==================== block 1
==> config.mk <==
export PLATFORM = sky130hd
export DESIGN_NAME = fp_div_seq
export DESIGN_NICKNAME = d
export VERILOG_FILES = /design/src/rtl/fp_div_pkg.sv /design/src/rtl/fp_unpack.sv /design/src/rtl/fp_div_seq.sv
export SDC_FILE = /design/constraint.sdc
export NUM_CORES = 1
export LEC_CHECK = 0
export CORE_ASPECT_RATIO = 0.6
export CORE_MARGIN = 2
export CORE_UTILIZATION = 30
export CTS_CLUSTER_SIZE = 40
export DETAILED_ROUTE_END_ITERATION = 12
export PLACE_DENSITY = 0.54
export SLEW_MARGIN = 20
export SYNTH_ARGS = -nofsm -noshare
export SYNTH_HDL_FRONTEND = slang
export SYNTH_SLANG_ARGS = --single-unit
==> constraint.sdc <==
create_clock -name clk -period 6.65 [get_ports clk]
set_input_delay 1.33 -clock clk [delete_from_list [all_inputs] [get_ports clk]]
set_output_delay 1.33 -clock clk [all_outputs]
set_load 0.1 [all_outputs]
==> src/rtl/fp_div_pkg.sv <==
// Shared constants, flag positions and controller states for the sequential binary32 divider.
package fp_div_pkg;

    localparam int FP_N    = 32;
    localparam int FP_NE   = 8;
    localparam int FP_NM   = 23;
    localparam int FP_BIAS = (1 << (FP_NE - 1)) - 1;

    localparam logic [31:0] FP_QNAN = 32'h7FC0_0000;

    localparam int FLG_INV = 3;
    localparam int FLG_DBZ = 2;
    localparam int FLG_OVF = 1;
    localparam int FLG_UNF = 0;

    localparam int CNT_W = 5;

    typedef enum logic [1:0] {
        S_IDLE,
        S_DIV,
        S_NORM,
        S_DONE
    } state_e;

endpackage

==> src/rtl/fp_unpack.sv <==
// Splits a float word into sign, exponent, mantissa with hidden bit and class; purely combinational.
// Denormals are treated as zero, so the hidden bit is simply "exponent non-zero".
module fp_unpack #(
    parameter int N  = 32,
    parameter int Ne = 8,
    parameter int Nm = 23
) (
    input  logic [N-1:0]  word_i,
    output logic          sign_o,
    output logic [Ne-1:0] exp_o,
    output logic [Nm:0]   man_o,
    output logic          is_zero_o,
    output logic          is_inf_o,
    output logic          is_nan_o
);

    logic [Nm-1:0] frac;
    logic          exp_max;

    assign sign_o    = word_i[N-1];
    assign exp_o     = word_i[Nm +: Ne];
    assign frac      = word_i[Nm-1:0];
    assign exp_max   = &exp_o;
    assign man_o     = {|exp_o, frac};
    assign is_zero_o = ~|exp_o;
    assign is_inf_o  = exp_max & ~|frac;
    assign is_nan_o  = exp_max & |frac;

endmodule

==> src/rtl/fp_div_seq.sv <==
// Sequential float divider: restoring division, one quotient bit per cycle; 27 cycles normal, 1 cycle special.
// Single operation in flight: in_ready only in IDLE, result held in DONE until out_ready.
module fp_div_seq
    import fp_div_pkg::*;
#(
    parameter int N  = FP_N,
    parameter int Ne = FP_NE,
    parameter int Nm = FP_NM
) (
    input  logic         clk,
    input  logic         nrst,
    input  logic [N-1:0] X,
    input  logic [N-1:0] Y,
    input  logic         in_valid,
    output logic         in_ready,
    output logic [N-1:0] Q,
    output logic [3:0]   flags,
    output logic         out_valid,
    input  logic         out_ready
);

    localparam int BIAS = (1 << (Ne - 1)) - 1;
    localparam int EW   = Ne + 2;
    localparam int QW   = Nm + 3;
    localparam logic [N-1:0]         QNAN  = {1'b0, {Ne{1'b1}}, 1'b1, {(Nm-1){1'b0}}};
    localparam logic signed [EW-1:0] E_MAX = EW'((1 << Ne) - 1);

    logic          x_sign, y_sign, x_zero, y_zero, x_inf, y_inf, x_nan, y_nan;
    logic [Ne-1:0] x_exp, y_exp;
    logic [Nm:0]   x_man, y_man;

    fp_unpack #(.N(N), .Ne(Ne), .Nm(Nm)) u_unpack_x (
        .word_i(X), .sign_o(x_sign), .exp_o(x_exp), .man_o(x_man),
        .is_zero_o(x_zero), .is_inf_o(x_inf), .is_nan_o(x_nan)
    );

    fp_unpack #(.N(N), .Ne(Ne), .Nm(Nm)) u_unpack_y (
        .word_i(Y), .sign_o(y_sign), .exp_o(y_exp), .man_o(y_man),
        .is_zero_o(y_zero), .is_inf_o(y_inf), .is_nan_o(y_nan)
    );

    state_e           state_q;
    logic             sign_q;
    logic [Ne-1:0]    ex_q, ey_q;
    logic [Nm:0]      my_q;
    logic [QW-1:0]    rem_q, quo_q;
    logic [CNT_W-1:0] cnt_q;
    logic [N-1:0]     q_q;
    logic [3:0]       flags_q;
    logic             in_ready_q, out_valid_q;

    logic         r_sign;
    logic         spc;
    logic [N-1:0] spc_res;
    logic [3:0]   spc_flg;

    assign r_sign = x_sign ^ y_sign;

    // inf/0 is caught by the x_inf arm first, so it yields inf without divbyzero.
    always_comb begin
        spc     = 1'b1;
        spc_res = QNAN;
        spc_flg = '0;
        if (x_nan || y_nan || (x_zero && y_zero) || (x_inf && y_inf)) begin
            spc_flg[FLG_INV] = 1'b1;
        end else if (x_inf) begin
            spc_res = {r_sign, {Ne{1'b1}}, {Nm{1'b0}}};
        end else if (y_zero) begin
            spc_res          = {r_sign, {Ne{1'b1}}, {Nm{1'b0}}};
            spc_flg[FLG_DBZ] = 1'b1;
        end else if (x_zero || y_inf) begin
            spc_res = {r_sign, {(N-1){1'b0}}};
        end else begin
            spc     = 1'b0;
            spc_res = '0;
        end
    end

    logic          rem_ge;
    logic [QW-1:0] rem_sub, rem_nxt;

    assign rem_ge  = rem_q >= QW'(my_q);
    assign rem_sub = rem_ge ? rem_q - QW'(my_q) : rem_q;
    assign rem_nxt = rem_sub << 1;

    logic [Nm-1:0]         frac;
    logic                  guard;
    logic [Nm:0]           frac_rnd;
    logic signed [EW-1:0]  e_n;
    logic [N-1:0]          q_d;
    logic [3:0]            flags_d;

    always_comb begin
        e_n = EW'(ex_q) - EW'(ey_q) + EW'(BIAS);
        if (quo_q[QW-1]) begin
            frac  = quo_q[Nm+1:2];
            guard = quo_q[1];
        end else begin
            frac  = quo_q[Nm:1];
            guard = quo_q[0];
            e_n   = e_n - EW'(1);
        end
        frac_rnd = {1'b0, frac} + {{Nm{1'b0}}, guard};
        if (frac_rnd[Nm]) begin
            e_n = e_n + EW'(1);
        end
        flags_d = '0;
        if (e_n >= E_MAX) begin
            q_d              = {sign_q, {Ne{1'b1}}, {Nm{1'b0}}};
            flags_d[FLG_OVF] = 1'b1;
        end else if (e_n[EW-1] || e_n == '0) begin
            q_d              = {sign_q, {(N-1){1'b0}}};
            flags_d[FLG_UNF] = 1'b1;
        end else begin
            q_d = {sign_q, e_n[Ne-1:0], frac_rnd[Nm-1:0]};
        end
    end

    always_ff @(posedge clk or negedge nrst) begin
        if (!nrst) begin
            state_q     <= S_IDLE;
            sign_q      <= 1'b0;
            ex_q        <= '0;
            ey_q        <= '0;
            my_q        <= '0;
            rem_q       <= '0;
            quo_q       <= '0;
            cnt_q       <= '0;
            q_q         <= '0;
            flags_q     <= '0;
            in_ready_q  <= 1'b1;
            out_valid_q <= 1'b0;
        end else begin
            case (state_q)
                S_IDLE: if (in_valid) begin
                    in_ready_q <= 1'b0;
                    sign_q     <= r_sign;
                    ex_q       <= x_exp;
                    ey_q       <= y_exp;
                    my_q       <= y_man;
                    rem_q      <= QW'(x_man);
                    quo_q      <= '0;
                    cnt_q      <= '0;
                    if (spc) begin
                        q_q         <= spc_res;
                        flags_q     <= spc_flg;
                        out_valid_q <= 1'b1;
                        state_q     <= S_DONE;
                    end else begin
                        state_q <= S_DIV;
                    end
                end
                S_DIV: begin
                    rem_q <= rem_nxt;
                    quo_q <= {quo_q[QW-2:0], rem_ge};
                    cnt_q <= cnt_q + CNT_W'(1);
                    if (cnt_q == CNT_W'(QW - 1)) begin
                        state_q <= S_NORM;
                    end
                end
                S_NORM: begin
                    q_q         <= q_d;
                    flags_q     <= flags_d;
                    out_valid_q <= 1'b1;
                    state_q     <= S_DONE;
                end
                S_DONE: if (out_ready) begin
                    out_valid_q <= 1'b0;
                    in_ready_q  <= 1'b1;
                    state_q     <= S_IDLE;
                end
                default: state_q <= S_IDLE;
            endcase
        end
    end

    assign in_ready  = in_ready_q;
    assign out_valid = out_valid_q;
    assign Q         = q_q;
    assign flags     = flags_q;

endmodule

==> qor.yml <==
setup_tns_ps: 0
diodes: 0
status: "finished, final reports clean"
post_cts_buffers: 0
yosys.area_share.xor_xnor_pct: 7.70
yosys_most_used_dff: "dfrtp_1"
h-tree-depth: 4
yosys_warnings: 0
mux_share_pct: 7.37
synthesis.nets: 1126
min_from: "flags[1]"
syn_avg_cell_area_sq_um: 9.09
clock-root-buffer: "clkbuf_16"
synth_area_leader_cell: "dfrtp_1"
routed_via_density: 5.21
worstPathCellList: "inv_1, ha_1, fa_1, ha_1, or3b_2, nor2_1, nor2_1, xnor2_1, nand3_1, nor2_1, nand2_1, xnor2_1, nor4b_1, and4bb_4, a221o_1"
post-route-period-util_pct: 72.8
crit_path_start_kind: "flip-flop"
-- tightest hold or removal path, delay by kind of cell, from the launching register on --
kind / cells / cell delay [ps]
flip-flops: 1 / 340
AND/OR/NAND/NOR: 2 / 110
-- cells in the final DEF (no fill, tap or decap), drive strengths merged, types with 41 or more instances in the layout --
cell,Yosys,layout
ha,43,43
o21ai,79,79
clkdlybuf4s50,0,104
xnor2,41,41
nand2,89,89
mux2,46,46
dfrtp,137,137
a22o,41,41
a21oi,53,53
nor2,72,72
inv,60,61
==> block_1/placed.png <==
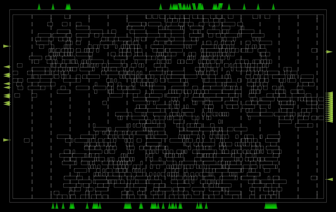
num tapcells: 408
Final Core Density: 37.3%

==> block_1/class_map.png <==
The bar under the picture is 50 um long.
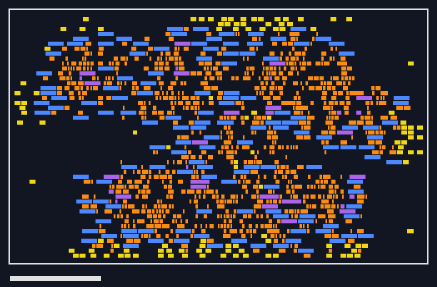
[remaining buffers and delay cells] yellow | cells: 114 | share of their area: 10%
[clock drivers and dummy loads] purple | cells: 31 | share of their area: 5.5%
[remaining logic cells] orange | cells: 823 | share of their area: 52%
[sequential cells] blue | cells: 138 | share of their area: 32%
Core Region: 0.0301 sq mm
Seq/total area: 30.8%
row count: 49
fin area: 0.0112 sq mm


==================== block 2
[config.mk]
export PLATFORM = sky130hd
export DESIGN_NAME = rect_matrix_accelerator
export DESIGN_NICKNAME = d
export VERILOG_FILES = /design/src/rtl/rect_matrix_accel_pkg.sv /design/src/rtl/rect_matrix_accelerator_mac_unit.sv /design/src/rtl/rect_matrix_accelerator.sv
export SDC_FILE = /design/constraint.sdc
export NUM_CORES = 2
export LEC_CHECK = 0
export ABC_AREA = 1
export CORE_ASPECT_RATIO = 1.1
export CORE_MARGIN = 1
export CORE_UTILIZATION = 50
export CTS_CLUSTER_SIZE = 10
export DETAILED_ROUTE_END_ITERATION = 16
export PLACE_DENSITY = 0.66
export SYNTH_ARGS = -nofsm -noshare
export SYNTH_HDL_FRONTEND = slang
export SYNTH_SLANG_ARGS = --single-unit
[constraint.sdc]
create_clock -name clk -period 8.9 [get_ports clk]
set_input_delay 1.78 -clock clk [delete_from_list [all_inputs] [get_ports clk]]
set_output_delay 1.78 -clock clk [all_outputs]
set_load 0.05 [all_outputs]
[src/rtl/rect_matrix_accel_pkg.sv]
// Shared types and helpers for the rectangular matrix accelerator.
// Latency: n/a (types and pure functions only).
// Backpressure: n/a.
package rect_matrix_accel_pkg;

  // Working width for intermediate sums; accumulators up to 62 bits fit without loss.
  localparam int MAXW = 64;

  typedef enum logic [1:0] {
    S_IDLE    = 2'd0,
    S_COMPUTE = 2'd1,
    S_DONE    = 2'd2
  } state_t;

  // Address/counter width for n entries; never collapses to zero bits.
  function automatic int cw(input int n);
    return (n > 1) ? $clog2(n) : 1;
  endfunction

  // Sign-extend the low w bits of v to MAXW bits.
  function automatic logic signed [MAXW-1:0] sext(input logic [MAXW-1:0] v, input int w);
    logic signed [MAXW-1:0] t;
    t = $signed(v << (MAXW - w));
    return t >>> (MAXW - w);
  endfunction

  // Largest signed value representable in w bits.
  function automatic logic signed [MAXW-1:0] acc_max(input int w);
    logic signed [MAXW-1:0] one;
    one = {{(MAXW-1){1'b0}}, 1'b1};
    return (one <<< (w - 1)) - one;
  endfunction

  // True when s does not fit in a w-bit signed value.
  function automatic logic sat_hit(input logic signed [MAXW-1:0] s, input int w);
    return (s > acc_max(w)) || (s < ~acc_max(w));
  endfunction

  // Clamp s to the w-bit signed range.
  function automatic logic signed [MAXW-1:0] sat_clamp(input logic signed [MAXW-1:0] s, input int w);
    if (s > acc_max(w)) return acc_max(w);
    if (s < ~acc_max(w)) return ~acc_max(w);
    return s;
  endfunction

endpackage

[src/rtl/rect_matrix_accelerator_mac_unit.sv]
// Signed multiply-accumulate step: product of a and b added to a seed or the running sum.
// Latency: sum is combinational; the running accumulator updates on the enabled edge.
// Backpressure: none, advances whenever i_en is high. Clamps instead of wrapping when SATURATE_EN is defined.
module mac_unit
  import rect_matrix_accel_pkg::*;
#(
  parameter int DATA_WIDTH  = 16,
  parameter int ACCUM_WIDTH = 40
) (
  input  logic                          i_clk,
  input  logic                          i_reset_n,
  input  logic                          i_en,
  input  logic                          i_first,
  input  logic signed [ACCUM_WIDTH-1:0] i_seed,
  input  logic signed [DATA_WIDTH-1:0]  i_a,
  input  logic signed [DATA_WIDTH-1:0]  i_b,
  output logic signed [ACCUM_WIDTH-1:0] o_sum,
  output logic                          o_ovf
);

  logic signed [ACCUM_WIDTH-1:0]  r_acc;
  logic signed [ACCUM_WIDTH-1:0]  w_base;
  logic signed [2*DATA_WIDTH-1:0] w_prod;
  logic signed [MAXW-1:0]         w_prod_ext;
  logic signed [MAXW-1:0]         w_sum_full;
  logic signed [MAXW-1:0]         w_sum_out;

  // Full-precision product plus base, then wrap or clamp to the accumulator width.
  always_comb begin
    w_base     = i_first ? i_seed : r_acc;
    w_prod     = (2*DATA_WIDTH)'(i_a) * (2*DATA_WIDTH)'(i_b);
    w_prod_ext = sext(MAXW'(unsigned'(w_prod)), 2*DATA_WIDTH);
    w_sum_full = MAXW'(w_base) + w_prod_ext;
`ifdef SATURATE_EN
    w_sum_out  = sat_clamp(w_sum_full, ACCUM_WIDTH);
    o_ovf      = sat_hit(w_sum_full, ACCUM_WIDTH);
`else
    w_sum_out  = w_sum_full;
    o_ovf      = 1'b0;
`endif
    o_sum      = w_sum_out[ACCUM_WIDTH-1:0];
  end

  // Running partial sum carried between inner-loop steps.
  always_ff @(posedge i_clk) begin
    if (!i_reset_n) begin
      r_acc <= '0;
    end else if (i_en) begin
      r_acc <= o_sum;
    end
  end

endmodule

[src/rtl/rect_matrix_accelerator.sv]
// Computes C = A x B (or C += A x B) over internal A/B/C register arrays, one MAC per clock.
// Latency: busy after the start edge, done M*P*K edges later; C reads are registered (1 cycle).
// Backpressure: start and A/B writes are dropped while busy. SATURATE_EN enables clamping and the overflow flag.
module rect_matrix_accelerator
  import rect_matrix_accel_pkg::*;
#(
  parameter int M           = 4,
  parameter int K           = 4,
  parameter int P           = 4,
  parameter int DATA_WIDTH  = 16,
  parameter int ACCUM_WIDTH = 40
) (
  input  logic                          clk,
  input  logic                          reset_n,
  input  logic                          start,
  input  logic                          accumulate,
  input  logic                          write_a_en,
  input  logic [cw(M*K)-1:0]            write_a_addr,
  input  logic signed [DATA_WIDTH-1:0]  write_a_data,
  input  logic                          write_b_en,
  input  logic [cw(K*P)-1:0]            write_b_addr,
  input  logic signed [DATA_WIDTH-1:0]  write_b_data,
  input  logic [cw(M*P)-1:0]            read_addr,
  output logic signed [ACCUM_WIDTH-1:0] read_data_c,
  output logic                          busy,
  output logic                          done,
  output logic                          overflow
);

  localparam int AAW = cw(M*K);
  localparam int BAW = cw(K*P);
  localparam int CAW = cw(M*P);
  localparam int IW  = cw(M);
  localparam int JW  = cw(P);
  localparam int KW  = cw(K);

  logic signed [DATA_WIDTH-1:0]  r_a [M*K];
  logic signed [DATA_WIDTH-1:0]  r_b [K*P];
  logic signed [ACCUM_WIDTH-1:0] r_c [M*P];

  state_t          r_state;
  logic [IW-1:0]   r_i;
  logic [JW-1:0]   r_j;
  logic [KW-1:0]   r_k;
  logic            r_accum_mode;
  logic            r_busy;
  logic            r_done;
  logic            r_overflow;

  logic [AAW-1:0]                w_a_idx;
  logic [BAW-1:0]                w_b_idx;
  logic [CAW-1:0]                w_c_idx;
  logic                          w_mac_en;
  logic                          w_first;
  logic                          w_last_i;
  logic                          w_last_j;
  logic                          w_last_k;
  logic signed [ACCUM_WIDTH-1:0] w_seed;
  logic signed [ACCUM_WIDTH-1:0] w_sum;
  logic                          w_mac_ovf;

  // Operand/result addresses for the current (i, j, k) step, row-major.
  always_comb begin
    w_a_idx  = AAW'(int'(r_i) * K + int'(r_k));
    w_b_idx  = BAW'(int'(r_k) * P + int'(r_j));
    w_c_idx  = CAW'(int'(r_i) * P + int'(r_j));
    w_mac_en = (r_state == S_COMPUTE);
    w_first  = (int'(r_k) == 0);
    w_last_i = (int'(r_i) == M - 1);
    w_last_j = (int'(r_j) == P - 1);
    w_last_k = (int'(r_k) == K - 1);
    w_seed   = r_accum_mode ? r_c[w_c_idx] : '0;
  end

  mac_unit #(
    .DATA_WIDTH (DATA_WIDTH),
    .ACCUM_WIDTH(ACCUM_WIDTH)
  ) u_mac (
    .i_clk    (clk),
    .i_reset_n(reset_n),
    .i_en     (w_mac_en),
    .i_first  (w_first),
    .i_seed   (w_seed),
    .i_a      (r_a[w_a_idx]),
    .i_b      (r_b[w_b_idx]),
    .o_sum    (w_sum),
    .o_ovf    (w_mac_ovf)
  );

  // Control FSM: walks i/j/k in row-major order and owns busy/done/overflow.
  always_ff @(posedge clk) begin
    if (!reset_n) begin
      r_state      <= S_IDLE;
      r_i          <= '0;
      r_j          <= '0;
      r_k          <= '0;
      r_accum_mode <= 1'b0;
      r_busy       <= 1'b0;
      r_done       <= 1'b0;
      r_overflow   <= 1'b0;
    end else begin
      case (r_state)
        S_IDLE, S_DONE: begin
          if (start) begin
            r_state      <= S_COMPUTE;
            r_busy       <= 1'b1;
            r_done       <= 1'b0;
            r_overflow   <= 1'b0;
            r_accum_mode <= accumulate;
            r_i          <= '0;
            r_j          <= '0;
            r_k          <= '0;
          end
        end
        S_COMPUTE: begin
          // Stays 0 without SATURATE_EN because the MAC never reports a clamp.
          r_overflow <= r_overflow | w_mac_ovf;
          if (w_last_k) begin
            r_k <= '0;
            if (w_last_j) begin
              r_j <= '0;
              if (w_last_i) begin
                r_i     <= '0;
                r_state <= S_DONE;
                r_busy  <= 1'b0;
                r_done  <= 1'b1;
              end else begin
                r_i <= r_i + 1'b1;
              end
            end else begin
              r_j <= r_j + 1'b1;
            end
          end else begin
            r_k <= r_k + 1'b1;
          end
        end
        default: r_state <= S_IDLE;
      endcase
    end
  end

  // Operand loads while idle, and C write-back on the last inner step of each element.
  always_ff @(posedge clk) begin
    if (!reset_n) begin
      for (int n = 0; n < M*K; n++) r_a[n] <= '0;
      for (int n = 0; n < K*P; n++) r_b[n] <= '0;
      for (int n = 0; n < M*P; n++) r_c[n] <= '0;
    end else begin
      if (write_a_en && !r_busy && (int'(write_a_addr) < M*K)) r_a[write_a_addr] <= write_a_data;
      if (write_b_en && !r_busy && (int'(write_b_addr) < K*P)) r_b[write_b_addr] <= write_b_data;
      if (w_mac_en && w_last_k) r_c[w_c_idx] <= w_sum;
    end
  end

  // Registered C read port; out-of-range addresses read as zero.
  always_ff @(posedge clk) begin
    if (!reset_n) begin
      read_data_c <= '0;
    end else if (int'(read_addr) < M*P) begin
      read_data_c <= r_c[read_addr];
    end else begin
      read_data_c <= '0;
    end
  end

  assign busy     = r_busy;
  assign done     = r_done;
  assign overflow = r_overflow;

endmodule

==> block_2/m2.png <==
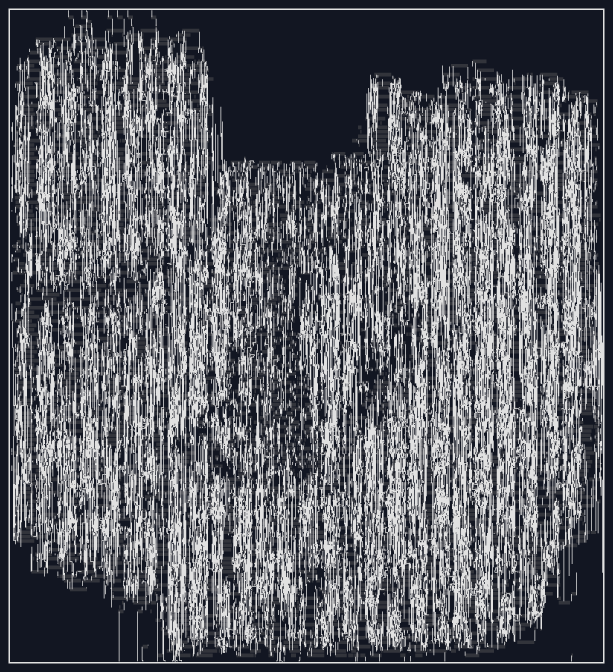
nets with wire on the layer: 6515
wire length on this layer: 112 mm
GR Layer Usage met2: 52.2%
Post-Route WL: 244000 um
vias: 59.9k

-- worst min-delay path: cells and delay by family, from the launching register on --
family	cells	cell delay (ps)
buffers and inverters	1	50
flip-flops	1	330
AND-OR/OR-AND	1	100
-- per-stage QoR --
step | hold slack [ps] | worst slack (ps)
floorplan | 451 | 1540
global placement | 481 | 857
detailed placement | 484 | 772
CTS | 502 | 772
global route | 534 | 111
finish | 501 | 576
==> qor.yml <==
die_x_um: 367
mostFrequentLayoutCell: "nor2_1"
final-nonclk-buf-share_pct: 3.04
dpl_cell_area_sq_mm: 0.0754
status: "finished, final reports clean"
reg2reg_from: "r_j[0]"
largest_reg_flops: 640
reg_top3: "r_c x640, r_a x256, r_b x256"
n_all_inverters: 986
cp-end-kind: "flip-flop"
mux_share_pct: 0
port_buffers: 91
instances_no_fill: 9879
chipArea_sq_mm: 0.148
layout.nets: 8372
numCtsBuffers: 146
grt_pass1_wl_um: 361000
r2r_slack_ps: 580

==================== block 3
===== src/rtl/sprite_line_fetch.sv =====
// sprite_line_fetch: per-line consumer of the active sprite list.
// For each active entry it pops the sprite number, reads SCB3 (Y/sticky/size)
// and SCB2 (shrink) from fast VRAM, computes the shrunk sprite-relative row
// for the current raster line and issues one SCB1 tile fetch request.
//
// Ports:
//   CLK_24M, RESETP            clock, synchronous active-high reset
//   LINE_START, RASTERC        pass start pulse and raster line to process
//   ACT_VALID/NUM/LAST, ACT_ACK active-list read port (ACK is combinational pop)
//   ATTR_REQ/ADDR/VALID/DATA   fast-VRAM attribute read port
//   TILE_REQ/ADDR/LINE/READY   tile fetch request to the render path
//   SPR_COUNT, DONE            entries processed this line, pass finished
module sprite_line_fetch (
  input  logic        CLK_24M,
  input  logic        RESETP,
  input  logic        LINE_START,
  input  logic [8:0]  RASTERC,
  input  logic        ACT_VALID,
  input  logic [8:0]  ACT_NUM,
  input  logic        ACT_LAST,
  output logic        ACT_ACK,
  output logic        ATTR_REQ,
  output logic [15:0] ATTR_ADDR,
  input  logic        ATTR_VALID,
  input  logic [15:0] ATTR_DATA,
  output logic        TILE_REQ,
  output logic [15:0] TILE_ADDR,
  output logic [3:0]  TILE_LINE,
  input  logic        TILE_READY,
  output logic [6:0]  SPR_COUNT,
  output logic        DONE
);

  localparam int unsigned MAX_SPR = 96;

  typedef enum logic [2:0] {
    S_IDLE, S_POP, S_RD3, S_RD2, S_CALC, S_ISSUE, S_DONE
  } state_t;

  state_t state, next_state;

  logic [8:0] line_r, num, y_r, py;
  logic       sticky_r;
  logic [5:0] size_r, psize;
  logic [7:0] shr_r, pshr;

  logic [8:0] eff_y, row, rows;
  logic [5:0] eff_size;
  logic [7:0] eff_shr;
  logic [4:0] tile;
  logic [3:0] tline;
  logic       skip;
  logic [8:0] attr_num;

  // State register
  always_ff @(posedge CLK_24M) begin
    if (RESETP) state <= S_IDLE;
    else        state <= next_state;
  end

  // Next state and the combinational list pop
  always_comb begin
    next_state = state;
    ACT_ACK    = 1'b0;
    if (LINE_START) begin
      next_state = S_POP;
    end else begin
      case (state)
        S_IDLE: next_state = S_IDLE;
        S_POP: begin
          if (SPR_COUNT == 7'(MAX_SPR)) begin
            next_state = S_DONE;
          end else if (ACT_VALID) begin
            ACT_ACK    = 1'b1;
            next_state = ACT_LAST ? S_DONE : S_RD3;
          end
        end
        S_RD3:   if (ATTR_VALID) next_state = S_RD2;
        S_RD2:   if (ATTR_VALID) next_state = S_CALC;
        S_CALC:  next_state = skip ? S_POP : S_ISSUE;
        S_ISSUE: if (TILE_READY) next_state = S_POP;
        S_DONE:  next_state = S_DONE;
        default: next_state = S_IDLE;
      endcase
    end
  end

  // Sticky sprites inherit the previous sprite's Y, size and shrink
  always_comb begin
    eff_y    = sticky_r ? py    : y_r;
    eff_size = sticky_r ? psize : size_r;
    eff_shr  = sticky_r ? pshr  : shr_r;
    row      = 9'(line_r + eff_y);
    rows     = 9'((17'(row) * 17'(9'(eff_shr) + 9'd1)) >> 8);
    tile     = rows[8:4];
    tline    = rows[3:0];
    // Sizes of 32 and above never clip on tile index
    skip     = (eff_size == 6'd0) || (!eff_size[5] && ({1'b0, tile} >= eff_size));
  end

  // Entry number driving the attribute address on the POP->RD3 transition
  assign attr_num = (state == S_POP) ? ACT_NUM : num;

  // Datapath and registered outputs
  always_ff @(posedge CLK_24M) begin
    if (RESETP) begin
      line_r    <= '0;
      num       <= '0;
      y_r       <= '0;
      sticky_r  <= 1'b0;
      size_r    <= '0;
      shr_r     <= '0;
      py        <= '0;
      psize     <= '0;
      pshr      <= '0;
      SPR_COUNT <= '0;
      ATTR_REQ  <= 1'b0;
      ATTR_ADDR <= '0;
      TILE_REQ  <= 1'b0;
      TILE_ADDR <= '0;
      TILE_LINE <= '0;
      DONE      <= 1'b0;
    end else begin
      if (LINE_START) begin
        line_r    <= RASTERC;
        SPR_COUNT <= '0;
        py        <= '0;
        psize     <= '0;
        pshr      <= '0;
      end else begin
        case (state)
          S_POP: if (next_state == S_RD3) num <= ACT_NUM;
          S_RD3: begin
            if (ATTR_VALID) begin
              y_r      <= ATTR_DATA[15:7];
              sticky_r <= ATTR_DATA[6];
              size_r   <= ATTR_DATA[5:0];
            end
          end
          S_RD2: if (ATTR_VALID) shr_r <= ATTR_DATA[7:0];
          S_CALC: begin
            py        <= eff_y;
            psize     <= eff_size;
            pshr      <= eff_shr;
            TILE_ADDR <= 16'({num, tile, 1'b0});
            TILE_LINE <= tline;
            if (SPR_COUNT != 7'(MAX_SPR)) SPR_COUNT <= SPR_COUNT + 7'd1;
          end
          default: ;
        endcase
      end

      ATTR_REQ <= (next_state == S_RD3) || (next_state == S_RD2);
      if (next_state == S_RD3)      ATTR_ADDR <= 16'h8200 + 16'(attr_num);
      else if (next_state == S_RD2) ATTR_ADDR <= 16'h8000 + 16'(num);
      TILE_REQ <= (next_state == S_ISSUE);
      DONE     <= (next_state == S_DONE);
    end
  end

endmodule

===== config.mk =====
export PLATFORM = sky130hd
export DESIGN_NAME = sprite_line_fetch
export DESIGN_NICKNAME = d
export VERILOG_FILES = /design/src/rtl/sprite_line_fetch.sv
export SDC_FILE = /design/constraint.sdc
export NUM_CORES = 1
export LEC_CHECK = 0
export CORE_MARGIN = 2
export CORE_UTILIZATION = 52
export DETAILED_ROUTE_END_ITERATION = 7
export HOLD_SLACK_MARGIN = 0.06
export PLACE_DENSITY_LB_ADDON = 0.15
export SETUP_SLACK_MARGIN = 0.15
export SYNTH_ARGS = -nofsm -noshare
export SYNTH_HDL_FRONTEND = slang
export SYNTH_SLANG_ARGS = --single-unit

===== constraint.sdc =====
create_clock -name CLK_24M -period 8.4 [get_ports CLK_24M]
set_input_delay 0.84 -clock CLK_24M [delete_from_list [all_inputs] [get_ports CLK_24M]]
set_output_delay 0.84 -clock CLK_24M [all_outputs]
set_load 0.02 [all_outputs]

==> block_3/placed.png <==
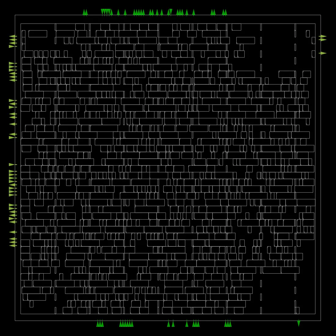
Final Core Density: 62.6%
num tapcells: 180
FILL cells: 1268

==> block_3/clock_wires.png <==
The bar under the picture is 20 um long.
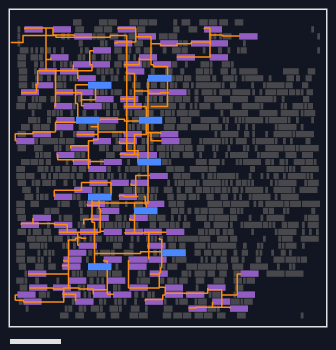
[clock-net drivers] blue | count: 9
[clock wires] orange | length: 1260 um
[flip-flops] purple | count: 107
routed clock nets: 10
clk_skew: 8.17 ps
Clock net power: 452 uW
clock share of power: 41.9%

==> qor.yml <==
fp.dieH_um: 123
slew_viol_final: 0
comb_power_share_pct: 9.9
n_all_inverters: 75
setup_violations: 0
status: "finished, final reports clean"
finalWorstSetupSlack_ps: 690
critical_path.startpoint: "sticky_r"
finalHoldViolations: 0
postRouteAntennaNets: 0
ys_top_cells_by_count: "nand2_1 (151), dfxtp_1 (107), nor2_1 (100)"
endpoint: "TILE_REQ"
max_freq_mhz: 130
synthCells: 876
p_comb_uw: 107
clk_latency_ps: 340
pin_count: 88
setup_tns_ps: 0
dpl_cell_area_sq_mm: 0.00829
instances_no_fill: 1125
synth_area_leader_cell: "dfxtp_1"
layout_min_cycle_time_ps: 7710
nFlopsAndLatches: 107
## per-layer routing
layer  up-vias  global-route usage, %  share of wire, %
met3        15                   3.55               3.7
met5         -                      0                 0
met2        93                   40.2                48
met1      2888                   31.4                47
met4         0                   5.11               1.2
li1       2993                      -                 -
## timing repair
action / in CTS / in global routing
buffers inserted: 0 / 3
gates resized: 0 / 9
setup endpoints to repair: 0 / 3
## through the flow
stage	hold slack, ps	util (%)	total power (uW)
3_3_place_gp	439	59.8	637
2_1_floorplan	433	-	595
3_5_place_dp	444	59.8	638
6_report	455	62.6	1080
4_1_cts	457	62.0	1080
5_1_grt	472	62.6	1120

==================== block 4
==> block_4/placed.png <==
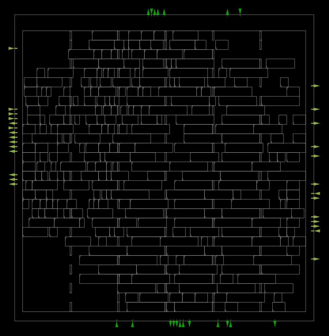
==> block_4/m2.png <==
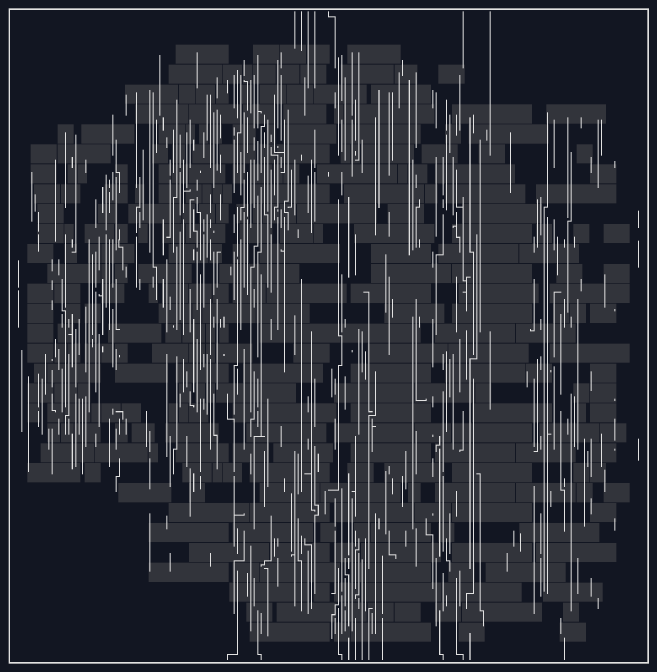
==> src/rtl/part_2_trgt_upld_buf.sv <==
// Upload buffer: samples the DUT output on each mission-clock rising edge into a
// first-word-fall-through FIFO, with freeze backpressure and overflow accounting.
module part_2_trgt_upld_buf #(
  parameter int DEPTH     = 4,
  parameter int FREEZE_TH = 3
) (
  input  logic                     clk_i,
  input  logic                     rst_i,
  input  logic                     clk_0_h,
  input  logic                     freeze_i,
  input  logic                     flush_i,
  input  logic                     sut_valid_i,
  input  logic [7:0]               sut_data_i,
  output logic                     vec_valid_o,
  output logic [8:0]               vec_data_o,
  output logic [7:0]               vec_seq_o,
  input  logic                     vec_ready_i,
  output logic [$clog2(DEPTH):0]   level_o,
  output logic                     freeze_req_o,
  output logic                     ovf_o,
  output logic [7:0]               ovf_cnt_o
);

  localparam int AW = $clog2(DEPTH);
  localparam int LW = AW + 1;
  localparam logic [AW-1:0] PTR_ONE_C = AW'(1'b1);
  localparam logic [LW-1:0] LVL_ONE_C = LW'(1'b1);
  localparam logic [LW-1:0] LVL_FULL_C = LW'(DEPTH);
  localparam logic [31:0] FREEZE_TH_C = 32'(FREEZE_TH);

  // Entry layout: {sut_valid, sut_data[7:0], seq[7:0]}
  logic [16:0]   mem_r [DEPTH];
  logic [AW-1:0] wr_ptr_r;
  logic [AW-1:0] rd_ptr_r;
  logic [LW-1:0] level_r;
  logic [7:0]    seq_cnt_r;
  logic          ovf_r;
  logic [7:0]    ovf_cnt_r;
  logic          clk_0_h_d_r;

  logic          cap_s;
  logic          pop_s;
  logic          full_s;
  logic          push_s;
  logic          drop_s;
  logic [LW-1:0] level_nxt_s;
  logic [16:0]   head_s;

  // Capture strobe, push/pop qualification and next occupancy
  always_comb begin
    cap_s       = clk_0_h & ~clk_0_h_d_r & ~freeze_i;
    pop_s       = (level_r != {LW{1'b0}}) & vec_ready_i;
    full_s      = (level_r == LVL_FULL_C);
    push_s      = cap_s & (~full_s | pop_s);
    drop_s      = cap_s & ~push_s;
    level_nxt_s = level_r;
    case ({push_s, pop_s})
      2'b10:   level_nxt_s = level_r + LVL_ONE_C;
      2'b01:   level_nxt_s = level_r - LVL_ONE_C;
      default: level_nxt_s = level_r;
    endcase
  end

  // Control state: pointers, occupancy, sequence and overflow counters
  always_ff @(posedge clk_i) begin
    if (rst_i) begin
      wr_ptr_r    <= {AW{1'b0}};
      rd_ptr_r    <= {AW{1'b0}};
      level_r     <= {LW{1'b0}};
      seq_cnt_r   <= 8'd0;
      ovf_r       <= 1'b0;
      ovf_cnt_r   <= 8'd0;
      clk_0_h_d_r <= 1'b1;
    end else begin
      clk_0_h_d_r <= clk_0_h;
      if (flush_i) begin
        wr_ptr_r <= {AW{1'b0}};
        rd_ptr_r <= {AW{1'b0}};
        level_r  <= {LW{1'b0}};
      end else begin
        level_r <= level_nxt_s;
        if (push_s) begin
          wr_ptr_r  <= wr_ptr_r + PTR_ONE_C;
          seq_cnt_r <= seq_cnt_r + 8'd1;
        end
        if (pop_s) begin
          rd_ptr_r <= rd_ptr_r + PTR_ONE_C;
        end
        if (drop_s) begin
          ovf_r <= 1'b1;
          if (ovf_cnt_r != 8'hFF) begin
            ovf_cnt_r <= ovf_cnt_r + 8'd1;
          end
        end
      end
    end
  end

  // Storage is not reset; only entries below level_r are ever exposed
  always_ff @(posedge clk_i) begin
    if (!rst_i && !flush_i && push_s) begin
      mem_r[wr_ptr_r] <= {sut_valid_i, sut_data_i, seq_cnt_r};
    end
  end

  // Head presentation, masked to zero while empty
  always_comb begin
    head_s      = mem_r[rd_ptr_r];
    vec_valid_o = (level_r != {LW{1'b0}});
    if (vec_valid_o) begin
      vec_data_o = head_s[16:8];
      vec_seq_o  = head_s[7:0];
    end else begin
      vec_data_o = 9'd0;
      vec_seq_o  = 8'd0;
    end
  end

  assign level_o      = level_r;
  assign freeze_req_o = (32'(level_r) >= FREEZE_TH_C);
  assign ovf_o        = ovf_r;
  assign ovf_cnt_o    = ovf_cnt_r;

endmodule

==> config.mk <==
export PLATFORM = sky130hd
export DESIGN_NAME = part_2_trgt_upld_buf
export DESIGN_NICKNAME = d
export VERILOG_FILES = /design/src/rtl/part_2_trgt_upld_buf.sv
export SDC_FILE = /design/constraint.sdc
export NUM_CORES = 1
export LEC_CHECK = 0
export CORE_AREA = 2 2 85 87
export DETAILED_ROUTE_END_ITERATION = 6
export DIE_AREA = 0 0 87 89
export HOLD_SLACK_MARGIN = 0.03
export MAX_ROUTING_LAYER = met4
export PLACE_DENSITY = 0.92
export SLEW_MARGIN = 30
export SYNTH_ARGS = -nofsm -noshare
export SYNTH_HDL_FRONTEND = slang
export SYNTH_SLANG_ARGS = --single-unit
==> constraint.sdc <==
create_clock -name clk_i -period 4.7 [get_ports clk_i]
set_input_delay 0.94 -clock clk_i [delete_from_list [all_inputs] [get_ports clk_i]]
set_output_delay 0.94 -clock clk_i [all_outputs]
set_load 0.01 [all_outputs]
==> qor.yml <==
status: "finished, final reports clean"
p_seq_uw: 894
warning_count: 29
p_per_area_mw_per_mm2: 306
stdcell_area_sq_mm: 0.00456
finalHoldViolations: 0
yosys.area_share.xor_xnor_pct: 2.04
cp_slowest_stage_delay_ps: 550
h-tree-depth: 3
post-route-period-util_pct: 70.6
min_from: "ovf_o"
maxCapViolations: 0
top_cell_area_share_pct: 52.7
endpoint: "vec_seq_o[6]"
globalplace.congestion: 0.774
## Picture notes: block_4/placed.png
Final Core Density: 67.9%
Core Region: 0.00672 sq mm
FILL cells: 451
registers: 95
Seq/total area: 56.6%

## Picture notes: block_4/m2.png
main direction: vertical
longest straight run: 52.4 um
GR Layer Usage met2: 32.1%
vias: 2260
Post-Route WL: 6770 um

-- cell type report --
type | instances | area [sq um] | area share (%)
clock inverters | 5 | 35.0 | 0.768
repair buffers | 47 | 465 | 10.2
multi-input cells | 147 | 1230 | 26.9
inverters | 6 | 22.5 | 0.493
clock buffers | 11 | 131 | 2.88
well taps | 80 | 100 | 2.19
flip-flops and latches | 95 | 2580 | 56.6
-- worst register-to-register path, stage by stage, from the launching register on --
cell and delay (ps):
dfxtp_1 500, nor4b_1 780, nor2_1 270, and3_1 550

==================== block 5
==> config.mk <==
export PLATFORM = sky130hd
export DESIGN_NAME = cdb
export DESIGN_NICKNAME = d
export VERILOG_FILES = /design/src/rtl/cdb_pkg.sv /design/src/rtl/cdb_priority_sel.sv /design/src/rtl/cdb.sv
export SDC_FILE = /design/constraint.sdc
export NUM_CORES = 1
export LEC_CHECK = 0
export CAP_MARGIN = 30
export CORE_MARGIN = 2
export CORE_UTILIZATION = 33
export DETAILED_ROUTE_END_ITERATION = 12
export PLACE_DENSITY = 0.83
export SYNTH_ARGS = -nofsm -noshare
export SYNTH_HDL_FRONTEND = slang
export SYNTH_SLANG_ARGS = --single-unit
==> constraint.sdc <==
create_clock -name clock -period 1.4 [get_ports clock]
set_input_delay 0.28 -clock clock [delete_from_list [all_inputs] [get_ports clock]]
set_output_delay 0.28 -clock clock [all_outputs]
set_load 0.005 [all_outputs]
==> src/rtl/cdb_pkg.sv <==
// Shared Common Data Bus definitions: sizing constants and the packets
// exchanged between the FU array, the CDB and the ROB/RS wakeup logic.
package cdb_pkg;

    localparam int NUM_FU    = 5;
    localparam int XLEN      = 32;
    localparam int ROB_TAG_W = 3;
    localparam int FU_IDX_W  = (NUM_FU > 1) ? $clog2(NUM_FU) : 1;

    typedef struct packed {
        logic [NUM_FU-1:0]                dones;
        logic [NUM_FU-1:0][XLEN-1:0]      v;
        logic [NUM_FU-1:0][ROB_TAG_W-1:0] rob_tags;
    } FU_CDB_PACKET;

    typedef struct packed {
        logic [NUM_FU-1:0] ack;
    } CDB_FU_PACKET;

    typedef struct packed {
        logic                 valid;
        logic [ROB_TAG_W-1:0] rob_tag;
        logic [XLEN-1:0]      v;
    } CDB_PACKET;

endpackage

==> src/rtl/cdb_priority_sel.sv <==
// Highest-index-first one-hot selector: grants the topmost asserted request
// and reports its index plus whether any request was present.
module cdb_priority_sel #(
    parameter int N     = 5,
    parameter int IDX_W = 3
) (
    input  logic [N-1:0]     req,
    output logic [N-1:0]     grant,
    output logic [IDX_W-1:0] idx,
    output logic             any
);

    // Ascending scan so a later (higher) request overrides any earlier one.
    always_comb begin
        grant = '0;
        idx   = '0;
        for (int i = 0; i < N; i++) begin
            if (req[i]) begin
                grant    = '0;
                grant[i] = 1'b1;
                idx      = IDX_W'(i);
            end
        end
    end

    assign any = |req;

endmodule

==> src/rtl/cdb.sv <==
// Common Data Bus: picks one finished FU per cycle, acks it combinationally
// and registers its tag/value as next cycle's broadcast.
module cdb
    import cdb_pkg::*;
(
    input  logic         clock,
    input  logic         reset,
    input  logic         clear,
    input  FU_CDB_PACKET fu_cdb_packet,
    output CDB_FU_PACKET cdb_fu_packet,
    output CDB_PACKET    cdb_packet
);

    logic [NUM_FU-1:0]   grant;
    logic [FU_IDX_W-1:0] win_idx;
    logic                any_done;
    CDB_PACKET           cdb_packet_d;
    CDB_PACKET           cdb_packet_q;

    cdb_priority_sel #(
        .N     (NUM_FU),
        .IDX_W (FU_IDX_W)
    ) u_sel (
        .req   (fu_cdb_packet.dones),
        .grant (grant),
        .idx   (win_idx),
        .any   (any_done)
    );

    // An FU must never see ack during reset or a flush, or it would drop a result nobody captured.
    always_comb begin
        cdb_fu_packet.ack = '0;
        if (reset && !clear) begin
            cdb_fu_packet.ack = grant;
        end
    end

    always_comb begin
        cdb_packet_d = '0;
        if (!clear && any_done) begin
            cdb_packet_d.valid   = 1'b1;
            cdb_packet_d.rob_tag = fu_cdb_packet.rob_tags[win_idx];
            cdb_packet_d.v       = fu_cdb_packet.v[win_idx];
        end
    end

    always_ff @(posedge clock or negedge reset) begin
        if (!reset) begin
            cdb_packet_q <= '0;
        end else begin
            cdb_packet_q <= cdb_packet_d;
        end
    end

    assign cdb_packet = cdb_packet_q;

endmodule

==> block_5/m2.png <==
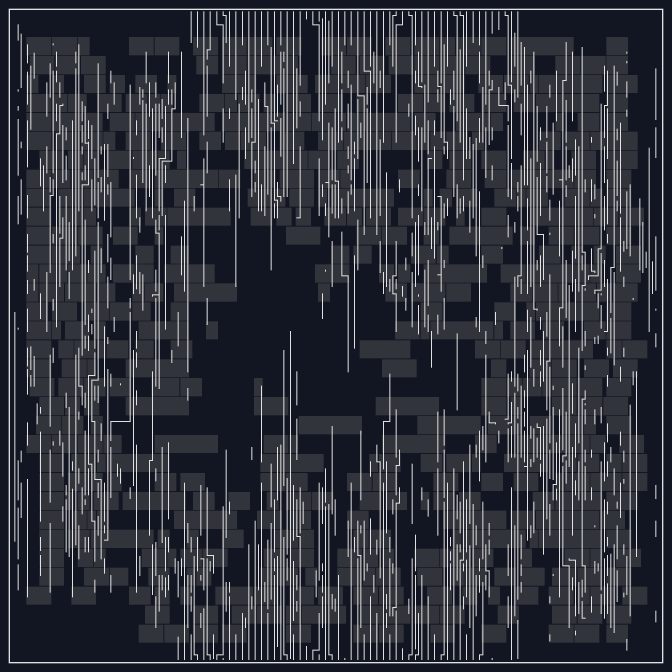
longest straight run: 46.9 um
wire length on this layer: 5630 um
nets with wire on the layer: 610
Post-Route WL: 10500 um
GR Layer Usage met2: 44.2%
vias: 3174

==> qor.yml <==
largest_reg_flops: 36
globalplace.congestion: 0.814
ys_chip_area_sq_mm: 0.00265
logic_area_sq_mm: 0.00153
drc: 0
wl_per_cell_um: 17.1
clkSlewWorstSetupHoldPaths_ps: 70
hpwlAfterDp_um: 8180
instances_no_fill: 615
regArea_sq_um: 901
first_pass_iters: 4
use_met3_pct: 6.45
yosys.area_share.xor_xnor_pct: 0
endpoint: "cdb_fu_packet[0]"
final-nonclk-buf-share_pct: 47.4
overflow: 0
yosys.area_share.adder_pct: 0
setup_tns_ps: 0
layout.nets: 694
hp-class: "primary input to async pin"
status: "finished, final reports clean"
dpl_cell_area_sq_mm: 0.00498
irDropWorstVdd_uv: 289
final_layout_size_suffix_gt1_share_pct: 13.5
==> block_5/clock_wires.png <==
The bar under the picture is 20 um long.
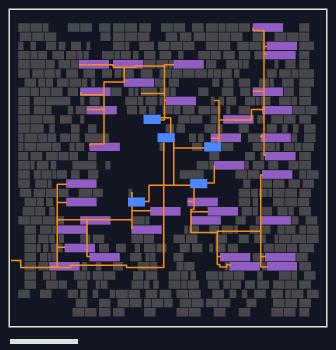
[clock wires] orange | length: 524 um
[flip-flops] purple | count: 36
[clock-net drivers] blue | count: 5
routed clock nets: 6
flops lie: spread over the die
clock share of power: 24.5%
Clock net power: 754 uW

-- Yosys cell counts --
master and number:
buf_12 3, buf_6 2, a21oi_1 46, and3_1 1, a21oi_2 24, nor3b_1 2, inv_2 2, and3b_1 1
and4b_1 1, dfrtp_1 36, a21o_1 1, clkbuf_1 8, buf_2 8, o311ai_1 35, nand2b_1 35, and2_1 1
nand2_1 35, nor2_2 1, mux2i_1 35, buf_4 10, nor3_1 1
-- cell families after synthesis --
kind of cell           after synthesis
DFF                                 36
AOI/OAI and AO/OA                  106
and+or+nand+nor                     78
muxes                               35
buffers and inverters               33

==================== block 6
==> block_6/gates.png <==
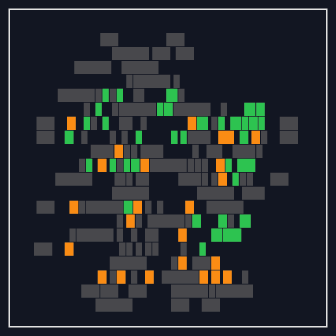
==> block_6/placed.png <==
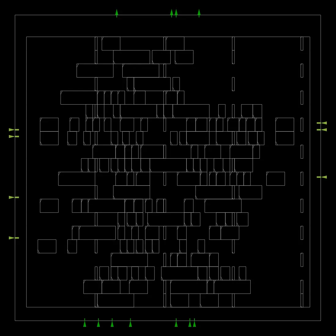
<file path="src/rtl/reduce_unit.sv">
// reduce_unit: folds an N-bit operand K bits per cycle into a one-bit AND/OR/XOR/NAND reduction
module reduce_unit #(
   parameter int N = 8,
   parameter int K = 3
) (
   input  logic         clk,
   input  logic         rst,
   input  logic [N-1:0] in_data,
   input  logic [1:0]   op,
   input  logic         in_valid,
   output logic         in_ready,
   output logic         out_data,
   output logic         out_valid,
   input  logic         out_ready,
   output logic         busy
);
   localparam int C = (N + K - 1) / K;
   localparam int CW = $clog2(C) + 1;
   typedef enum logic [1:0] {IDLE, BUSY, DONE} state_t;
   state_t state_q, state_d;
   logic [N-1:0] data_q, data_d;
   logic [1:0] op_q, op_d;
   logic [CW-1:0] cnt_q, cnt_d;
   logic acc_q, acc_d;
   logic in_ready_q, in_ready_d;
   logic busy_q, busy_d;
   logic out_valid_q, out_valid_d;
   logic out_data_q, out_data_d;
   logic ident;
   logic [C*K-1:0] padded;
   logic [K-1:0] chunk;
   logic fold;
   // bits past N in the last chunk read as the identity so they never change the result
   always_comb begin
      ident = ~(op_q[1] ^ op_q[0]);
      padded = {(C*K){ident}};
      padded[N-1:0] = data_q;
      chunk = K'(padded >> (int'(cnt_q) * K));
      fold = op_q == 2'b01 ? acc_q | (|chunk) : op_q == 2'b10 ? acc_q ^ (^chunk) : acc_q & (&chunk);
   end
   always_comb begin
      state_d = state_q;
      data_d = data_q;
      op_d = op_q;
      cnt_d = cnt_q;
      acc_d = acc_q;
      if (state_q == IDLE && in_valid) begin
         state_d = BUSY;
         data_d = in_data;
         op_d = op;
         cnt_d = '0;
         acc_d = ~(op[1] ^ op[0]);
      end else if (state_q == BUSY) begin
         acc_d = fold;
         cnt_d = cnt_q + CW'(1);
         state_d = cnt_q == CW'(C - 1) ? DONE : BUSY;
      end else if (state_q == DONE && out_ready) begin
         state_d = IDLE;
      end
      in_ready_d = state_d == IDLE;
      busy_d = state_d == BUSY;
      out_valid_d = state_d == DONE;
      out_data_d = state_d == DONE && (op_d == 2'b11 ? ~acc_d : acc_d);
   end
   always_ff @(posedge clk) begin
      if (rst) begin
         state_q <= IDLE;
         data_q <= '0;
         op_q <= '0;
         cnt_q <= '0;
         acc_q <= 1'b0;
         in_ready_q <= 1'b1;
         busy_q <= 1'b0;
         out_valid_q <= 1'b0;
         out_data_q <= 1'b0;
      end else begin
         state_q <= state_d;
         data_q <= data_d;
         op_q <= op_d;
         cnt_q <= cnt_d;
         acc_q <= acc_d;
         in_ready_q <= in_ready_d;
         busy_q <= busy_d;
         out_valid_q <= out_valid_d;
         out_data_q <= out_data_d;
      end
   end
   assign in_ready = in_ready_q;
   assign busy = busy_q;
   assign out_valid = out_valid_q;
   assign out_data = out_data_q;
endmodule

</file>
<file path="config.mk">
export PLATFORM = sky130hd
export DESIGN_NAME = reduce_unit
export DESIGN_NICKNAME = d
export VERILOG_FILES = /design/src/rtl/reduce_unit.sv
export SDC_FILE = /design/constraint.sdc
export NUM_CORES = 1
export LEC_CHECK = 0
export ABC_AREA = 1
export CORE_MARGIN = 2
export CORE_UTILIZATION = 30
export DETAILED_ROUTE_END_ITERATION = 7
export REMOVE_ABC_BUFFERS = 1
export SYNTH_ARGS = -nofsm -noshare
export SYNTH_HDL_FRONTEND = slang
export SYNTH_SLANG_ARGS = --single-unit
</file>
<file path="constraint.sdc">
create_clock -name clk -period 4.27 [get_ports clk]
set_input_delay 0.6405 -clock clk [delete_from_list [all_inputs] [get_ports clk]]
set_output_delay 0.6405 -clock clk [all_outputs]
set_load 0.05 [all_outputs]
</file>
==> qor.yml <==
status: "finished, final reports clean"
h-tree-depth: 1
n_all_buffers: 17
dpl_cell_area_sq_mm: 0.00120
final_layout_size_suffix_gt1_share_pct: 7.64
regMostFlops: "data_q"
post-route-util_pct: 39.4
ys_types: 18
routed_via_density: 4.49
logic_area_sq_um: 490
slew_viol_final: 0
crit_buf_inv: 2
yosys_warnings: 0
endpoint: "out_data"
clock-sinks: 20
cts_tree: "built"
area_leaders: "dfxtp_1 (40%), nor2_1 (11%), inv_1 (7.9%), ha_1 (7.6%), o21ai_0 (7.1%)"
Notes on block_6/gates.png above:
[aoi and oai cells] orange | cells: 23 | most used: o21ai_0
[nand cells] green | cells: 35 | most used: nand2_1
final cell count without fillers: 201
most frequent logic cell in the layout: nor2_1
Comb/total area: 40.2%

Notes on block_6/placed.png above:
Core Region: 0.00310 sq mm
registers: 20

-- kinds of logic (layout without fill, tap and decap cells) --
logic type	count (synthesis)	in the layout	synth area share, %
flip-flops	20	20	40.4
buffers and inverters	25	42	10.2
AND-OR/OR-AND	23	23	12.0
XOR/XNOR	1	1	0.883
AND/OR/NAND/NOR	65	65	29.0
adder cells (fa/ha/maj)	6	6	7.57
-- synth_stat cells, drive strengths merged --
master  count
buf         2
nand4       1
clkbuf      1
o21ai      14
ha          6
xor2        1
a21oi       8
nor2       29
nand2      23
dfxtp      20
nor4        1
nand3      11
a41oi       1
inv        22

==================== block 7
==> block_7/class_map.png <==
The bar under the picture is 20 um long.
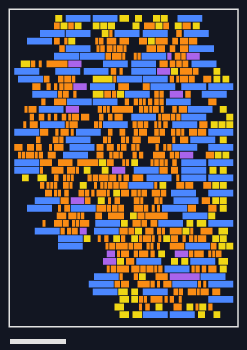
==> block_7/clock_wires.png <==
The bar under the picture is 20 um long.
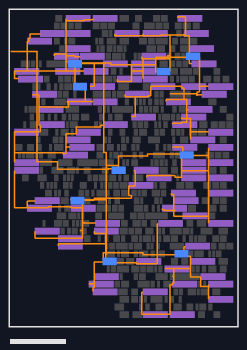
==> block_7/placed.png <==
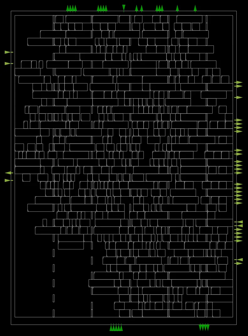
**config.mk**
```make
export PLATFORM = sky130hd
export DESIGN_NAME = uart_frame_loader_flat
export DESIGN_NICKNAME = d
export VERILOG_FILES = /design/src/rtl/uart_frame_loader_if.sv /design/src/rtl/uart_frame_loader.sv /design/src/flat_wrapper.sv
export SDC_FILE = /design/constraint.sdc
export NUM_CORES = 1
export LEC_CHECK = 0
export CAP_MARGIN = 20
export CORE_ASPECT_RATIO = 1.4
export CORE_MARGIN = 1
export CORE_UTILIZATION = 52
export CTS_BUF_LIST = sky130_fd_sc_hd__clkbuf_8
export CTS_CLUSTER_SIZE = 20
export DETAILED_ROUTE_END_ITERATION = 10
export HOLD_SLACK_MARGIN = 0.05
export PLACE_DENSITY = 0.82
export SYNTH_ARGS = -nofsm -noshare
export SYNTH_HDL_FRONTEND = slang
export SYNTH_SLANG_ARGS = --single-unit
```
**constraint.sdc**
```tcl
create_clock -name clk -period 2.96 [get_ports clk]
set_clock_uncertainty 0.05 [all_clocks]
set_input_delay 0.444 -clock clk [delete_from_list [all_inputs] [get_ports clk]]
set_output_delay 0.444 -clock clk [all_outputs]
set_load 0.1 [all_outputs]
```
**src/rtl/uart_frame_loader_if.sv**
```systemverilog
// Byte-stream, response and IRAM write-port signals of the frame loader.
// The host/board side uses the master modport and the loader uses the slave modport.
interface uart_frame_loader_if #(
  parameter int DATA_W = 16,
  parameter int ADDR_W = 8
);
  logic [7:0]        rx_data;
  logic              rx_valid;
  logic [7:0]        tx_data;
  logic              tx_start;
  logic              tx_busy;
  logic              mem_we;
  logic [ADDR_W-1:0] mem_addr;
  logic [DATA_W-1:0] mem_din;
  logic              loading;
  logic              frame_ok;
  logic [7:0]        err_cnt;

  modport master (
    output rx_data, rx_valid, tx_busy,
    input  tx_data, tx_start, mem_we, mem_addr, mem_din, loading, frame_ok, err_cnt
  );

  modport slave (
    input  rx_data, rx_valid, tx_busy,
    output tx_data, tx_start, mem_we, mem_addr, mem_din, loading, frame_ok, err_cnt
  );
endinterface

```
**src/rtl/uart_frame_loader.sv**
```systemverilog
// Parses checksummed UART write frames into IRAM writes and answers each one with ACK/NAK.
// state | meaning
// IDLE  | hunting for SYNC (A5)
// CMD   | expecting the command byte
// ADDR  | collecting start address bytes, MSB first
// COUNT | expecting the word count
// DATA  | shifting word bytes, writing on each word's last byte
// CSUM  | expecting the checksum byte
// RESP  | response pending, waiting for the transmitter to go idle
module uart_frame_loader #(
  parameter int DATA_W      = 16,
  parameter int ADDR_W      = 8,
  parameter int TIMEOUT_CYC = 1_000_000
) (
  input logic               clk,
  input logic               rst,
  uart_frame_loader_if.slave bus
);
  localparam int WORD_BYTES = DATA_W / 8;
  localparam int ADDR_BYTES = (ADDR_W + 7) / 8;
  localparam int TMO_W      = $clog2(TIMEOUT_CYC + 1);
  // Loaded with TIMEOUT_CYC-2 so the return to IDLE is visible exactly TIMEOUT_CYC cycles after the byte.
  localparam logic [TMO_W-1:0] TMO_LOAD = TMO_W'(TIMEOUT_CYC - 2);
  localparam logic [7:0] SYNC = 8'hA5, CMD_WR = 8'h57, ACK = 8'h06, NAK = 8'h15;

  typedef enum logic [2:0] {S_IDLE, S_CMD, S_ADDR, S_COUNT, S_DATA, S_CSUM, S_RESP} state_t;

  state_t            state_q, state_d;
  logic [7:0]        sum_q, sum_d;
  logic [ADDR_W-1:0] addr_q, addr_d;
  logic [DATA_W-1:0] word_q, word_d;
  logic [2:0]        byte_cnt_q, byte_cnt_d;
  logic              addr_cnt_q, addr_cnt_d;
  logic [7:0]        word_cnt_q, word_cnt_d;
  logic [TMO_W-1:0]  tmo_q, tmo_d;
  logic [7:0]        resp_q, resp_d;
  logic [7:0]        tx_data_q, tx_data_d;
  logic              tx_start_q, tx_start_d;
  logic              frame_ok_q, frame_ok_d;
  logic              mem_we_q, mem_we_d;
  logic [7:0]        err_q, err_d;

  logic       in_frame, send, err_inc;
  logic [7:0] send_byte, sum_in;

  always_comb begin
    state_d    = state_q;
    sum_d      = sum_q;
    addr_d     = mem_we_q ? addr_q + ADDR_W'(1) : addr_q;
    word_d     = word_q;
    byte_cnt_d = byte_cnt_q;
    addr_cnt_d = addr_cnt_q;
    word_cnt_d = word_cnt_q;
    tmo_d      = (tmo_q != '0) ? tmo_q - TMO_W'(1) : tmo_q;
    resp_d     = resp_q;
    tx_data_d  = tx_data_q;
    tx_start_d = 1'b0;
    frame_ok_d = 1'b0;
    mem_we_d   = 1'b0;
    send       = 1'b0;
    send_byte  = NAK;
    err_inc    = 1'b0;
    sum_in     = sum_q + bus.rx_data;
    in_frame   = state_q inside {S_CMD, S_ADDR, S_COUNT, S_DATA, S_CSUM};

    if (in_frame && bus.rx_valid) begin
      tmo_d = TMO_LOAD;
      sum_d = sum_in;
    end

    case (state_q)
      S_IDLE: begin
        if (bus.rx_valid && bus.rx_data == SYNC) begin
          state_d    = S_CMD;
          sum_d      = 8'h00;
          tmo_d      = TMO_LOAD;
          addr_cnt_d = 1'b0;
          byte_cnt_d = 3'd0;
          word_d     = '0;
        end
      end
      S_CMD: begin
        if (bus.rx_valid) begin
          if (bus.rx_data == CMD_WR) state_d = S_ADDR;
          else send = 1'b1;
        end
      end
      S_ADDR: begin
        if (bus.rx_valid) begin
          addr_d     = (addr_q << 8) | ADDR_W'(bus.rx_data);
          addr_cnt_d = addr_cnt_q + 1'b1;
          if (addr_cnt_q == 1'(ADDR_BYTES - 1)) state_d = S_COUNT;
        end
      end
      S_COUNT: begin
        if (bus.rx_valid) begin
          word_cnt_d = bus.rx_data;
          state_d    = (bus.rx_data == 8'd0) ? S_CSUM : S_DATA;
        end
      end
      S_DATA: begin
        if (bus.rx_valid) begin
          word_d = (word_q << 8) | DATA_W'(bus.rx_data);
          if (byte_cnt_q == 3'(WORD_BYTES - 1)) begin
            byte_cnt_d = 3'd0;
            mem_we_d   = 1'b1;
            word_cnt_d = word_cnt_q - 8'd1;
            if (word_cnt_q == 8'd1) state_d = S_CSUM;
          end else begin
            byte_cnt_d = byte_cnt_q + 3'd1;
          end
        end
      end
      S_CSUM: begin
        if (bus.rx_valid) begin
          send      = 1'b1;
          send_byte = (sum_in == 8'h00) ? ACK : NAK;
        end
      end
      S_RESP: begin
        if (!bus.tx_busy) begin
          tx_start_d = 1'b1;
          tx_data_d  = resp_q;
          frame_ok_d = (resp_q == ACK);
          state_d    = S_IDLE;
        end
      end
      default: state_d = S_IDLE;
    endcase

    if (send) begin
      resp_d  = send_byte;
      err_inc = (send_byte == NAK);
      if (!bus.tx_busy) begin
        tx_start_d = 1'b1;
        tx_data_d  = send_byte;
        frame_ok_d = (send_byte == ACK);
        state_d    = S_IDLE;
      end else begin
        state_d = S_RESP;
      end
    end

    if (in_frame && !bus.rx_valid && tmo_q == '0) begin
      state_d    = S_IDLE;
      err_inc    = 1'b1;
      byte_cnt_d = 3'd0;
      word_d     = '0;
    end

    err_d = (err_inc && err_q != 8'hFF) ? err_q + 8'd1 : err_q;
  end

  always_ff @(posedge clk or posedge rst) begin
    if (rst) begin
      state_q    <= S_IDLE;
      sum_q      <= '0;
      addr_q     <= '0;
      word_q     <= '0;
      byte_cnt_q <= '0;
      addr_cnt_q <= 1'b0;
      word_cnt_q <= '0;
      tmo_q      <= '0;
      resp_q     <= '0;
      tx_data_q  <= '0;
      tx_start_q <= 1'b0;
      frame_ok_q <= 1'b0;
      mem_we_q   <= 1'b0;
      err_q      <= '0;
    end else begin
      state_q    <= state_d;
      sum_q      <= sum_d;
      addr_q     <= addr_d;
      word_q     <= word_d;
      byte_cnt_q <= byte_cnt_d;
      addr_cnt_q <= addr_cnt_d;
      word_cnt_q <= word_cnt_d;
      tmo_q      <= tmo_d;
      resp_q     <= resp_d;
      tx_data_q  <= tx_data_d;
      tx_start_q <= tx_start_d;
      frame_ok_q <= frame_ok_d;
      mem_we_q   <= mem_we_d;
      err_q      <= err_d;
    end
  end

  assign bus.tx_data  = tx_data_q;
  assign bus.tx_start = tx_start_q;
  assign bus.frame_ok = frame_ok_q;
  assign bus.mem_we   = mem_we_q;
  assign bus.mem_addr = addr_q;
  assign bus.mem_din  = word_q;
  assign bus.loading  = (state_q != S_IDLE);
  assign bus.err_cnt  = err_q;
endmodule

```
**src/flat_wrapper.sv**
```systemverilog
// flat-port wrapper written by rule: the top's interface ports become plain ports
module uart_frame_loader_flat 
#(
  parameter int DATA_W      = 16,
  parameter int ADDR_W      = 8,
  parameter int TIMEOUT_CYC = 1_000_000
)
  (clk, rst, bus_rx_data, bus_rx_valid, bus_tx_busy, bus_tx_data, bus_tx_start, bus_mem_we, bus_mem_addr, bus_mem_din, bus_loading, bus_frame_ok, bus_err_cnt);
  uart_frame_loader_if #(.DATA_W(DATA_W), .ADDR_W(ADDR_W)) bus_i ();
  input logic clk;
  input logic rst;
  input wire logic [$bits(bus_i.rx_data)-1:0] bus_rx_data;
  input wire logic [$bits(bus_i.rx_valid)-1:0] bus_rx_valid;
  input wire logic [$bits(bus_i.tx_busy)-1:0] bus_tx_busy;
  output wire logic [$bits(bus_i.tx_data)-1:0] bus_tx_data;
  output wire logic [$bits(bus_i.tx_start)-1:0] bus_tx_start;
  output wire logic [$bits(bus_i.mem_we)-1:0] bus_mem_we;
  output wire logic [$bits(bus_i.mem_addr)-1:0] bus_mem_addr;
  output wire logic [$bits(bus_i.mem_din)-1:0] bus_mem_din;
  output wire logic [$bits(bus_i.loading)-1:0] bus_loading;
  output wire logic [$bits(bus_i.frame_ok)-1:0] bus_frame_ok;
  output wire logic [$bits(bus_i.err_cnt)-1:0] bus_err_cnt;
  assign bus_i.rx_data = bus_rx_data;
  assign bus_i.rx_valid = bus_rx_valid;
  assign bus_i.tx_busy = bus_tx_busy;
  assign bus_tx_data = bus_i.tx_data;
  assign bus_tx_start = bus_i.tx_start;
  assign bus_mem_we = bus_i.mem_we;
  assign bus_mem_addr = bus_i.mem_addr;
  assign bus_mem_din = bus_i.mem_din;
  assign bus_loading = bus_i.loading;
  assign bus_frame_ok = bus_i.frame_ok;
  assign bus_err_cnt = bus_i.err_cnt;
  uart_frame_loader #(.DATA_W(DATA_W), .ADDR_W(ADDR_W), .TIMEOUT_CYC(TIMEOUT_CYC)) u_core (.clk(clk), .rst(rst), .bus(bus_i));
endmodule
```
==> qor.yml <==
post-route-period-util_pct: 95.7
grt_pass1_wl_um: 16900
crit_path_top_delay_cell: "clkdlybuf4s50_1"
async_flop_share_pct: 100
ys_types: 58
rr_worst_depth: 10
maxCapViolations: 0
layout.nets: 572
antenna_found_initial: 0
path_delay_family: "AND-OR/OR-AND gates"
overflow: 0
numSynthFlops: 89
synthCells: 470
final_layout_size_suffix_gt1_share_pct: 19.6
chipArea_sq_mm: 0.00921
vias: 3790
numCtsBuffers: 9
power-top-group: "combinational cells"
crit_path_max_fanout: 6
p_sw_uw: 3430
syn_avg_cell_area_sq_um: 9.76
status: "finished, final reports clean"
mux_share_pct: 1.39
yosys.area_share.adder_pct: 4.20
Notes on block_7/class_map.png above:
[clock drivers and dummy loads] purple | cells: 15 | share of their area: 3.7%
[remaining buffers and delay cells] yellow | cells: 85 | share of their area: 13%
[remaining logic cells] orange | cells: 361 | share of their area: 42%
[sequential cells] blue | cells: 89 | share of their area: 41%
row count: 40
Final Core Density: 64.7%
fin area: 0.00554 sq mm

Notes on block_7/clock_wires.png above:
[clock-net drivers] blue | count: 9
[clock wires] orange | length: 1080 um
[flip-flops] purple | count: 89
flops lie: spread over the die
routed clock nets: 10
clock share of power: 13.3%
Latency at later pin: 370 ps
Clock net power: 869 uW

Notes on block_7/placed.png above:
FILL cells: 689
registers: 89

==> routing by layer <==
metal | global-route usage (%) | vias up
met2 | 38.7 | 99
met3 | 5.32 | 23
met1 | 29.9 | 1846
met5 | 0 | -
met4 | 11.4 | 0
li1 | - | 1822
==> repair_timing <==
action	CTS	global route
resized	0	4
buffers inserted	0	2
endpoints found under the setup margin	0	11

==================== block 8
==> block_8/clock_wires.png <==
The bar under the picture is 50 um long.
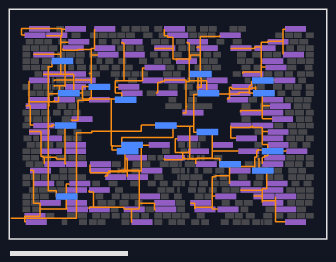
==> block_8/m2.png <==
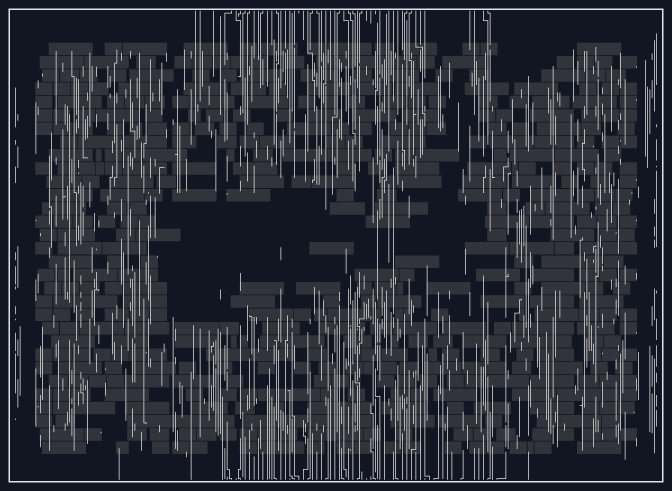
**config.mk**
```make
export PLATFORM = sky130hd
export DESIGN_NAME = register_access_sequencer
export DESIGN_NICKNAME = d
export VERILOG_FILES = /design/src/rtl/reg_access_pkg.sv /design/src/rtl/reg_bypass_mux.sv /design/src/rtl/register_access_sequencer.sv
export SDC_FILE = /design/constraint.sdc
export NUM_CORES = 1
export LEC_CHECK = 0
export CORE_ASPECT_RATIO = 0.7
export CORE_MARGIN = 5
export CORE_UTILIZATION = 41
export CTS_CLUSTER_DIAMETER = 40
export DETAILED_ROUTE_END_ITERATION = 16
export HOLD_SLACK_MARGIN = 0.03
export PLACE_DENSITY = 0.86
export SYNTH_ARGS = -nofsm -noshare
export SYNTH_HDL_FRONTEND = slang
export SYNTH_SLANG_ARGS = --single-unit
```
**constraint.sdc**
```tcl
create_clock -name clk -period 4.48 [get_ports clk]
set_clock_uncertainty 0.2 [all_clocks]
set_input_delay 1.12 -clock clk [delete_from_list [all_inputs] [get_ports clk]]
set_output_delay 1.12 -clock clk [all_outputs]
set_load 0.005 [all_outputs]
```
**src/rtl/reg_access_pkg.sv**
```systemverilog
// Shared definitions for the register access sequencer.
// Holds the fetch FSM state encoding, the instruction field positions of the
// two source register indices and the default data/index widths.
package reg_access_pkg;

  localparam int DEFAULT_DATA_W = 32;
  localparam int DEFAULT_ADDR_W = 5;

  // Source register fields inside the 32-bit instruction word
  localparam int RS_HI = 25;
  localparam int RS_LO = 21;
  localparam int RT_HI = 20;
  localparam int RT_LO = 16;

  typedef enum logic [1:0] {
    ST_IDLE = 2'd0,
    ST_READ = 2'd1,
    ST_WAIT = 2'd2,
    ST_HOLD = 2'd3
  } seq_state_e;

endpackage

```
**src/rtl/reg_bypass_mux.sv**
```systemverilog
// Read-after-write bypass select for one operand.
// Chooses between a write strobed in the capture cycle, a write strobed one
// cycle earlier, and the raw register-file read data, in that priority.
// Ports:
//   rd_index   index being read
//   now_we/now_reg/now_data     write strobe active in the capture cycle
//   prev_we/prev_reg/prev_data  write strobe from the cycle before capture
//   rd_data    raw register-file read data
//   sel_data   selected operand value
module reg_bypass_mux #(
  parameter int DATA_W = 32,
  parameter int ADDR_W = 5
) (
  input  logic [ADDR_W-1:0] rd_index,
  input  logic              now_we,
  input  logic [ADDR_W-1:0] now_reg,
  input  logic [DATA_W-1:0] now_data,
  input  logic              prev_we,
  input  logic [ADDR_W-1:0] prev_reg,
  input  logic [DATA_W-1:0] prev_data,
  input  logic [DATA_W-1:0] rd_data,
  output logic [DATA_W-1:0] sel_data
);

  // Priority select: newest matching write wins over older write and raw read
  always_comb begin
    sel_data = rd_data;
    if (now_we && (now_reg == rd_index) && (rd_index != {ADDR_W{1'b0}})) begin
      sel_data = now_data;
    end else if (prev_we && (prev_reg == rd_index)) begin
      sel_data = prev_data;
    end else begin
      sel_data = rd_data;
    end
  end

endmodule

```
**src/rtl/register_access_sequencer.sv**
```systemverilog
// Initiator side of the register-file port in the multi-cycle datapath.
// Operand fetches become two-address reads (one-cycle registered read latency
// covered by the READ/WAIT states) and are returned on a valid/ready handshake.
// Write-back requests become single-beat, one-cycle write strobes.
// Optional macro REGSEQ_BYPASS_EN adds read-after-write bypass at the capture.
// Ports:
//   clk, rst_n                      clock, async active-low reset
//   opValid/opReady/instr           operand-fetch request (rs, rt in instr)
//   operandValid/operandReady       operand return handshake
//   operandA/operandB               values of rs / rt
//   wbValid/wbReady/wbRegister/wbData  write-back request (wbReady always 1)
//   rfReadRegister1/2, rfReadData1/2   register-file read port
//   rfWriteRegister/Data/Enable        register-file write port
//   busy                            fetch FSM not idle
module register_access_sequencer
  import reg_access_pkg::*;
#(
  parameter int DATA_W           = DEFAULT_DATA_W,
  parameter int ADDR_W           = DEFAULT_ADDR_W,
  parameter bit ZERO_REG_PROTECT = 1'b1
) (
  input  logic              clk,
  input  logic              rst_n,
  input  logic              opValid,
  output logic              opReady,
  input  logic [31:0]       instr,
  output logic              operandValid,
  input  logic              operandReady,
  output logic [DATA_W-1:0] operandA,
  output logic [DATA_W-1:0] operandB,
  input  logic              wbValid,
  output logic              wbReady,
  input  logic [ADDR_W-1:0] wbRegister,
  input  logic [DATA_W-1:0] wbData,
  output logic [ADDR_W-1:0] rfReadRegister1,
  output logic [ADDR_W-1:0] rfReadRegister2,
  input  logic [DATA_W-1:0] rfReadData1,
  input  logic [DATA_W-1:0] rfReadData2,
  output logic [ADDR_W-1:0] rfWriteRegister,
  output logic [DATA_W-1:0] rfWriteData,
  output logic              rfWriteEnable,
  output logic              busy
);

  seq_state_e        state_r;
  seq_state_e        state_next_s;
  logic              op_ready_s;
  logic              accept_s;
  logic              wr_strobe_s;
  logic [ADDR_W-1:0] rs_s;
  logic [ADDR_W-1:0] rt_s;
  logic [DATA_W-1:0] capture_a_s;
  logic [DATA_W-1:0] capture_b_s;
  logic              instr_unused_s;

  assign rs_s           = ADDR_W'(instr[RS_HI:RS_LO]);
  assign rt_s           = ADDR_W'(instr[RT_HI:RT_LO]);
  assign instr_unused_s = ^{instr[31:26], instr[15:0]};

  assign accept_s = opValid && op_ready_s;
  assign opReady  = op_ready_s;
  assign wbReady  = 1'b1;
  assign busy     = (state_r != ST_IDLE);

  // A write to index 0 is accepted but never strobed when protection is on
  assign wr_strobe_s = !(ZERO_REG_PROTECT && (wbRegister == {ADDR_W{1'b0}}));

  // Request acceptance: idle, or handing off straight from HOLD as operands leave
  always_comb begin
    op_ready_s = 1'b0;
    case (state_r)
      ST_IDLE: op_ready_s = 1'b1;
      ST_HOLD: op_ready_s = operandReady;
      default: op_ready_s = 1'b0;
    endcase
  end

  // Next-state logic of the fetch FSM
  always_comb begin
    state_next_s = state_r;
    case (state_r)
      ST_IDLE: begin
        if (accept_s) begin
          state_next_s = ST_READ;
        end else begin
          state_next_s = ST_IDLE;
        end
      end
      ST_READ: state_next_s = ST_WAIT;
      ST_WAIT: state_next_s = ST_HOLD;
      ST_HOLD: begin
        if (operandReady && opValid) begin
          state_next_s = ST_READ;
        end else if (operandReady) begin
          state_next_s = ST_IDLE;
        end else begin
          state_next_s = ST_HOLD;
        end
      end
      default: state_next_s = ST_IDLE;
    endcase
  end

  // Fetch FSM state register
  always_ff @(posedge clk or negedge rst_n) begin
    if (!rst_n) begin
      state_r <= ST_IDLE;
    end else begin
      state_r <= state_next_s;
    end
  end

  // Read addresses are latched on accept and held through READ/WAIT/HOLD
  always_ff @(posedge clk or negedge rst_n) begin
    if (!rst_n) begin
      rfReadRegister1 <= {ADDR_W{1'b0}};
      rfReadRegister2 <= {ADDR_W{1'b0}};
    end else if (accept_s) begin
      rfReadRegister1 <= rs_s;
      rfReadRegister2 <= rt_s;
    end else begin
      rfReadRegister1 <= rfReadRegister1;
      rfReadRegister2 <= rfReadRegister2;
    end
  end

  // Operand capture at the end of WAIT; frozen in HOLD until consumed
  always_ff @(posedge clk or negedge rst_n) begin
    if (!rst_n) begin
      operandA     <= {DATA_W{1'b0}};
      operandB     <= {DATA_W{1'b0}};
      operandValid <= 1'b0;
    end else if (state_r == ST_WAIT) begin
      operandA     <= capture_a_s;
      operandB     <= capture_b_s;
      operandValid <= 1'b1;
    end else if ((state_r == ST_HOLD) && operandReady) begin
      operandValid <= 1'b0;
    end else begin
      operandValid <= operandValid;
    end
  end

  // Write-back beat: register the request and strobe for exactly one cycle
  always_ff @(posedge clk or negedge rst_n) begin
    if (!rst_n) begin
      rfWriteRegister <= {ADDR_W{1'b0}};
      rfWriteData     <= {DATA_W{1'b0}};
      rfWriteEnable   <= 1'b0;
    end else if (wbValid) begin
      rfWriteRegister <= wbRegister;
      rfWriteData     <= wbData;
      rfWriteEnable   <= wr_strobe_s;
    end else begin
      rfWriteEnable   <= 1'b0;
    end
  end

`ifdef REGSEQ_BYPASS_EN
  logic              prev_we_r;
  logic [ADDR_W-1:0] prev_reg_r;
  logic [DATA_W-1:0] prev_data_r;

  // Remember last cycle's strobe; during WAIT this is the strobe seen in READ,
  // which the register file may not have reflected in its read data
  always_ff @(posedge clk or negedge rst_n) begin
    if (!rst_n) begin
      prev_we_r   <= 1'b0;
      prev_reg_r  <= {ADDR_W{1'b0}};
      prev_data_r <= {DATA_W{1'b0}};
    end else begin
      prev_we_r   <= rfWriteEnable;
      prev_reg_r  <= rfWriteRegister;
      prev_data_r <= rfWriteData;
    end
  end

  reg_bypass_mux #(.DATA_W(DATA_W), .ADDR_W(ADDR_W)) u_bypass_a (
    .rd_index  (rfReadRegister1),
    .now_we    (rfWriteEnable),
    .now_reg   (rfWriteRegister),
    .now_data  (rfWriteData),
    .prev_we   (prev_we_r),
    .prev_reg  (prev_reg_r),
    .prev_data (prev_data_r),
    .rd_data   (rfReadData1),
    .sel_data  (capture_a_s)
  );

  reg_bypass_mux #(.DATA_W(DATA_W), .ADDR_W(ADDR_W)) u_bypass_b (
    .rd_index  (rfReadRegister2),
    .now_we    (rfWriteEnable),
    .now_reg   (rfWriteRegister),
    .now_data  (rfWriteData),
    .prev_we   (prev_we_r),
    .prev_reg  (prev_reg_r),
    .prev_data (prev_data_r),
    .rd_data   (rfReadData2),
    .sel_data  (capture_b_s)
  );
`else
  // Raw capture: control spaces requests to avoid read-after-write hazards
  assign capture_a_s = rfReadData1;
  assign capture_b_s = rfReadData2;
`endif

endmodule

```
==> qor.yml <==
routed_via_density: 4.75
rsz0062_at_grt: "no"
num_rows: 31
globalplace.congestion: 0.745
comb_share_pct: 18.9
stdcell_area_sq_mm: 0.00732
wl_met1_um: 4190
grt_max_degree: 66
p_comb_uw: 1730
ys_top_cells_by_count: "dfrtp_1 (115), mux2_2 (111), buf_4 (5)"
logic_gate_count: 129
grt_usage_pct: 17.9
dpl_cell_area_sq_mm: 0.00678
p_total_uw: 4580
min_from: "operandValid"
status: "finished, final reports clean"
crit_path_max_fanout: 4
post_cts_buffers: 0
drc: 0
r2r_slack_ps: 2000
post-route-period-util_pct: 83.0
worstPathCellList: "clkdlybuf4s50_1, a21oi_2, nor2_1, clkdlybuf4s50_1"
clk_share_pct: 7.34
numSynthFlops: 115
use_met3_pct: 8.67
## Picture notes: block_8/clock_wires.png
[clock wires] orange | length: 1400 um
[clock-net drivers] blue | count: 17
[flip-flops] purple | count: 115
flops lie: spread over the die
routed clock nets: 18
Clock net power: 1210 uW
Latency at later pin: 390 ps
clock share of power: 26.5%

## Picture notes: block_8/m2.png
wire length on this layer: 5870 um
main direction: vertical
Post-Route WL: 11400 um
GR Layer Usage met2: 32.1%
vias: 3054

[cell usage in the layout (no fill, tap or decap), drive strengths merged, types with 2 or more instances in the layout]
master and instances:
clkdlybuf4s50 229, dfrtp 115, mux2 111, clkbuf 24
clkinv 5, inv 4, buf 4, nor2 3
ha 3, o21ai 2, a21oi 2
[sequential cells by signal, summed over array words and instances, names as in the netlist]
name,count
operandB,32
rfWriteEnable,1
rfReadRegister2,5
rfWriteData,32
state_r,2
rfReadRegister1,5
rfWriteRegister,5
operandA,32
operandValid,1

==================== block 9
==> block_9/class_map.png <==
The bar under the picture is 50 um long.
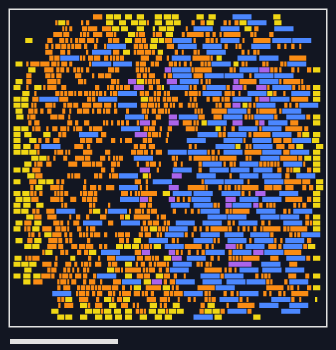
==> block_9/placed.png <==
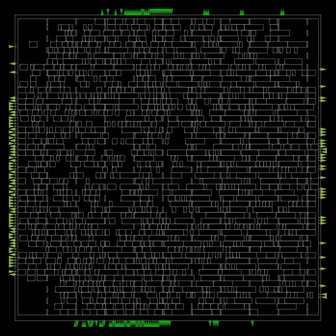
`src/rtl/next_pc_if.sv`:
```
// Fetch-stage PC unit bus: control requests from the pipeline plus PC/RAS status back to it.
interface next_pc_if #(
  parameter int unsigned ADDR_W = 32,
  parameter int unsigned IMM_W  = 26,
  parameter int unsigned OFF_W  = 16
);
  logic              stall;
  logic              branch_taken;
  logic [OFF_W-1:0]  branch_off;
  logic              jump;
  logic              link;
  logic [IMM_W-1:0]  jump_imm;
  logic              jr;
  logic [ADDR_W-1:0] jr_target;
  logic [ADDR_W-1:0] pc;
  logic [ADDR_W-1:0] pc_plus4;
  logic              redirect;
  logic [ADDR_W-1:0] ras_top;
  logic              ras_empty;
  logic              ras_full;

  modport master (
    output stall, branch_taken, branch_off, jump, link, jump_imm, jr, jr_target,
    input  pc, pc_plus4, redirect, ras_top, ras_empty, ras_full
  );

  modport slave (
    input  stall, branch_taken, branch_off, jump, link, jump_imm, jr, jr_target,
    output pc, pc_plus4, redirect, ras_top, ras_empty, ras_full
  );
endinterface

```
`src/rtl/next_pc_ctrl.sv`:
```
// Program-counter unit: owns the PC, picks the next fetch address and keeps a circular
// return-address stack pushed on JAL and popped on JR.
module next_pc_ctrl #(
  parameter int unsigned          ADDR_W    = 32,
  parameter int unsigned          IMM_W     = 26,
  parameter int unsigned          OFF_W     = 16,
  parameter int unsigned          RAS_DEPTH = 4,
  parameter logic [ADDR_W-1:0]    RESET_PC  = '0
) (
  input logic     clk,
  input logic     rst_n,
  next_pc_if.slave bus
);

  localparam int unsigned PTR_W = (RAS_DEPTH > 1) ? $clog2(RAS_DEPTH) : 1;
  localparam int unsigned CNT_W = PTR_W + 1;
  localparam logic [CNT_W-1:0] CNT_MAX = CNT_W'(RAS_DEPTH);

  logic [ADDR_W-1:0] pc_q, pc_d;
  logic [ADDR_W-1:0] pc_plus4;
  logic              redirect_q, redirect_d;
  logic [ADDR_W-1:0] ras_q [RAS_DEPTH];
  logic [PTR_W-1:0]  ptr_q, ptr_d, top_idx;
  logic [CNT_W-1:0]  cnt_q, cnt_d;
  logic [ADDR_W-1:0] br_off_ext;
  logic [ADDR_W-1:0] br_target, jump_target;
  logic              push, pop, ras_nonempty;

  assign pc_plus4     = pc_q + ADDR_W'(4);
  // Word offset sign-extended to the address width, then scaled to bytes.
  assign br_off_ext   = {{(ADDR_W-OFF_W){bus.branch_off[OFF_W-1]}}, bus.branch_off} << 2;
  assign br_target    = pc_plus4 + br_off_ext;
  assign jump_target  = {pc_plus4[ADDR_W-1:IMM_W+2], bus.jump_imm, 2'b00};
  assign ras_nonempty = (cnt_q != '0);
  assign top_idx      = ptr_q - PTR_W'(1);

  // Branch overrides everything, so a taken branch never touches the RAS.
  assign push = ~bus.stall & ~bus.branch_taken & ~bus.jr & bus.jump & bus.link;
  assign pop  = ~bus.stall & ~bus.branch_taken & bus.jr & ras_nonempty;

  always_comb begin
    pc_d       = pc_q;
    redirect_d = 1'b0;
    if (!bus.stall) begin
      redirect_d = 1'b1;
      if (bus.branch_taken) begin
        pc_d = br_target;
      end else if (bus.jr) begin
        pc_d = bus.jr_target;
      end else if (bus.jump) begin
        pc_d = jump_target;
      end else begin
        pc_d       = pc_plus4;
        redirect_d = 1'b0;
      end
    end
  end

  always_comb begin
    ptr_d = ptr_q;
    cnt_d = cnt_q;
    if (push) begin
      ptr_d = ptr_q + PTR_W'(1);
      cnt_d = (cnt_q == CNT_MAX) ? cnt_q : cnt_q + CNT_W'(1);
    end else if (pop) begin
      ptr_d = top_idx;
      cnt_d = cnt_q - CNT_W'(1);
    end
  end

  always_ff @(posedge clk or negedge rst_n) begin
    if (!rst_n) begin
      pc_q       <= RESET_PC;
      redirect_q <= 1'b0;
      ptr_q      <= '0;
      cnt_q      <= '0;
      for (int i = 0; i < int'(RAS_DEPTH); i++) begin
        ras_q[i] <= '0;
      end
    end else begin
      pc_q       <= pc_d;
      redirect_q <= redirect_d;
      ptr_q      <= ptr_d;
      cnt_q      <= cnt_d;
      if (push) begin
        ras_q[ptr_q] <= pc_plus4;
      end
    end
  end

  assign bus.pc        = pc_q;
  assign bus.pc_plus4  = pc_plus4;
  assign bus.redirect  = redirect_q;
  assign bus.ras_top   = ras_nonempty ? ras_q[top_idx] : '0;
  assign bus.ras_empty = ~ras_nonempty;
  assign bus.ras_full  = (cnt_q == CNT_MAX);

endmodule

```
`src/flat_wrapper.sv`:
```
// flat-port wrapper written by rule: the top's interface ports become plain ports
module next_pc_ctrl_flat 
#(
  parameter int unsigned          ADDR_W    = 32,
  parameter int unsigned          IMM_W     = 26,
  parameter int unsigned          OFF_W     = 16,
  parameter int unsigned          RAS_DEPTH = 4,
  parameter logic [ADDR_W-1:0]    RESET_PC  = '0
)
  (clk, rst_n, bus_stall, bus_branch_taken, bus_branch_off, bus_jump, bus_link, bus_jump_imm, bus_jr, bus_jr_target, bus_pc, bus_pc_plus4, bus_redirect, bus_ras_top, bus_ras_empty, bus_ras_full);
  next_pc_if #(.ADDR_W(ADDR_W), .IMM_W(IMM_W), .OFF_W(OFF_W)) bus_i ();
  input logic clk;
  input logic rst_n;
  input wire logic [$bits(bus_i.stall)-1:0] bus_stall;
  input wire logic [$bits(bus_i.branch_taken)-1:0] bus_branch_taken;
  input wire logic [$bits(bus_i.branch_off)-1:0] bus_branch_off;
  input wire logic [$bits(bus_i.jump)-1:0] bus_jump;
  input wire logic [$bits(bus_i.link)-1:0] bus_link;
  input wire logic [$bits(bus_i.jump_imm)-1:0] bus_jump_imm;
  input wire logic [$bits(bus_i.jr)-1:0] bus_jr;
  input wire logic [$bits(bus_i.jr_target)-1:0] bus_jr_target;
  output wire logic [$bits(bus_i.pc)-1:0] bus_pc;
  output wire logic [$bits(bus_i.pc_plus4)-1:0] bus_pc_plus4;
  output wire logic [$bits(bus_i.redirect)-1:0] bus_redirect;
  output wire logic [$bits(bus_i.ras_top)-1:0] bus_ras_top;
  output wire logic [$bits(bus_i.ras_empty)-1:0] bus_ras_empty;
  output wire logic [$bits(bus_i.ras_full)-1:0] bus_ras_full;
  assign bus_i.stall = bus_stall;
  assign bus_i.branch_taken = bus_branch_taken;
  assign bus_i.branch_off = bus_branch_off;
  assign bus_i.jump = bus_jump;
  assign bus_i.link = bus_link;
  assign bus_i.jump_imm = bus_jump_imm;
  assign bus_i.jr = bus_jr;
  assign bus_i.jr_target = bus_jr_target;
  assign bus_pc = bus_i.pc;
  assign bus_pc_plus4 = bus_i.pc_plus4;
  assign bus_redirect = bus_i.redirect;
  assign bus_ras_top = bus_i.ras_top;
  assign bus_ras_empty = bus_i.ras_empty;
  assign bus_ras_full = bus_i.ras_full;
  next_pc_ctrl #(.ADDR_W(ADDR_W), .IMM_W(IMM_W), .OFF_W(OFF_W), .RAS_DEPTH(RAS_DEPTH), .RESET_PC(RESET_PC)) u_core (.clk(clk), .rst_n(rst_n), .bus(bus_i));
endmodule
```
`config.mk`:
```
export PLATFORM = sky130hd
export DESIGN_NAME = next_pc_ctrl_flat
export DESIGN_NICKNAME = d
export VERILOG_FILES = /design/src/rtl/next_pc_if.sv /design/src/rtl/next_pc_ctrl.sv /design/src/flat_wrapper.sv
export SDC_FILE = /design/constraint.sdc
export NUM_CORES = 1
export LEC_CHECK = 0
export ABC_CLOCK_PERIOD_IN_PS = 11400
export CORE_UTILIZATION = 50
export CTS_BUF_LIST = sky130_fd_sc_hd__clkbuf_4 sky130_fd_sc_hd__clkbuf_8
export DETAILED_ROUTE_END_ITERATION = 16
export PLACE_DENSITY_LB_ADDON = 0.25
export RECOVER_POWER = 50
export SYNTH_ARGS = -nofsm -noshare
export SYNTH_HDL_FRONTEND = slang
export SYNTH_SLANG_ARGS = --single-unit
```
`constraint.sdc`:
```
create_clock -name clk -period 11.4 [get_ports clk]
set_input_delay 2.28 -clock clk [delete_from_list [all_inputs] [get_ports clk]]
set_output_delay 2.28 -clock clk [all_outputs]
set_load 0.03 [all_outputs]
```
==> qor.yml <==
post-route-period-util_pct: 61.1
slew_viol_final: 185
fp.dieH_um: 146
h-tree-depth: 4
clk_share_pct: 3.21
maxCapViolations: 3
setup.worst_path.class: "primary input to async pin"
clock_path_buffers: 2
most_common_cell: "nand2_1"
p_seq_uw: 989
rr_worst_depth: 13
violations: "max-capacitance violations, max-slew violations"
setup_tns_ps: 0
routed_wl_um: 29500
ctsResizeCount: 0
most-common-layout-cells: "nand2_1 (178), dfrtp_1 (165), o21ai_0 (155)"
status: "finished, violations left"
worstReg2RegEnd: "u_core.bus.pc[25]"
grt_pass1_vias: 8656
p_int_uw: 1860
comb_share_pct: 45.1
setup_violations: 0
critical_path.startpoint: "rst_n"
cp.depth: 1
Notes on block_9/class_map.png above:
[sequential cells] blue | cells: 166 | share of their area: 34%
[remaining buffers and delay cells] yellow | cells: 192 | share of their area: 15%
[clock drivers and dummy loads] purple | cells: 32 | share of their area: 3.3%
[remaining logic cells] orange | cells: 907 | share of their area: 48%
Seq/total area: 32.7%
Core Region: 0.0203 sq mm
fin area: 0.0127 sq mm

Notes on block_9/placed.png above:
Final Core Density: 62.5%
FILL cells: 1823
registers: 166

-- metrics by stage --
step	std cells	utilization [%]	setup WS [ps]	area, sq um	hold slack, ps
2_1_floorplan	1144	-	6170	10400	445
6_report	1567	62.5	4440	12700	480
4_1_cts	1567	62.6	5260	12700	487
5_1_grt	1567	62.5	3270	12700	498
3_3_place_gp	1535	60.6	5800	12300	456
3_5_place_dp	1535	60.6	5760	12300	466
-- sequential cells by signal (all words and copies together) (netlist names) --
name	count
u_core.bus.pc	32
u_core.ras_q	128
u_core.bus.redirect	1
u_core.cnt_q	3
u_core.ptr_q	2

==================== block 10
==> block_10/m2.png <==
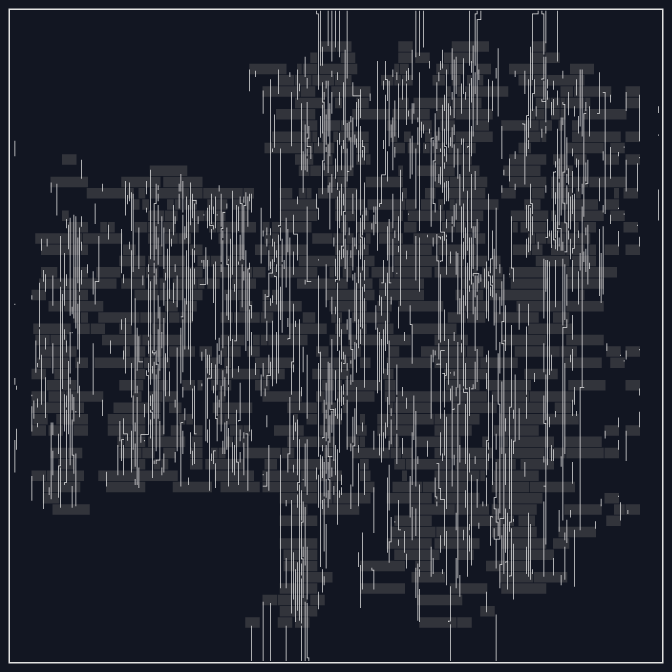
`src/rtl/rmii_pkg.sv`:
```
// Shared constants and types for the RMII receive ring.
package rmii_pkg;

    localparam int RING_L  = 11;
    localparam int RING_SL = 2;

    localparam logic [31:0] CRC_POLY    = 32'hEDB88320;
    localparam logic [31:0] CRC_INIT    = 32'hFFFFFFFF;
    localparam logic [31:0] CRC_RESIDUE = 32'hDEBB20E3;

    typedef enum logic [1:0] {
        ST_IDLE,
        ST_RECV,
        ST_DISCARD,
        ST_POST
    } rmii_state_e;

    // Descriptor widths track the package geometry; the top-level defaults use the same values.
    typedef struct packed {
        logic [RING_SL-1:0]      slot;
        logic [RING_L-RING_SL:0] len;
        logic                    crc_ok;
    } desc_t;

endpackage

```
`src/rtl/crc32_byte.sv`:
```
// One byte step of the reflected CRC-32 (LSB of the byte first), no output inversion.
module crc32_byte
    import rmii_pkg::*;
(
    input  logic [31:0] crc_in,
    input  logic [7:0]  data,
    output logic [31:0] crc_out
);

    // Eight serial LFSR steps unrolled into one combinational stage.
    always_comb begin
        logic [31:0] c;
        c = crc_in;
        for (int i = 0; i < 8; i++) begin
            if (c[0] ^ data[i]) begin
                c = (c >> 1) ^ CRC_POLY;
            end else begin
                c = c >> 1;
            end
        end
        crc_out = c;
    end

endmodule

```
`src/rtl/rmii_recv_ring.sv`:
```
// RMII receive-to-RAM writer with a ring of fixed-size frame slots and a descriptor queue.
//
// state    | meaning
// ---------+---------------------------------------------------------------
// IDLE     | waiting for rx_busy to rise; claims the lowest free slot
// RECV     | writing bytes into the claimed slot, running the FCS check
// DISCARD  | frame is being dropped (no slot or oversize); wait for rx_busy low
// POST     | one cycle: push {slot, len, crc_ok} into the descriptor queue
module rmii_recv_ring
    import rmii_pkg::*;
#(
    parameter int L       = RING_L,
    parameter int SL      = RING_SL,
    parameter int MIN_LEN = 64
) (
    input  logic          clk,
    input  logic          rst,
    input  logic [7:0]    rx_data,
    input  logic          rx_rdy,
    input  logic          rx_busy,
    output logic [L-1:0]  addr,
    output logic [7:0]    wdata,
    output logic          we,
    output logic          desc_valid,
    input  logic          desc_ready,
    output logic [SL-1:0] desc_slot,
    output logic [L-SL:0] desc_len,
    output logic          desc_crc_ok,
    input  logic          rel_valid,
    input  logic [SL-1:0] rel_slot,
    output logic [SL:0]   free_cnt,
    output logic [15:0]   drop_cnt
);

    localparam int SLOTS = 1 << SL;
    localparam int SW    = L - SL;
    localparam logic [SW:0] S_LEN = {1'b1, {SW{1'b0}}};
    localparam logic [SW:0] MIN_L = (SW + 1)'(MIN_LEN);

    rmii_state_e state, state_nxt;

    logic             rx_busy_q;
    logic [SL-1:0]    slot_q;
    logic [SW:0]      len_q;
    logic [31:0]      crc_q, crc_nxt;
    logic [SLOTS-1:0] free_map, free_nxt;
    logic [SLOTS-1:0] queued_map, queued_nxt;

    desc_t            fifo_mem [SLOTS];
    desc_t            push_entry, desc_head;
    logic [SL-1:0]    wr_ptr, rd_ptr, rd_ptr_nxt;
    logic [SL:0]      q_cnt, q_cnt_nxt;

    logic             busy_rise, any_free;
    logic [SL-1:0]    low_free;
    logic             claim, take_byte, give_back, drop_inc, push, pop, rel_ok;

    crc32_byte u_crc (
        .crc_in  (crc_q),
        .data    (rx_data),
        .crc_out (crc_nxt)
    );

    assign busy_rise = rx_busy & ~rx_busy_q;
    assign any_free  = |free_map;
    assign pop       = desc_valid & desc_ready;

    // Lowest-index free slot and number of free slots.
    always_comb begin
        low_free = '0;
        free_cnt = '0;
        for (int i = SLOTS - 1; i >= 0; i--) begin
            if (free_map[i]) begin
                low_free = SL'(i);
            end
        end
        for (int i = 0; i < SLOTS; i++) begin
            free_cnt = free_cnt + (SL + 1)'(free_map[i]);
        end
    end

    // FSM state register.
    always_ff @(posedge clk or negedge rst) begin
        if (!rst) begin
            state <= ST_IDLE;
        end else begin
            state <= state_nxt;
        end
    end

    // FSM next state and per-cycle control strobes.
    always_comb begin
        state_nxt = state;
        claim     = 1'b0;
        take_byte = 1'b0;
        give_back = 1'b0;
        drop_inc  = 1'b0;
        push      = 1'b0;
        unique case (state)
            ST_IDLE: begin
                if (busy_rise) begin
                    if (any_free) begin
                        claim     = 1'b1;
                        state_nxt = ST_RECV;
                    end else begin
                        drop_inc  = 1'b1;
                        state_nxt = ST_DISCARD;
                    end
                end
            end
            ST_RECV: begin
                if (!rx_busy) begin
                    if (len_q == '0) begin
                        give_back = 1'b1;
                        state_nxt = ST_IDLE;
                    end else if (len_q < MIN_L) begin
                        give_back = 1'b1;
                        drop_inc  = 1'b1;
                        state_nxt = ST_IDLE;
                    end else begin
                        state_nxt = ST_POST;
                    end
                end else if (rx_rdy) begin
                    if (len_q == S_LEN) begin
                        give_back = 1'b1;
                        drop_inc  = 1'b1;
                        state_nxt = ST_DISCARD;
                    end else begin
                        take_byte = 1'b1;
                    end
                end
            end
            ST_DISCARD: begin
                if (!rx_busy) begin
                    state_nxt = ST_IDLE;
                end
            end
            ST_POST: begin
                push      = 1'b1;
                state_nxt = ST_IDLE;
            end
            default: state_nxt = ST_IDLE;
        endcase
    end

    // Frame datapath: RAM write port, length, running CRC, drop counter.
    always_ff @(posedge clk or negedge rst) begin
        if (!rst) begin
            rx_busy_q <= 1'b1;
            slot_q    <= '0;
            len_q     <= '0;
            crc_q     <= CRC_INIT;
            addr      <= '0;
            wdata     <= '0;
            we        <= 1'b0;
            drop_cnt  <= '0;
        end else begin
            rx_busy_q <= rx_busy;
            we        <= take_byte;
            if (take_byte) begin
                addr  <= {slot_q, len_q[SW-1:0]};
                wdata <= rx_data;
                len_q <= len_q + 1'b1;
                crc_q <= crc_nxt;
            end
            if (claim) begin
                slot_q <= low_free;
                len_q  <= '0;
                crc_q  <= CRC_INIT;
            end
            if (drop_inc && drop_cnt != 16'hFFFF) begin
                drop_cnt <= drop_cnt + 1'b1;
            end
        end
    end

    // A slot may be released only while owned, not queued and not the one being filled.
    assign rel_ok = rel_valid & ~free_map[rel_slot] & ~queued_map[rel_slot]
                  & ~(((state == ST_RECV) || (state == ST_POST)) && (slot_q == rel_slot));

    // Next free/queued bitmaps; allocation uses the bitmap before any same-cycle release.
    always_comb begin
        free_nxt   = free_map;
        queued_nxt = queued_map;
        if (rel_ok) begin
            free_nxt[rel_slot] = 1'b1;
        end
        if (give_back) begin
            free_nxt[slot_q] = 1'b1;
        end
        if (claim) begin
            free_nxt[low_free] = 1'b0;
        end
        if (push) begin
            queued_nxt[slot_q] = 1'b1;
        end
        if (pop) begin
            queued_nxt[desc_head.slot] = 1'b0;
        end
    end

    // Slot ownership bitmaps.
    always_ff @(posedge clk or negedge rst) begin
        if (!rst) begin
            free_map   <= '1;
            queued_map <= '0;
        end else begin
            free_map   <= free_nxt;
            queued_map <= queued_nxt;
        end
    end

    assign push_entry = '{slot: slot_q, len: len_q, crc_ok: (crc_q == CRC_RESIDUE)};
    assign q_cnt_nxt  = q_cnt + (SL + 1)'(push) - (SL + 1)'(pop);
    assign rd_ptr_nxt = rd_ptr + SL'(pop);

    // Descriptor storage; entries need no reset since q_cnt gates their use.
    always_ff @(posedge clk) begin
        if (push) begin
            fifo_mem[wr_ptr] <= push_entry;
        end
    end

    // Queue pointers and registered head; the head bypasses a push landing on the new read slot.
    always_ff @(posedge clk or negedge rst) begin
        if (!rst) begin
            wr_ptr     <= '0;
            rd_ptr     <= '0;
            q_cnt      <= '0;
            desc_valid <= 1'b0;
            desc_head  <= '0;
        end else begin
            if (push) begin
                wr_ptr <= wr_ptr + 1'b1;
            end
            rd_ptr     <= rd_ptr_nxt;
            q_cnt      <= q_cnt_nxt;
            desc_valid <= (q_cnt_nxt != '0);
            if (push && (wr_ptr == rd_ptr_nxt)) begin
                desc_head <= push_entry;
            end else begin
                desc_head <= fifo_mem[rd_ptr_nxt];
            end
        end
    end

    assign desc_slot   = desc_head.slot;
    assign desc_len    = desc_head.len;
    assign desc_crc_ok = desc_head.crc_ok;

endmodule
```
`config.mk`:
```
export PLATFORM = sky130hd
export DESIGN_NAME = rmii_recv_ring
export DESIGN_NICKNAME = d
export VERILOG_FILES = /design/src/rtl/rmii_pkg.sv /design/src/rtl/crc32_byte.sv /design/src/rtl/rmii_recv_ring.sv
export SDC_FILE = /design/constraint.sdc
export NUM_CORES = 1
export LEC_CHECK = 0
export CAP_MARGIN = 20
export CELL_PAD_IN_SITES_DETAIL_PLACEMENT = 0
export CELL_PAD_IN_SITES_GLOBAL_PLACEMENT = 1
export CORE_MARGIN = 5
export CORE_UTILIZATION = 35
export DETAILED_ROUTE_END_ITERATION = 6
export PLACE_DENSITY = 0.69
export SYNTH_ARGS = -nofsm -noshare
export SYNTH_HDL_FRONTEND = slang
export SYNTH_SLANG_ARGS = --single-unit
```
`constraint.sdc`:
```
create_clock -name clk -period 2.3 [get_ports clk]
set_input_delay 0.23 -clock clk [delete_from_list [all_inputs] [get_ports clk]]
set_output_delay 0.23 -clock clk [all_outputs]
set_load 0.01 [all_outputs]
```
==> qor.yml <==
finalWorstSetupSlack_ps: -12.8
antenna_found_initial: 0
crit_path_max_fanout: 2
path_delay_family: "adder cells"
n_tap_cell: 275
cp-end-kind: "output port"
ys_top_cells_by_count: "dfrtp_1 (75), xnor2_1 (57), edfxtp_1 (52)"
status: "finished, violations left"
power.leakage_uw: 0.00388
comb_share_pct: 31.9
ys_cells: 582
regArea_sq_mm: 0.00441
crit_required_ps: 2070
setup_violations: 1
violations: "negative setup slack"
cp_slowest_stage_delay_ps: 530
port_buffers: 68
setup_tns_ps: -12.8
## Picture notes: block_10/m2.png
share of all routed wire: 51%
wire length on this layer: 8310 um
main direction: vertical
vias: 4829
GR Layer Usage met2: 23.7%

-- path summary, 6_finish.rpt --
| path | start | endpoint | slack [ps] | depth (start not counted) |
|---|---|---|---|---|
| max | free_map[0] | free_cnt[1] | -10 | 6 |
| min | rst | desc_len[7] | 330 | 2 |
| max reg2reg | len_q[5] | drop_cnt[4] | 20 | 7 |
| min reg2reg | q_cnt[0] | q_cnt[0] | 500 | 1 |
| max in group asynchronous | rst | free_map[1] | 1210 | 3 |
| min in group clk | rx_busy | rx_busy_q | 460 | 2 |

==================== block 11
===== config.mk =====
export PLATFORM = sky130hd
export DESIGN_NAME = mat_add_seq
export DESIGN_NICKNAME = d
export VERILOG_FILES = /design/src/rtl/linalg_pkg.sv /design/src/rtl/fp32_add.sv /design/src/rtl/mat_add_seq.sv
export SDC_FILE = /design/constraint.sdc
export NUM_CORES = 1
export LEC_CHECK = 0
export ABC_CLOCK_PERIOD_IN_PS = 21500
export CORE_UTILIZATION = 27
export CTS_BUF_LIST = sky130_fd_sc_hd__clkbuf_4 sky130_fd_sc_hd__clkbuf_8
export CTS_CLUSTER_SIZE = 30
export DETAILED_ROUTE_END_ITERATION = 12
export PLACE_DENSITY = 0.56
export SLEW_MARGIN = 20
export SYNTH_ARGS = -nofsm -noshare
export SYNTH_HDL_FRONTEND = slang
export SYNTH_SLANG_ARGS = --single-unit
export TNS_END_PERCENT = 50

===== constraint.sdc =====
create_clock -name clk -period 21.5 [get_ports clk]
set_input_delay 4.3 -clock clk [delete_from_list [all_inputs] [get_ports clk]]
set_output_delay 4.3 -clock clk [all_outputs]
set_load 0.02 [all_outputs]

===== src/rtl/linalg_pkg.sv =====
`default_nettype none
// ============================================================================
// Module      : linalg_pkg
// Description : Shared types and constants for the linear-algebra datapath
//               (fp32 word type, canonical special values, FSM state type).
// Revision    : 1.0 - initial release
// ============================================================================
package linalg_pkg;

  typedef logic [31:0] fp32_t;

  localparam fp32_t FP32_QNAN    = 32'h7FC0_0000;
  localparam fp32_t FP32_POS_INF = 32'h7F80_0000;
  localparam fp32_t FP32_NEG_INF = 32'hFF80_0000;

  typedef enum logic [1:0] {
    ST_IDLE = 2'd0,
    ST_RUN  = 2'd1,
    ST_DONE = 2'd2
  } mat_add_state_e;

endpackage
`default_nettype wire


===== src/rtl/fp32_add.sv =====
`default_nettype none
// ============================================================================
// Module      : fp32_add
// Description : Combinational IEEE-754 single-precision adder.
//               Round-to-nearest-even, subnormal inputs treated as zero,
//               subnormal results flushed to signed zero, canonical qNaN.
// Ports       : a, b  - fp32 operands
//               sum   - fp32 result a + b
// Revision    : 1.0 - initial release
// ============================================================================
module fp32_add
  import linalg_pkg::*;
(
  input  logic [31:0] a,
  input  logic [31:0] b,
  output logic [31:0] sum
);

  logic              a_s, b_s, a_nan, b_nan, a_inf, b_inf, a_zero, b_zero;
  logic [7:0]        a_e, b_e;
  logic [22:0]       a_m, b_m;
  logic              swap, big_s, sml_s, sticky, rnd, found;
  logic [7:0]        big_e, sml_e, diff;
  logic [23:0]       big_m, sml_m;
  logic [26:0]       big_x, sml_x0, sml_x, norm;
  logic [27:0]       raw;
  logic [4:0]        lz;
  logic [24:0]       mant;
  logic [22:0]       frac;
  logic signed [10:0] e_n;
  logic [31:0]       gen;

  assign a_s    = a[31];
  assign b_s    = b[31];
  assign a_e    = a[30:23];
  assign b_e    = b[30:23];
  assign a_m    = a[22:0];
  assign b_m    = b[22:0];
  assign a_nan  = (a_e == 8'hFF) && (a_m != 23'd0);
  assign b_nan  = (b_e == 8'hFF) && (b_m != 23'd0);
  assign a_inf  = (a_e == 8'hFF) && (a_m == 23'd0);
  assign b_inf  = (b_e == 8'hFF) && (b_m == 23'd0);
  // Exponent zero covers both true zero and subnormals (flushed on input).
  assign a_zero = (a_e == 8'd0);
  assign b_zero = (b_e == 8'd0);

  // General path: both operands normal and finite.
  always_comb begin
    swap   = {b_e, b_m} > {a_e, a_m};
    big_s  = swap ? b_s : a_s;
    sml_s  = swap ? a_s : b_s;
    big_e  = swap ? b_e : a_e;
    sml_e  = swap ? a_e : b_e;
    big_m  = swap ? {1'b1, b_m} : {1'b1, a_m};
    sml_m  = swap ? {1'b1, a_m} : {1'b1, b_m};
    diff   = big_e - sml_e;
    big_x  = {big_m, 3'b000};
    sml_x0 = {sml_m, 3'b000};
    // Alignment keeps guard/round bits and ORs everything shifted out into sticky.
    if (diff > 8'd26) begin
      sticky = 1'b1;
      sml_x  = 27'd1;
    end else begin
      sticky = |(sml_x0 & ((27'd1 << diff) - 27'd1));
      sml_x  = (sml_x0 >> diff) | {26'd0, sticky};
    end

    if (big_s ^ sml_s) raw = {1'b0, big_x} - {1'b0, sml_x};
    else               raw = {1'b0, big_x} + {1'b0, sml_x};

    lz    = 5'd0;
    found = 1'b0;
    for (int i = 26; i >= 0; i--) begin
      if (!found && raw[i]) begin
        lz    = 5'(26 - i);
        found = 1'b1;
      end
    end

    if (raw[27]) begin
      norm = {raw[27:2], raw[1] | raw[0]};
      e_n  = $signed({3'b000, big_e}) + 11'sd1;
    end else begin
      norm = raw[26:0] << lz;
      e_n  = $signed({3'b000, big_e}) - $signed({6'd0, lz});
    end

    // Round half to even on the 24-bit significand.
    rnd  = norm[2] & (norm[1] | norm[0] | norm[3]);
    mant = {1'b0, norm[26:3]} + {24'd0, rnd};
    if (mant[24]) begin
      e_n  = e_n + 11'sd1;
      frac = mant[23:1];
    end else begin
      frac = mant[22:0];
    end

    if (raw == 28'd0)        gen = 32'h0000_0000;   // exact cancellation gives +0
    else if (e_n >= 11'sd255) gen = big_s ? FP32_NEG_INF : FP32_POS_INF;
    else if (e_n <= 11'sd0)   gen = {big_s, 31'd0};
    else                      gen = {big_s, e_n[7:0], frac};
  end

  always_comb begin
    if (a_nan || b_nan)        sum = FP32_QNAN;
    else if (a_inf && b_inf)   sum = (a_s == b_s) ? a : FP32_QNAN;
    else if (a_inf)            sum = a;
    else if (b_inf)            sum = b;
    else if (a_zero && b_zero) sum = {a_s & b_s, 31'd0};
    else if (a_zero)           sum = b;
    else if (b_zero)           sum = a;
    else                       sum = gen;
  end

endmodule
`default_nettype wire


===== src/rtl/mat_add_seq.sv =====
`default_nettype none
// ============================================================================
// Module      : mat_add_seq
// Description : Sequential element-wise fp32 matrix adder C = A + B using one
//               shared adder, one element per clock in row-major order.
// Ports       : clk, rst_n        - clock, async active-low reset
//               start             - request, sampled only in IDLE
//               a_mat, b_mat      - operands, row-major packed fp32
//               busy, done        - status (done is a one-cycle pulse)
//               sum_mat           - registered result
// Revision    : 1.0 - initial release
// ============================================================================
module mat_add_seq
  import linalg_pkg::*;
#(
  parameter int M = 2,
  parameter int N = 3
) (
  input  logic                      clk,
  input  logic                      rst_n,
  input  logic                      start,
  input  logic [M-1:0][N-1:0][31:0] a_mat,
  input  logic [M-1:0][N-1:0][31:0] b_mat,
  output logic                      busy,
  output logic                      done,
  output logic [M-1:0][N-1:0][31:0] sum_mat
);

  localparam int ELEMS  = M * N;
  localparam int IDX_W  = (ELEMS > 1) ? $clog2(ELEMS) : 1;
  localparam int DATA_W = ELEMS * 32;

  mat_add_state_e    state_q, state_d;
  logic [IDX_W-1:0]  idx_q, idx_d;
  logic [DATA_W-1:0] a_cap_q, a_cap_d, b_cap_q, b_cap_d, sum_q, sum_d;
  logic              busy_q, busy_d, done_q, done_d;
  logic [31:0]       a_el, b_el, add_res;
  logic              last;

  // Packed [M][N] layout flattens so that element idx = i*N+j sits at bits idx*32.
  assign a_el = a_cap_q[32*int'(idx_q) +: 32];
  assign b_el = b_cap_q[32*int'(idx_q) +: 32];
  assign last = (idx_q == IDX_W'(ELEMS - 1));

  fp32_add u_add (
    .a   (a_el),
    .b   (b_el),
    .sum (add_res)
  );

  always_comb begin
    state_d = state_q;
    idx_d   = idx_q;
    a_cap_d = a_cap_q;
    b_cap_d = b_cap_q;
    sum_d   = sum_q;
    busy_d  = busy_q;
    done_d  = 1'b0;
    case (state_q)
      ST_IDLE: begin
        busy_d = 1'b0;
        if (start) begin
          a_cap_d = a_mat;
          b_cap_d = b_mat;
          idx_d   = '0;
          busy_d  = 1'b1;
          state_d = ST_RUN;
        end
      end
      ST_RUN: begin
        sum_d[32*int'(idx_q) +: 32] = add_res;
        if (last) begin
          done_d  = 1'b1;
          state_d = ST_DONE;
        end else begin
          idx_d = idx_q + IDX_W'(1);
        end
      end
      ST_DONE: begin
        busy_d  = 1'b0;
        state_d = ST_IDLE;
      end
      default: begin
        busy_d  = 1'b0;
        state_d = ST_IDLE;
      end
    endcase
  end

  always_ff @(posedge clk or negedge rst_n) begin
    if (!rst_n) begin
      state_q <= ST_IDLE;
      idx_q   <= '0;
      a_cap_q <= '0;
      b_cap_q <= '0;
      sum_q   <= '0;
      busy_q  <= 1'b0;
      done_q  <= 1'b0;
    end else begin
      state_q <= state_d;
      idx_q   <= idx_d;
      a_cap_q <= a_cap_d;
      b_cap_q <= b_cap_d;
      sum_q   <= sum_d;
      busy_q  <= busy_d;
      done_q  <= done_d;
    end
  end

  assign busy    = busy_q;
  assign done    = done_q;
  assign sum_mat = sum_q;

endmodule
`default_nettype wire

==> qor.yml <==
status: "finished, final reports clean"
clock_path_buffers: 3
setup.worst_path.class: "flip-flop to flip-flop"
syn_avg_cell_area_sq_um: 9.70
postRouteAntennaNets: 0
post_cts_buffers: 0
overflow: 0
dpl_cell_area_sq_mm: 0.0453
routed_via_density: 5.49
synth_area_leader_cell: "dfrtp_1"
n_all_buffers: 688
yosys_warnings: 0
final-nonclk-buf-share_pct: 14.0
grt_util_met1_pct: 28.7
ctsResizeCount: 0
logic_gate_count: 2917
cp-end-kind: "flip-flop"
port_buffers: 580
syn-cell-area_sq_mm: 0.0374
clk_share_pct: 4.72
path_delay_family: "AND-OR/OR-AND gates"
ys_cells: 3859
top_logic_kind: "multiplexers"
[worst paths after layout]
kind | startpoint | endpoint | slack (ps) | depth (start not counted)
min in group asynchronous | rst_n | a_cap_q[106] | 3430 | 1
worst max-delay path | idx_q[0] | sum_mat[40] | 2530 | 58
worst min-delay path | sum_mat[53] | sum_mat[53] | 470 | 2
worst min register to register | sum_mat[53] | sum_mat[53] | 470 | 2
worst max register to register | idx_q[0] | sum_mat[40] | 2530 | 58
max in group asynchronous | rst_n | sum_mat[8] | 14090 | 5
==> block_11/class_map.png <==
The bar under the picture is 100 um long.
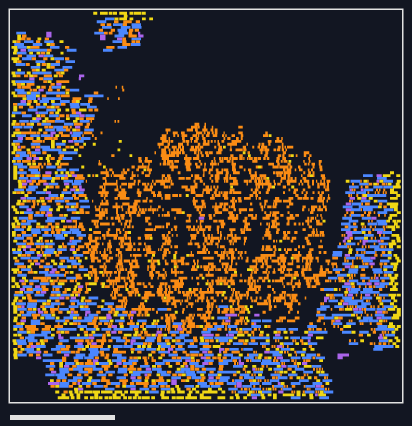
[remaining logic cells] orange | cells: 3027 | share of their area: 48%
[remaining buffers and delay cells] yellow | cells: 688 | share of their area: 15%
[sequential cells] blue | cells: 583 | share of their area: 32%
[clock drivers and dummy loads] purple | cells: 181 | share of their area: 5.0%
fin area: 0.0476 sq mm
Core Region: 0.137 sq mm
Final Core Density: 34.6%
Seq/total area: 30.7%
row count: 136

==> block_11/clock_wires.png <==
The bar under the picture is 100 um long.
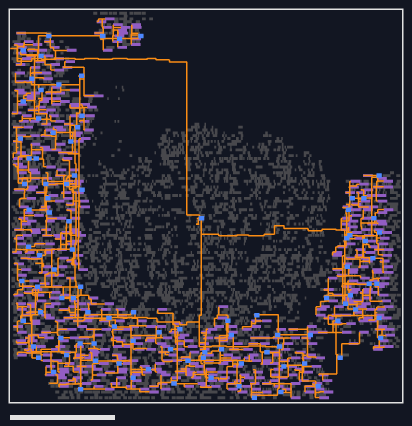
[flip-flops] purple | count: 583
[clock-net drivers] blue | count: 101
[clock wires] orange | length: 8880 um
routed clock nets: 102
Latency at later pin: 830 ps
clk_skew: 64.1 ps

==> block_11/m2.png <==
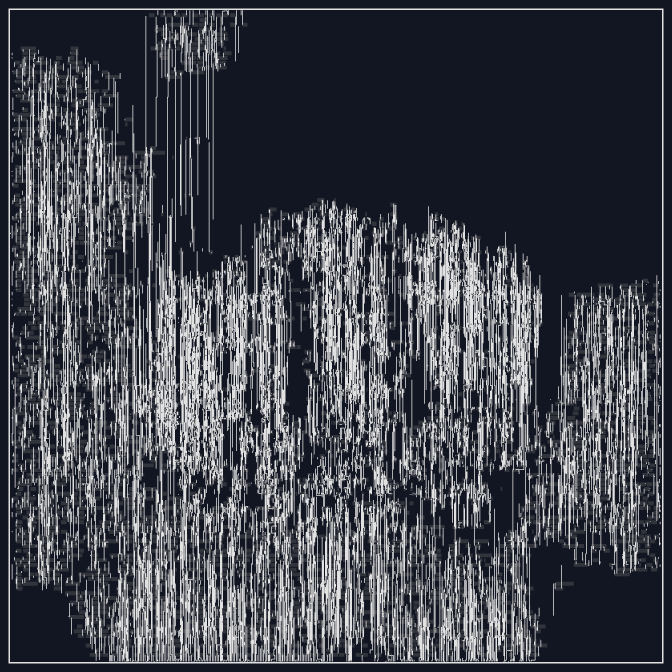
share of all routed wire: 45%
main direction: vertical
nets with wire on the layer: 4192
wire length on this layer: 71.7 mm
GR Layer Usage met2: 34.9%
Post-Route WL: 160000 um
vias: 34.5k


==================== block 12
==> block_12/gates.png <==
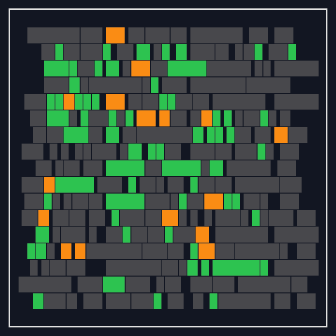
==> block_12/placed.png <==
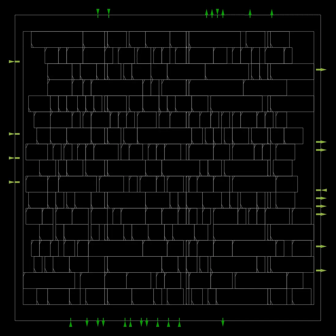
==> block_12/m2.png <==
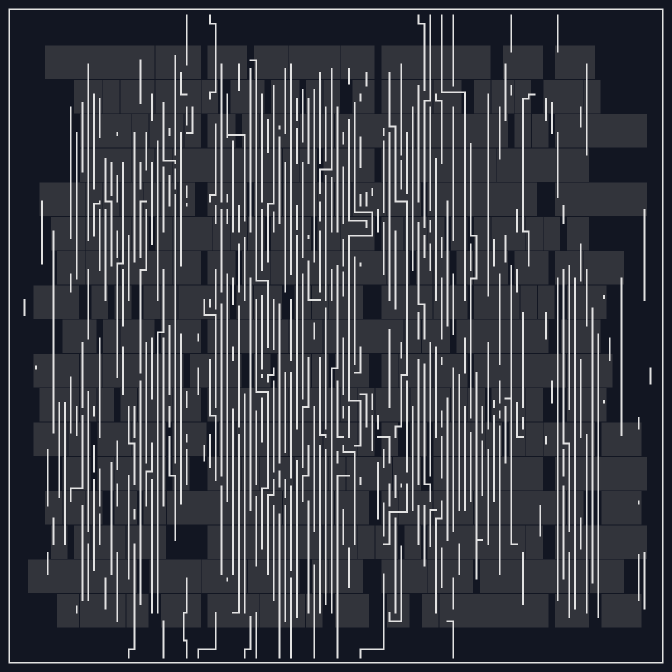
## src/rtl/cascade_counter.sv

```systemverilog
// cascade_counter
//   Multi-digit cascaded counter. It has NUM_DIGITS digits of DIGIT_W bits,
//   and every digit counts modulo MODULUS (10 gives BCD, 2**DIGIT_W gives plain
//   binary). Digit 0 is the least significant digit. A higher digit steps only
//   when every lower digit is at its rollover value for the current direction.
//   The counter either wraps at the terminal value or holds there, as chosen by
//   SATURATE.
//
// Ports
//   clk        rising-edge clock
//   rst        synchronous active-low reset (clears count, out and tc)
//   en         count enable; one step per enabled edge
//   up_dn      1 = count up, 0 = count down
//   clear      synchronous clear of all digits (outranks load and en)
//   load       synchronous parallel load (outranks en); digits are clamped to MODULUS-1
//   load_val   load value; digit i at [i*DIGIT_W +: DIGIT_W]
//   count      registered live counter value, same packing as load_val
//   out        count delayed by one cycle
//   tc         one-cycle terminal-count pulse (held while saturated and enabled)
//   busy_max   combinational: every digit equals MODULUS-1
//   busy_zero  combinational: every digit equals 0
module cascade_counter #(
  parameter int NUM_DIGITS = 2,
  parameter int DIGIT_W    = 4,
  parameter int MODULUS    = 16,
  parameter int SATURATE   = 0
) (
  input  logic                          clk,
  input  logic                          rst,
  input  logic                          en,
  input  logic                          up_dn,
  input  logic                          clear,
  input  logic                          load,
  input  logic [NUM_DIGITS*DIGIT_W-1:0] load_val,
  output logic [NUM_DIGITS*DIGIT_W-1:0] count,
  output logic [NUM_DIGITS*DIGIT_W-1:0] out,
  output logic                          tc,
  output logic                          busy_max,
  output logic                          busy_zero
);

  localparam int                 W          = NUM_DIGITS * DIGIT_W;
  localparam logic [DIGIT_W-1:0] DMAX       = DIGIT_W'(MODULUS - 1);
  // A clamp is only possible when the digit field can hold values >= MODULUS.
  localparam bit                 NEED_CLAMP = (MODULUS < (2 ** DIGIT_W));

  // Clamp an out-of-range load digit to the largest legal digit value.
  function automatic logic [DIGIT_W-1:0] clamp_digit(input logic [DIGIT_W-1:0] d);
    if (NEED_CLAMP && (d > DMAX))
      return DMAX;
    return d;
  endfunction

  function automatic logic [DIGIT_W-1:0] inc_digit(input logic [DIGIT_W-1:0] d);
    return (d == DMAX) ? '0 : d + DIGIT_W'(1);
  endfunction

  function automatic logic [DIGIT_W-1:0] dec_digit(input logic [DIGIT_W-1:0] d);
    return (d == '0) ? DMAX : d - DIGIT_W'(1);
  endfunction

  logic [W-1:0] count_p0;
  logic         tc_p0;
  logic [W-1:0] out_p1;

  logic [W-1:0] count_nxt;
  logic [W-1:0] load_nxt;
  logic         tc_nxt;
  logic         all_max;
  logic         all_zero;
  logic         terminal;

  // Next-state decode. all_max/all_zero are built up from digit 0 upwards, so
  // inside the loop they give the state of the digits below digit i. This is
  // the cascade enable for digit i.
  always_comb begin
    count_nxt = count_p0;
    load_nxt  = '0;
    tc_nxt    = 1'b0;
    all_max   = 1'b1;
    all_zero  = 1'b1;
    for (int i = 0; i < NUM_DIGITS; i++) begin
      load_nxt[i*DIGIT_W +: DIGIT_W] = clamp_digit(load_val[i*DIGIT_W +: DIGIT_W]);
      if (en) begin
        if (up_dn && all_max)
          count_nxt[i*DIGIT_W +: DIGIT_W] = inc_digit(count_p0[i*DIGIT_W +: DIGIT_W]);
        else if (!up_dn && all_zero)
          count_nxt[i*DIGIT_W +: DIGIT_W] = dec_digit(count_p0[i*DIGIT_W +: DIGIT_W]);
      end
      all_max  = all_max  & (count_p0[i*DIGIT_W +: DIGIT_W] == DMAX);
      all_zero = all_zero & (count_p0[i*DIGIT_W +: DIGIT_W] == '0);
    end
    terminal = up_dn ? all_max : all_zero;
    // In wrap mode the cascade already produces the wrapped value.
    // In saturate mode the counter holds instead.
    if (en && terminal) begin
      tc_nxt = 1'b1;
      if (SATURATE != 0)
        count_nxt = count_p0;
    end
  end

  // Stage p0: live count and terminal-count pulse
  always_ff @(posedge clk) begin
    if (!rst) begin
      count_p0 <= '0;
      tc_p0    <= 1'b0;
    end else if (clear) begin
      count_p0 <= '0;
      tc_p0    <= 1'b0;
    end else if (load) begin
      count_p0 <= load_nxt;
      tc_p0    <= 1'b0;
    end else begin
      count_p0 <= count_nxt;
      tc_p0    <= tc_nxt;
    end
  end

  // Stage p1: one-cycle snapshot of the count
  always_ff @(posedge clk) begin
    if (!rst)
      out_p1 <= '0;
    else
      out_p1 <= count_p0;
  end

  assign count     = count_p0;
  assign tc        = tc_p0;
  assign out       = out_p1;
  assign busy_max  = all_max;
  assign busy_zero = all_zero;

endmodule

```

## config.mk

```make
export PLATFORM = sky130hd
export DESIGN_NAME = cascade_counter
export DESIGN_NICKNAME = d
export VERILOG_FILES = /design/src/rtl/cascade_counter.sv
export SDC_FILE = /design/constraint.sdc
export NUM_CORES = 1
export LEC_CHECK = 0
export ABC_AREA = 1
export CAP_MARGIN = 40
export CORE_UTILIZATION = 41
export DETAILED_ROUTE_END_ITERATION = 7
export PLACE_DENSITY = 0.75
export SLEW_MARGIN = 5
export SYNTH_ARGS = -nofsm -noshare
export SYNTH_HDL_FRONTEND = slang
export SYNTH_SLANG_ARGS = --single-unit
```

## constraint.sdc

```tcl
create_clock -name clk -period 1.3 [get_ports clk]
set_input_delay 0.26 -clock clk [delete_from_list [all_inputs] [get_ports clk]]
set_output_delay 0.26 -clock clk [all_outputs]
set_load 0.01 [all_outputs]
```

==> qor.yml <==
maxCapViolations: 0
violations: "negative setup slack"
drt_iter0_drc: 71
clkSlewWorstSetupHoldPaths_ps: 100
antenna_found_initial: 0
warning_count: 30
finalWorstSetupSlack_ps: -220
yosys.area_share.xor_xnor_pct: 2.59
tightest_slew_ps: 295
setup_tns_ps: -1380
relSlewSlack_pct: 80.3
setup.worst_path.class: "flip-flop to output port"
status: "finished, violations left"
setup_violations: 11
crit_required_ps: 1040
Notes on block_12/gates.png above:
[nand cells] green | cells: 65 | most used: nand2_1
[aoi and oai cells] orange | cells: 16 | most used: a21oi_1
most frequent logic cell in the layout: nand2_1
Comb/total area: 37.9%
final cell count without fillers: 265

Notes on block_12/placed.png above:
Seq/total area: 18.9%
num tapcells: 28
Final Core Density: 85.9%
FILL cells: 126
row count: 17

Notes on block_12/m2.png above:
wire length on this layer: 2210 um
longest straight run: 26.2 um
nets with wire on the layer: 223
share of all routed wire: 48%
main direction: vertical
vias: 1427
GR Layer Usage met2: 48.7%
Post-Route WL: 4630 um

==> path summary, 6_finish.rpt <==
path          startpoint  cells past startpoint  slack (ps)   endpoint
max             count[0]                      5        -220  busy_zero
min          load_val[0]                      3         510   count[0]
max reg2reg     count[1]                      9        -210   count[7]
min reg2reg     count[6]                      3         630     out[6]
==> layer usage <==
| metal | track usage (%) | vias to the layer above | routed length, um |
|---|---|---|---|
| met5 | 0 | - | 0 |
| met4 | 19.4 | 0 | 174 |
| met3 | 6.14 | 21 | 510 |
| met2 | 48.7 | 111 | 2210 |
| met1 | 35.2 | 651 | 1740 |
| li1 | - | 644 | - |


==> layout pictures side by side <==
Placement view.
image #1
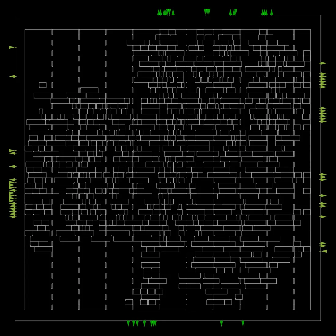
image #2
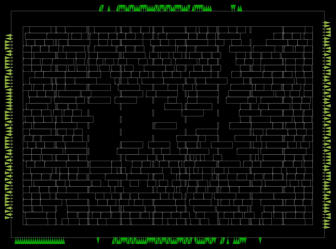
image #3
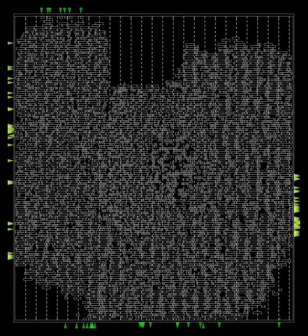
image #4
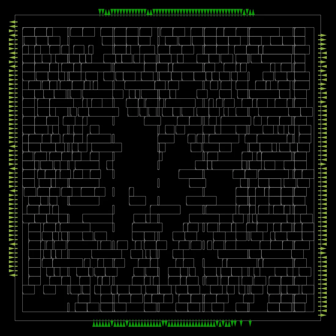
image #5
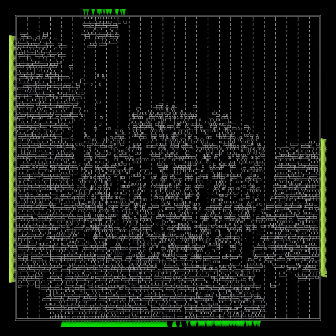
block 8 -> image #2
block 10 -> image #1
block 11 -> image #5
block 2 -> image #3
block 5 -> image #4
Of these, most cells: image #3
Of these, most sequential cells: image #3


==> notes/layouts.md <==
Pictures saved along the way, in no particular order.

Clock wires, drivers and flops.
picture 1
The bar under the picture is 100 um long.
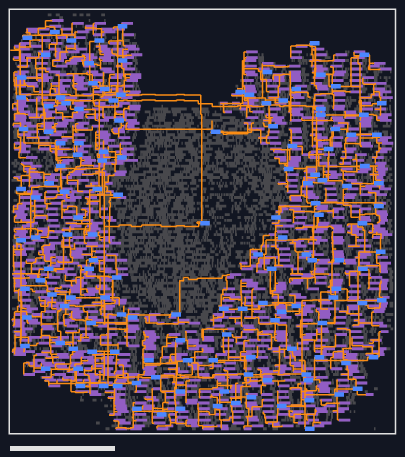
picture 2
The bar under the picture is 50 um long.
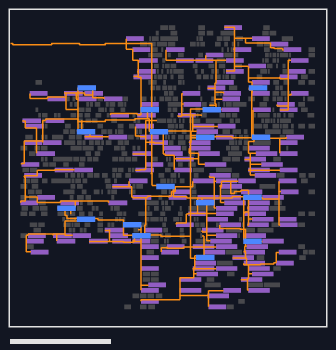
picture 3
The bar under the picture is 50 um long.
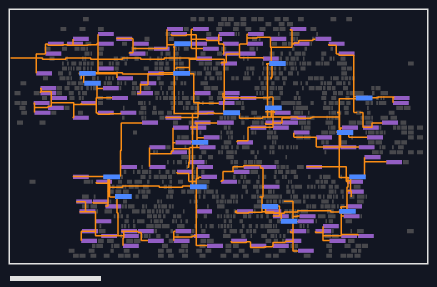
picture 4
The bar under the picture is 50 um long.
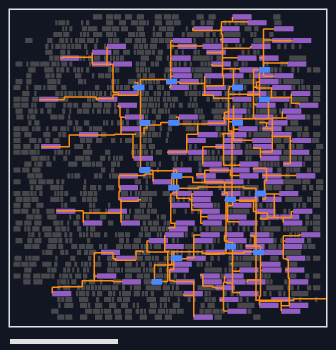
picture 5
The bar under the picture is 20 um long.
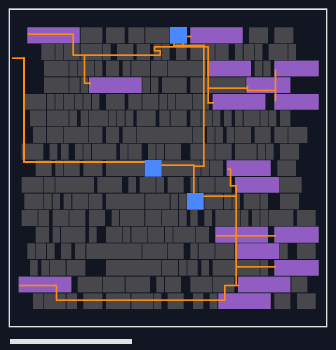
picture 6
The bar under the picture is 20 um long.
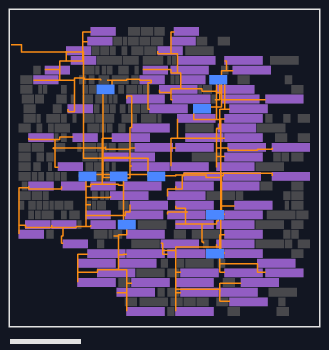
Picture 6 comes from block 4.
Picture 1 comes from block 2.
Picture 2 comes from block 10.
Picture 4 comes from block 9.
Picture 5 comes from block 12.
Picture 3 comes from block 1.
- smallest die: picture 5
- fewest sequential cells: picture 5

Power is estimated from default activity; no workload was simulated.
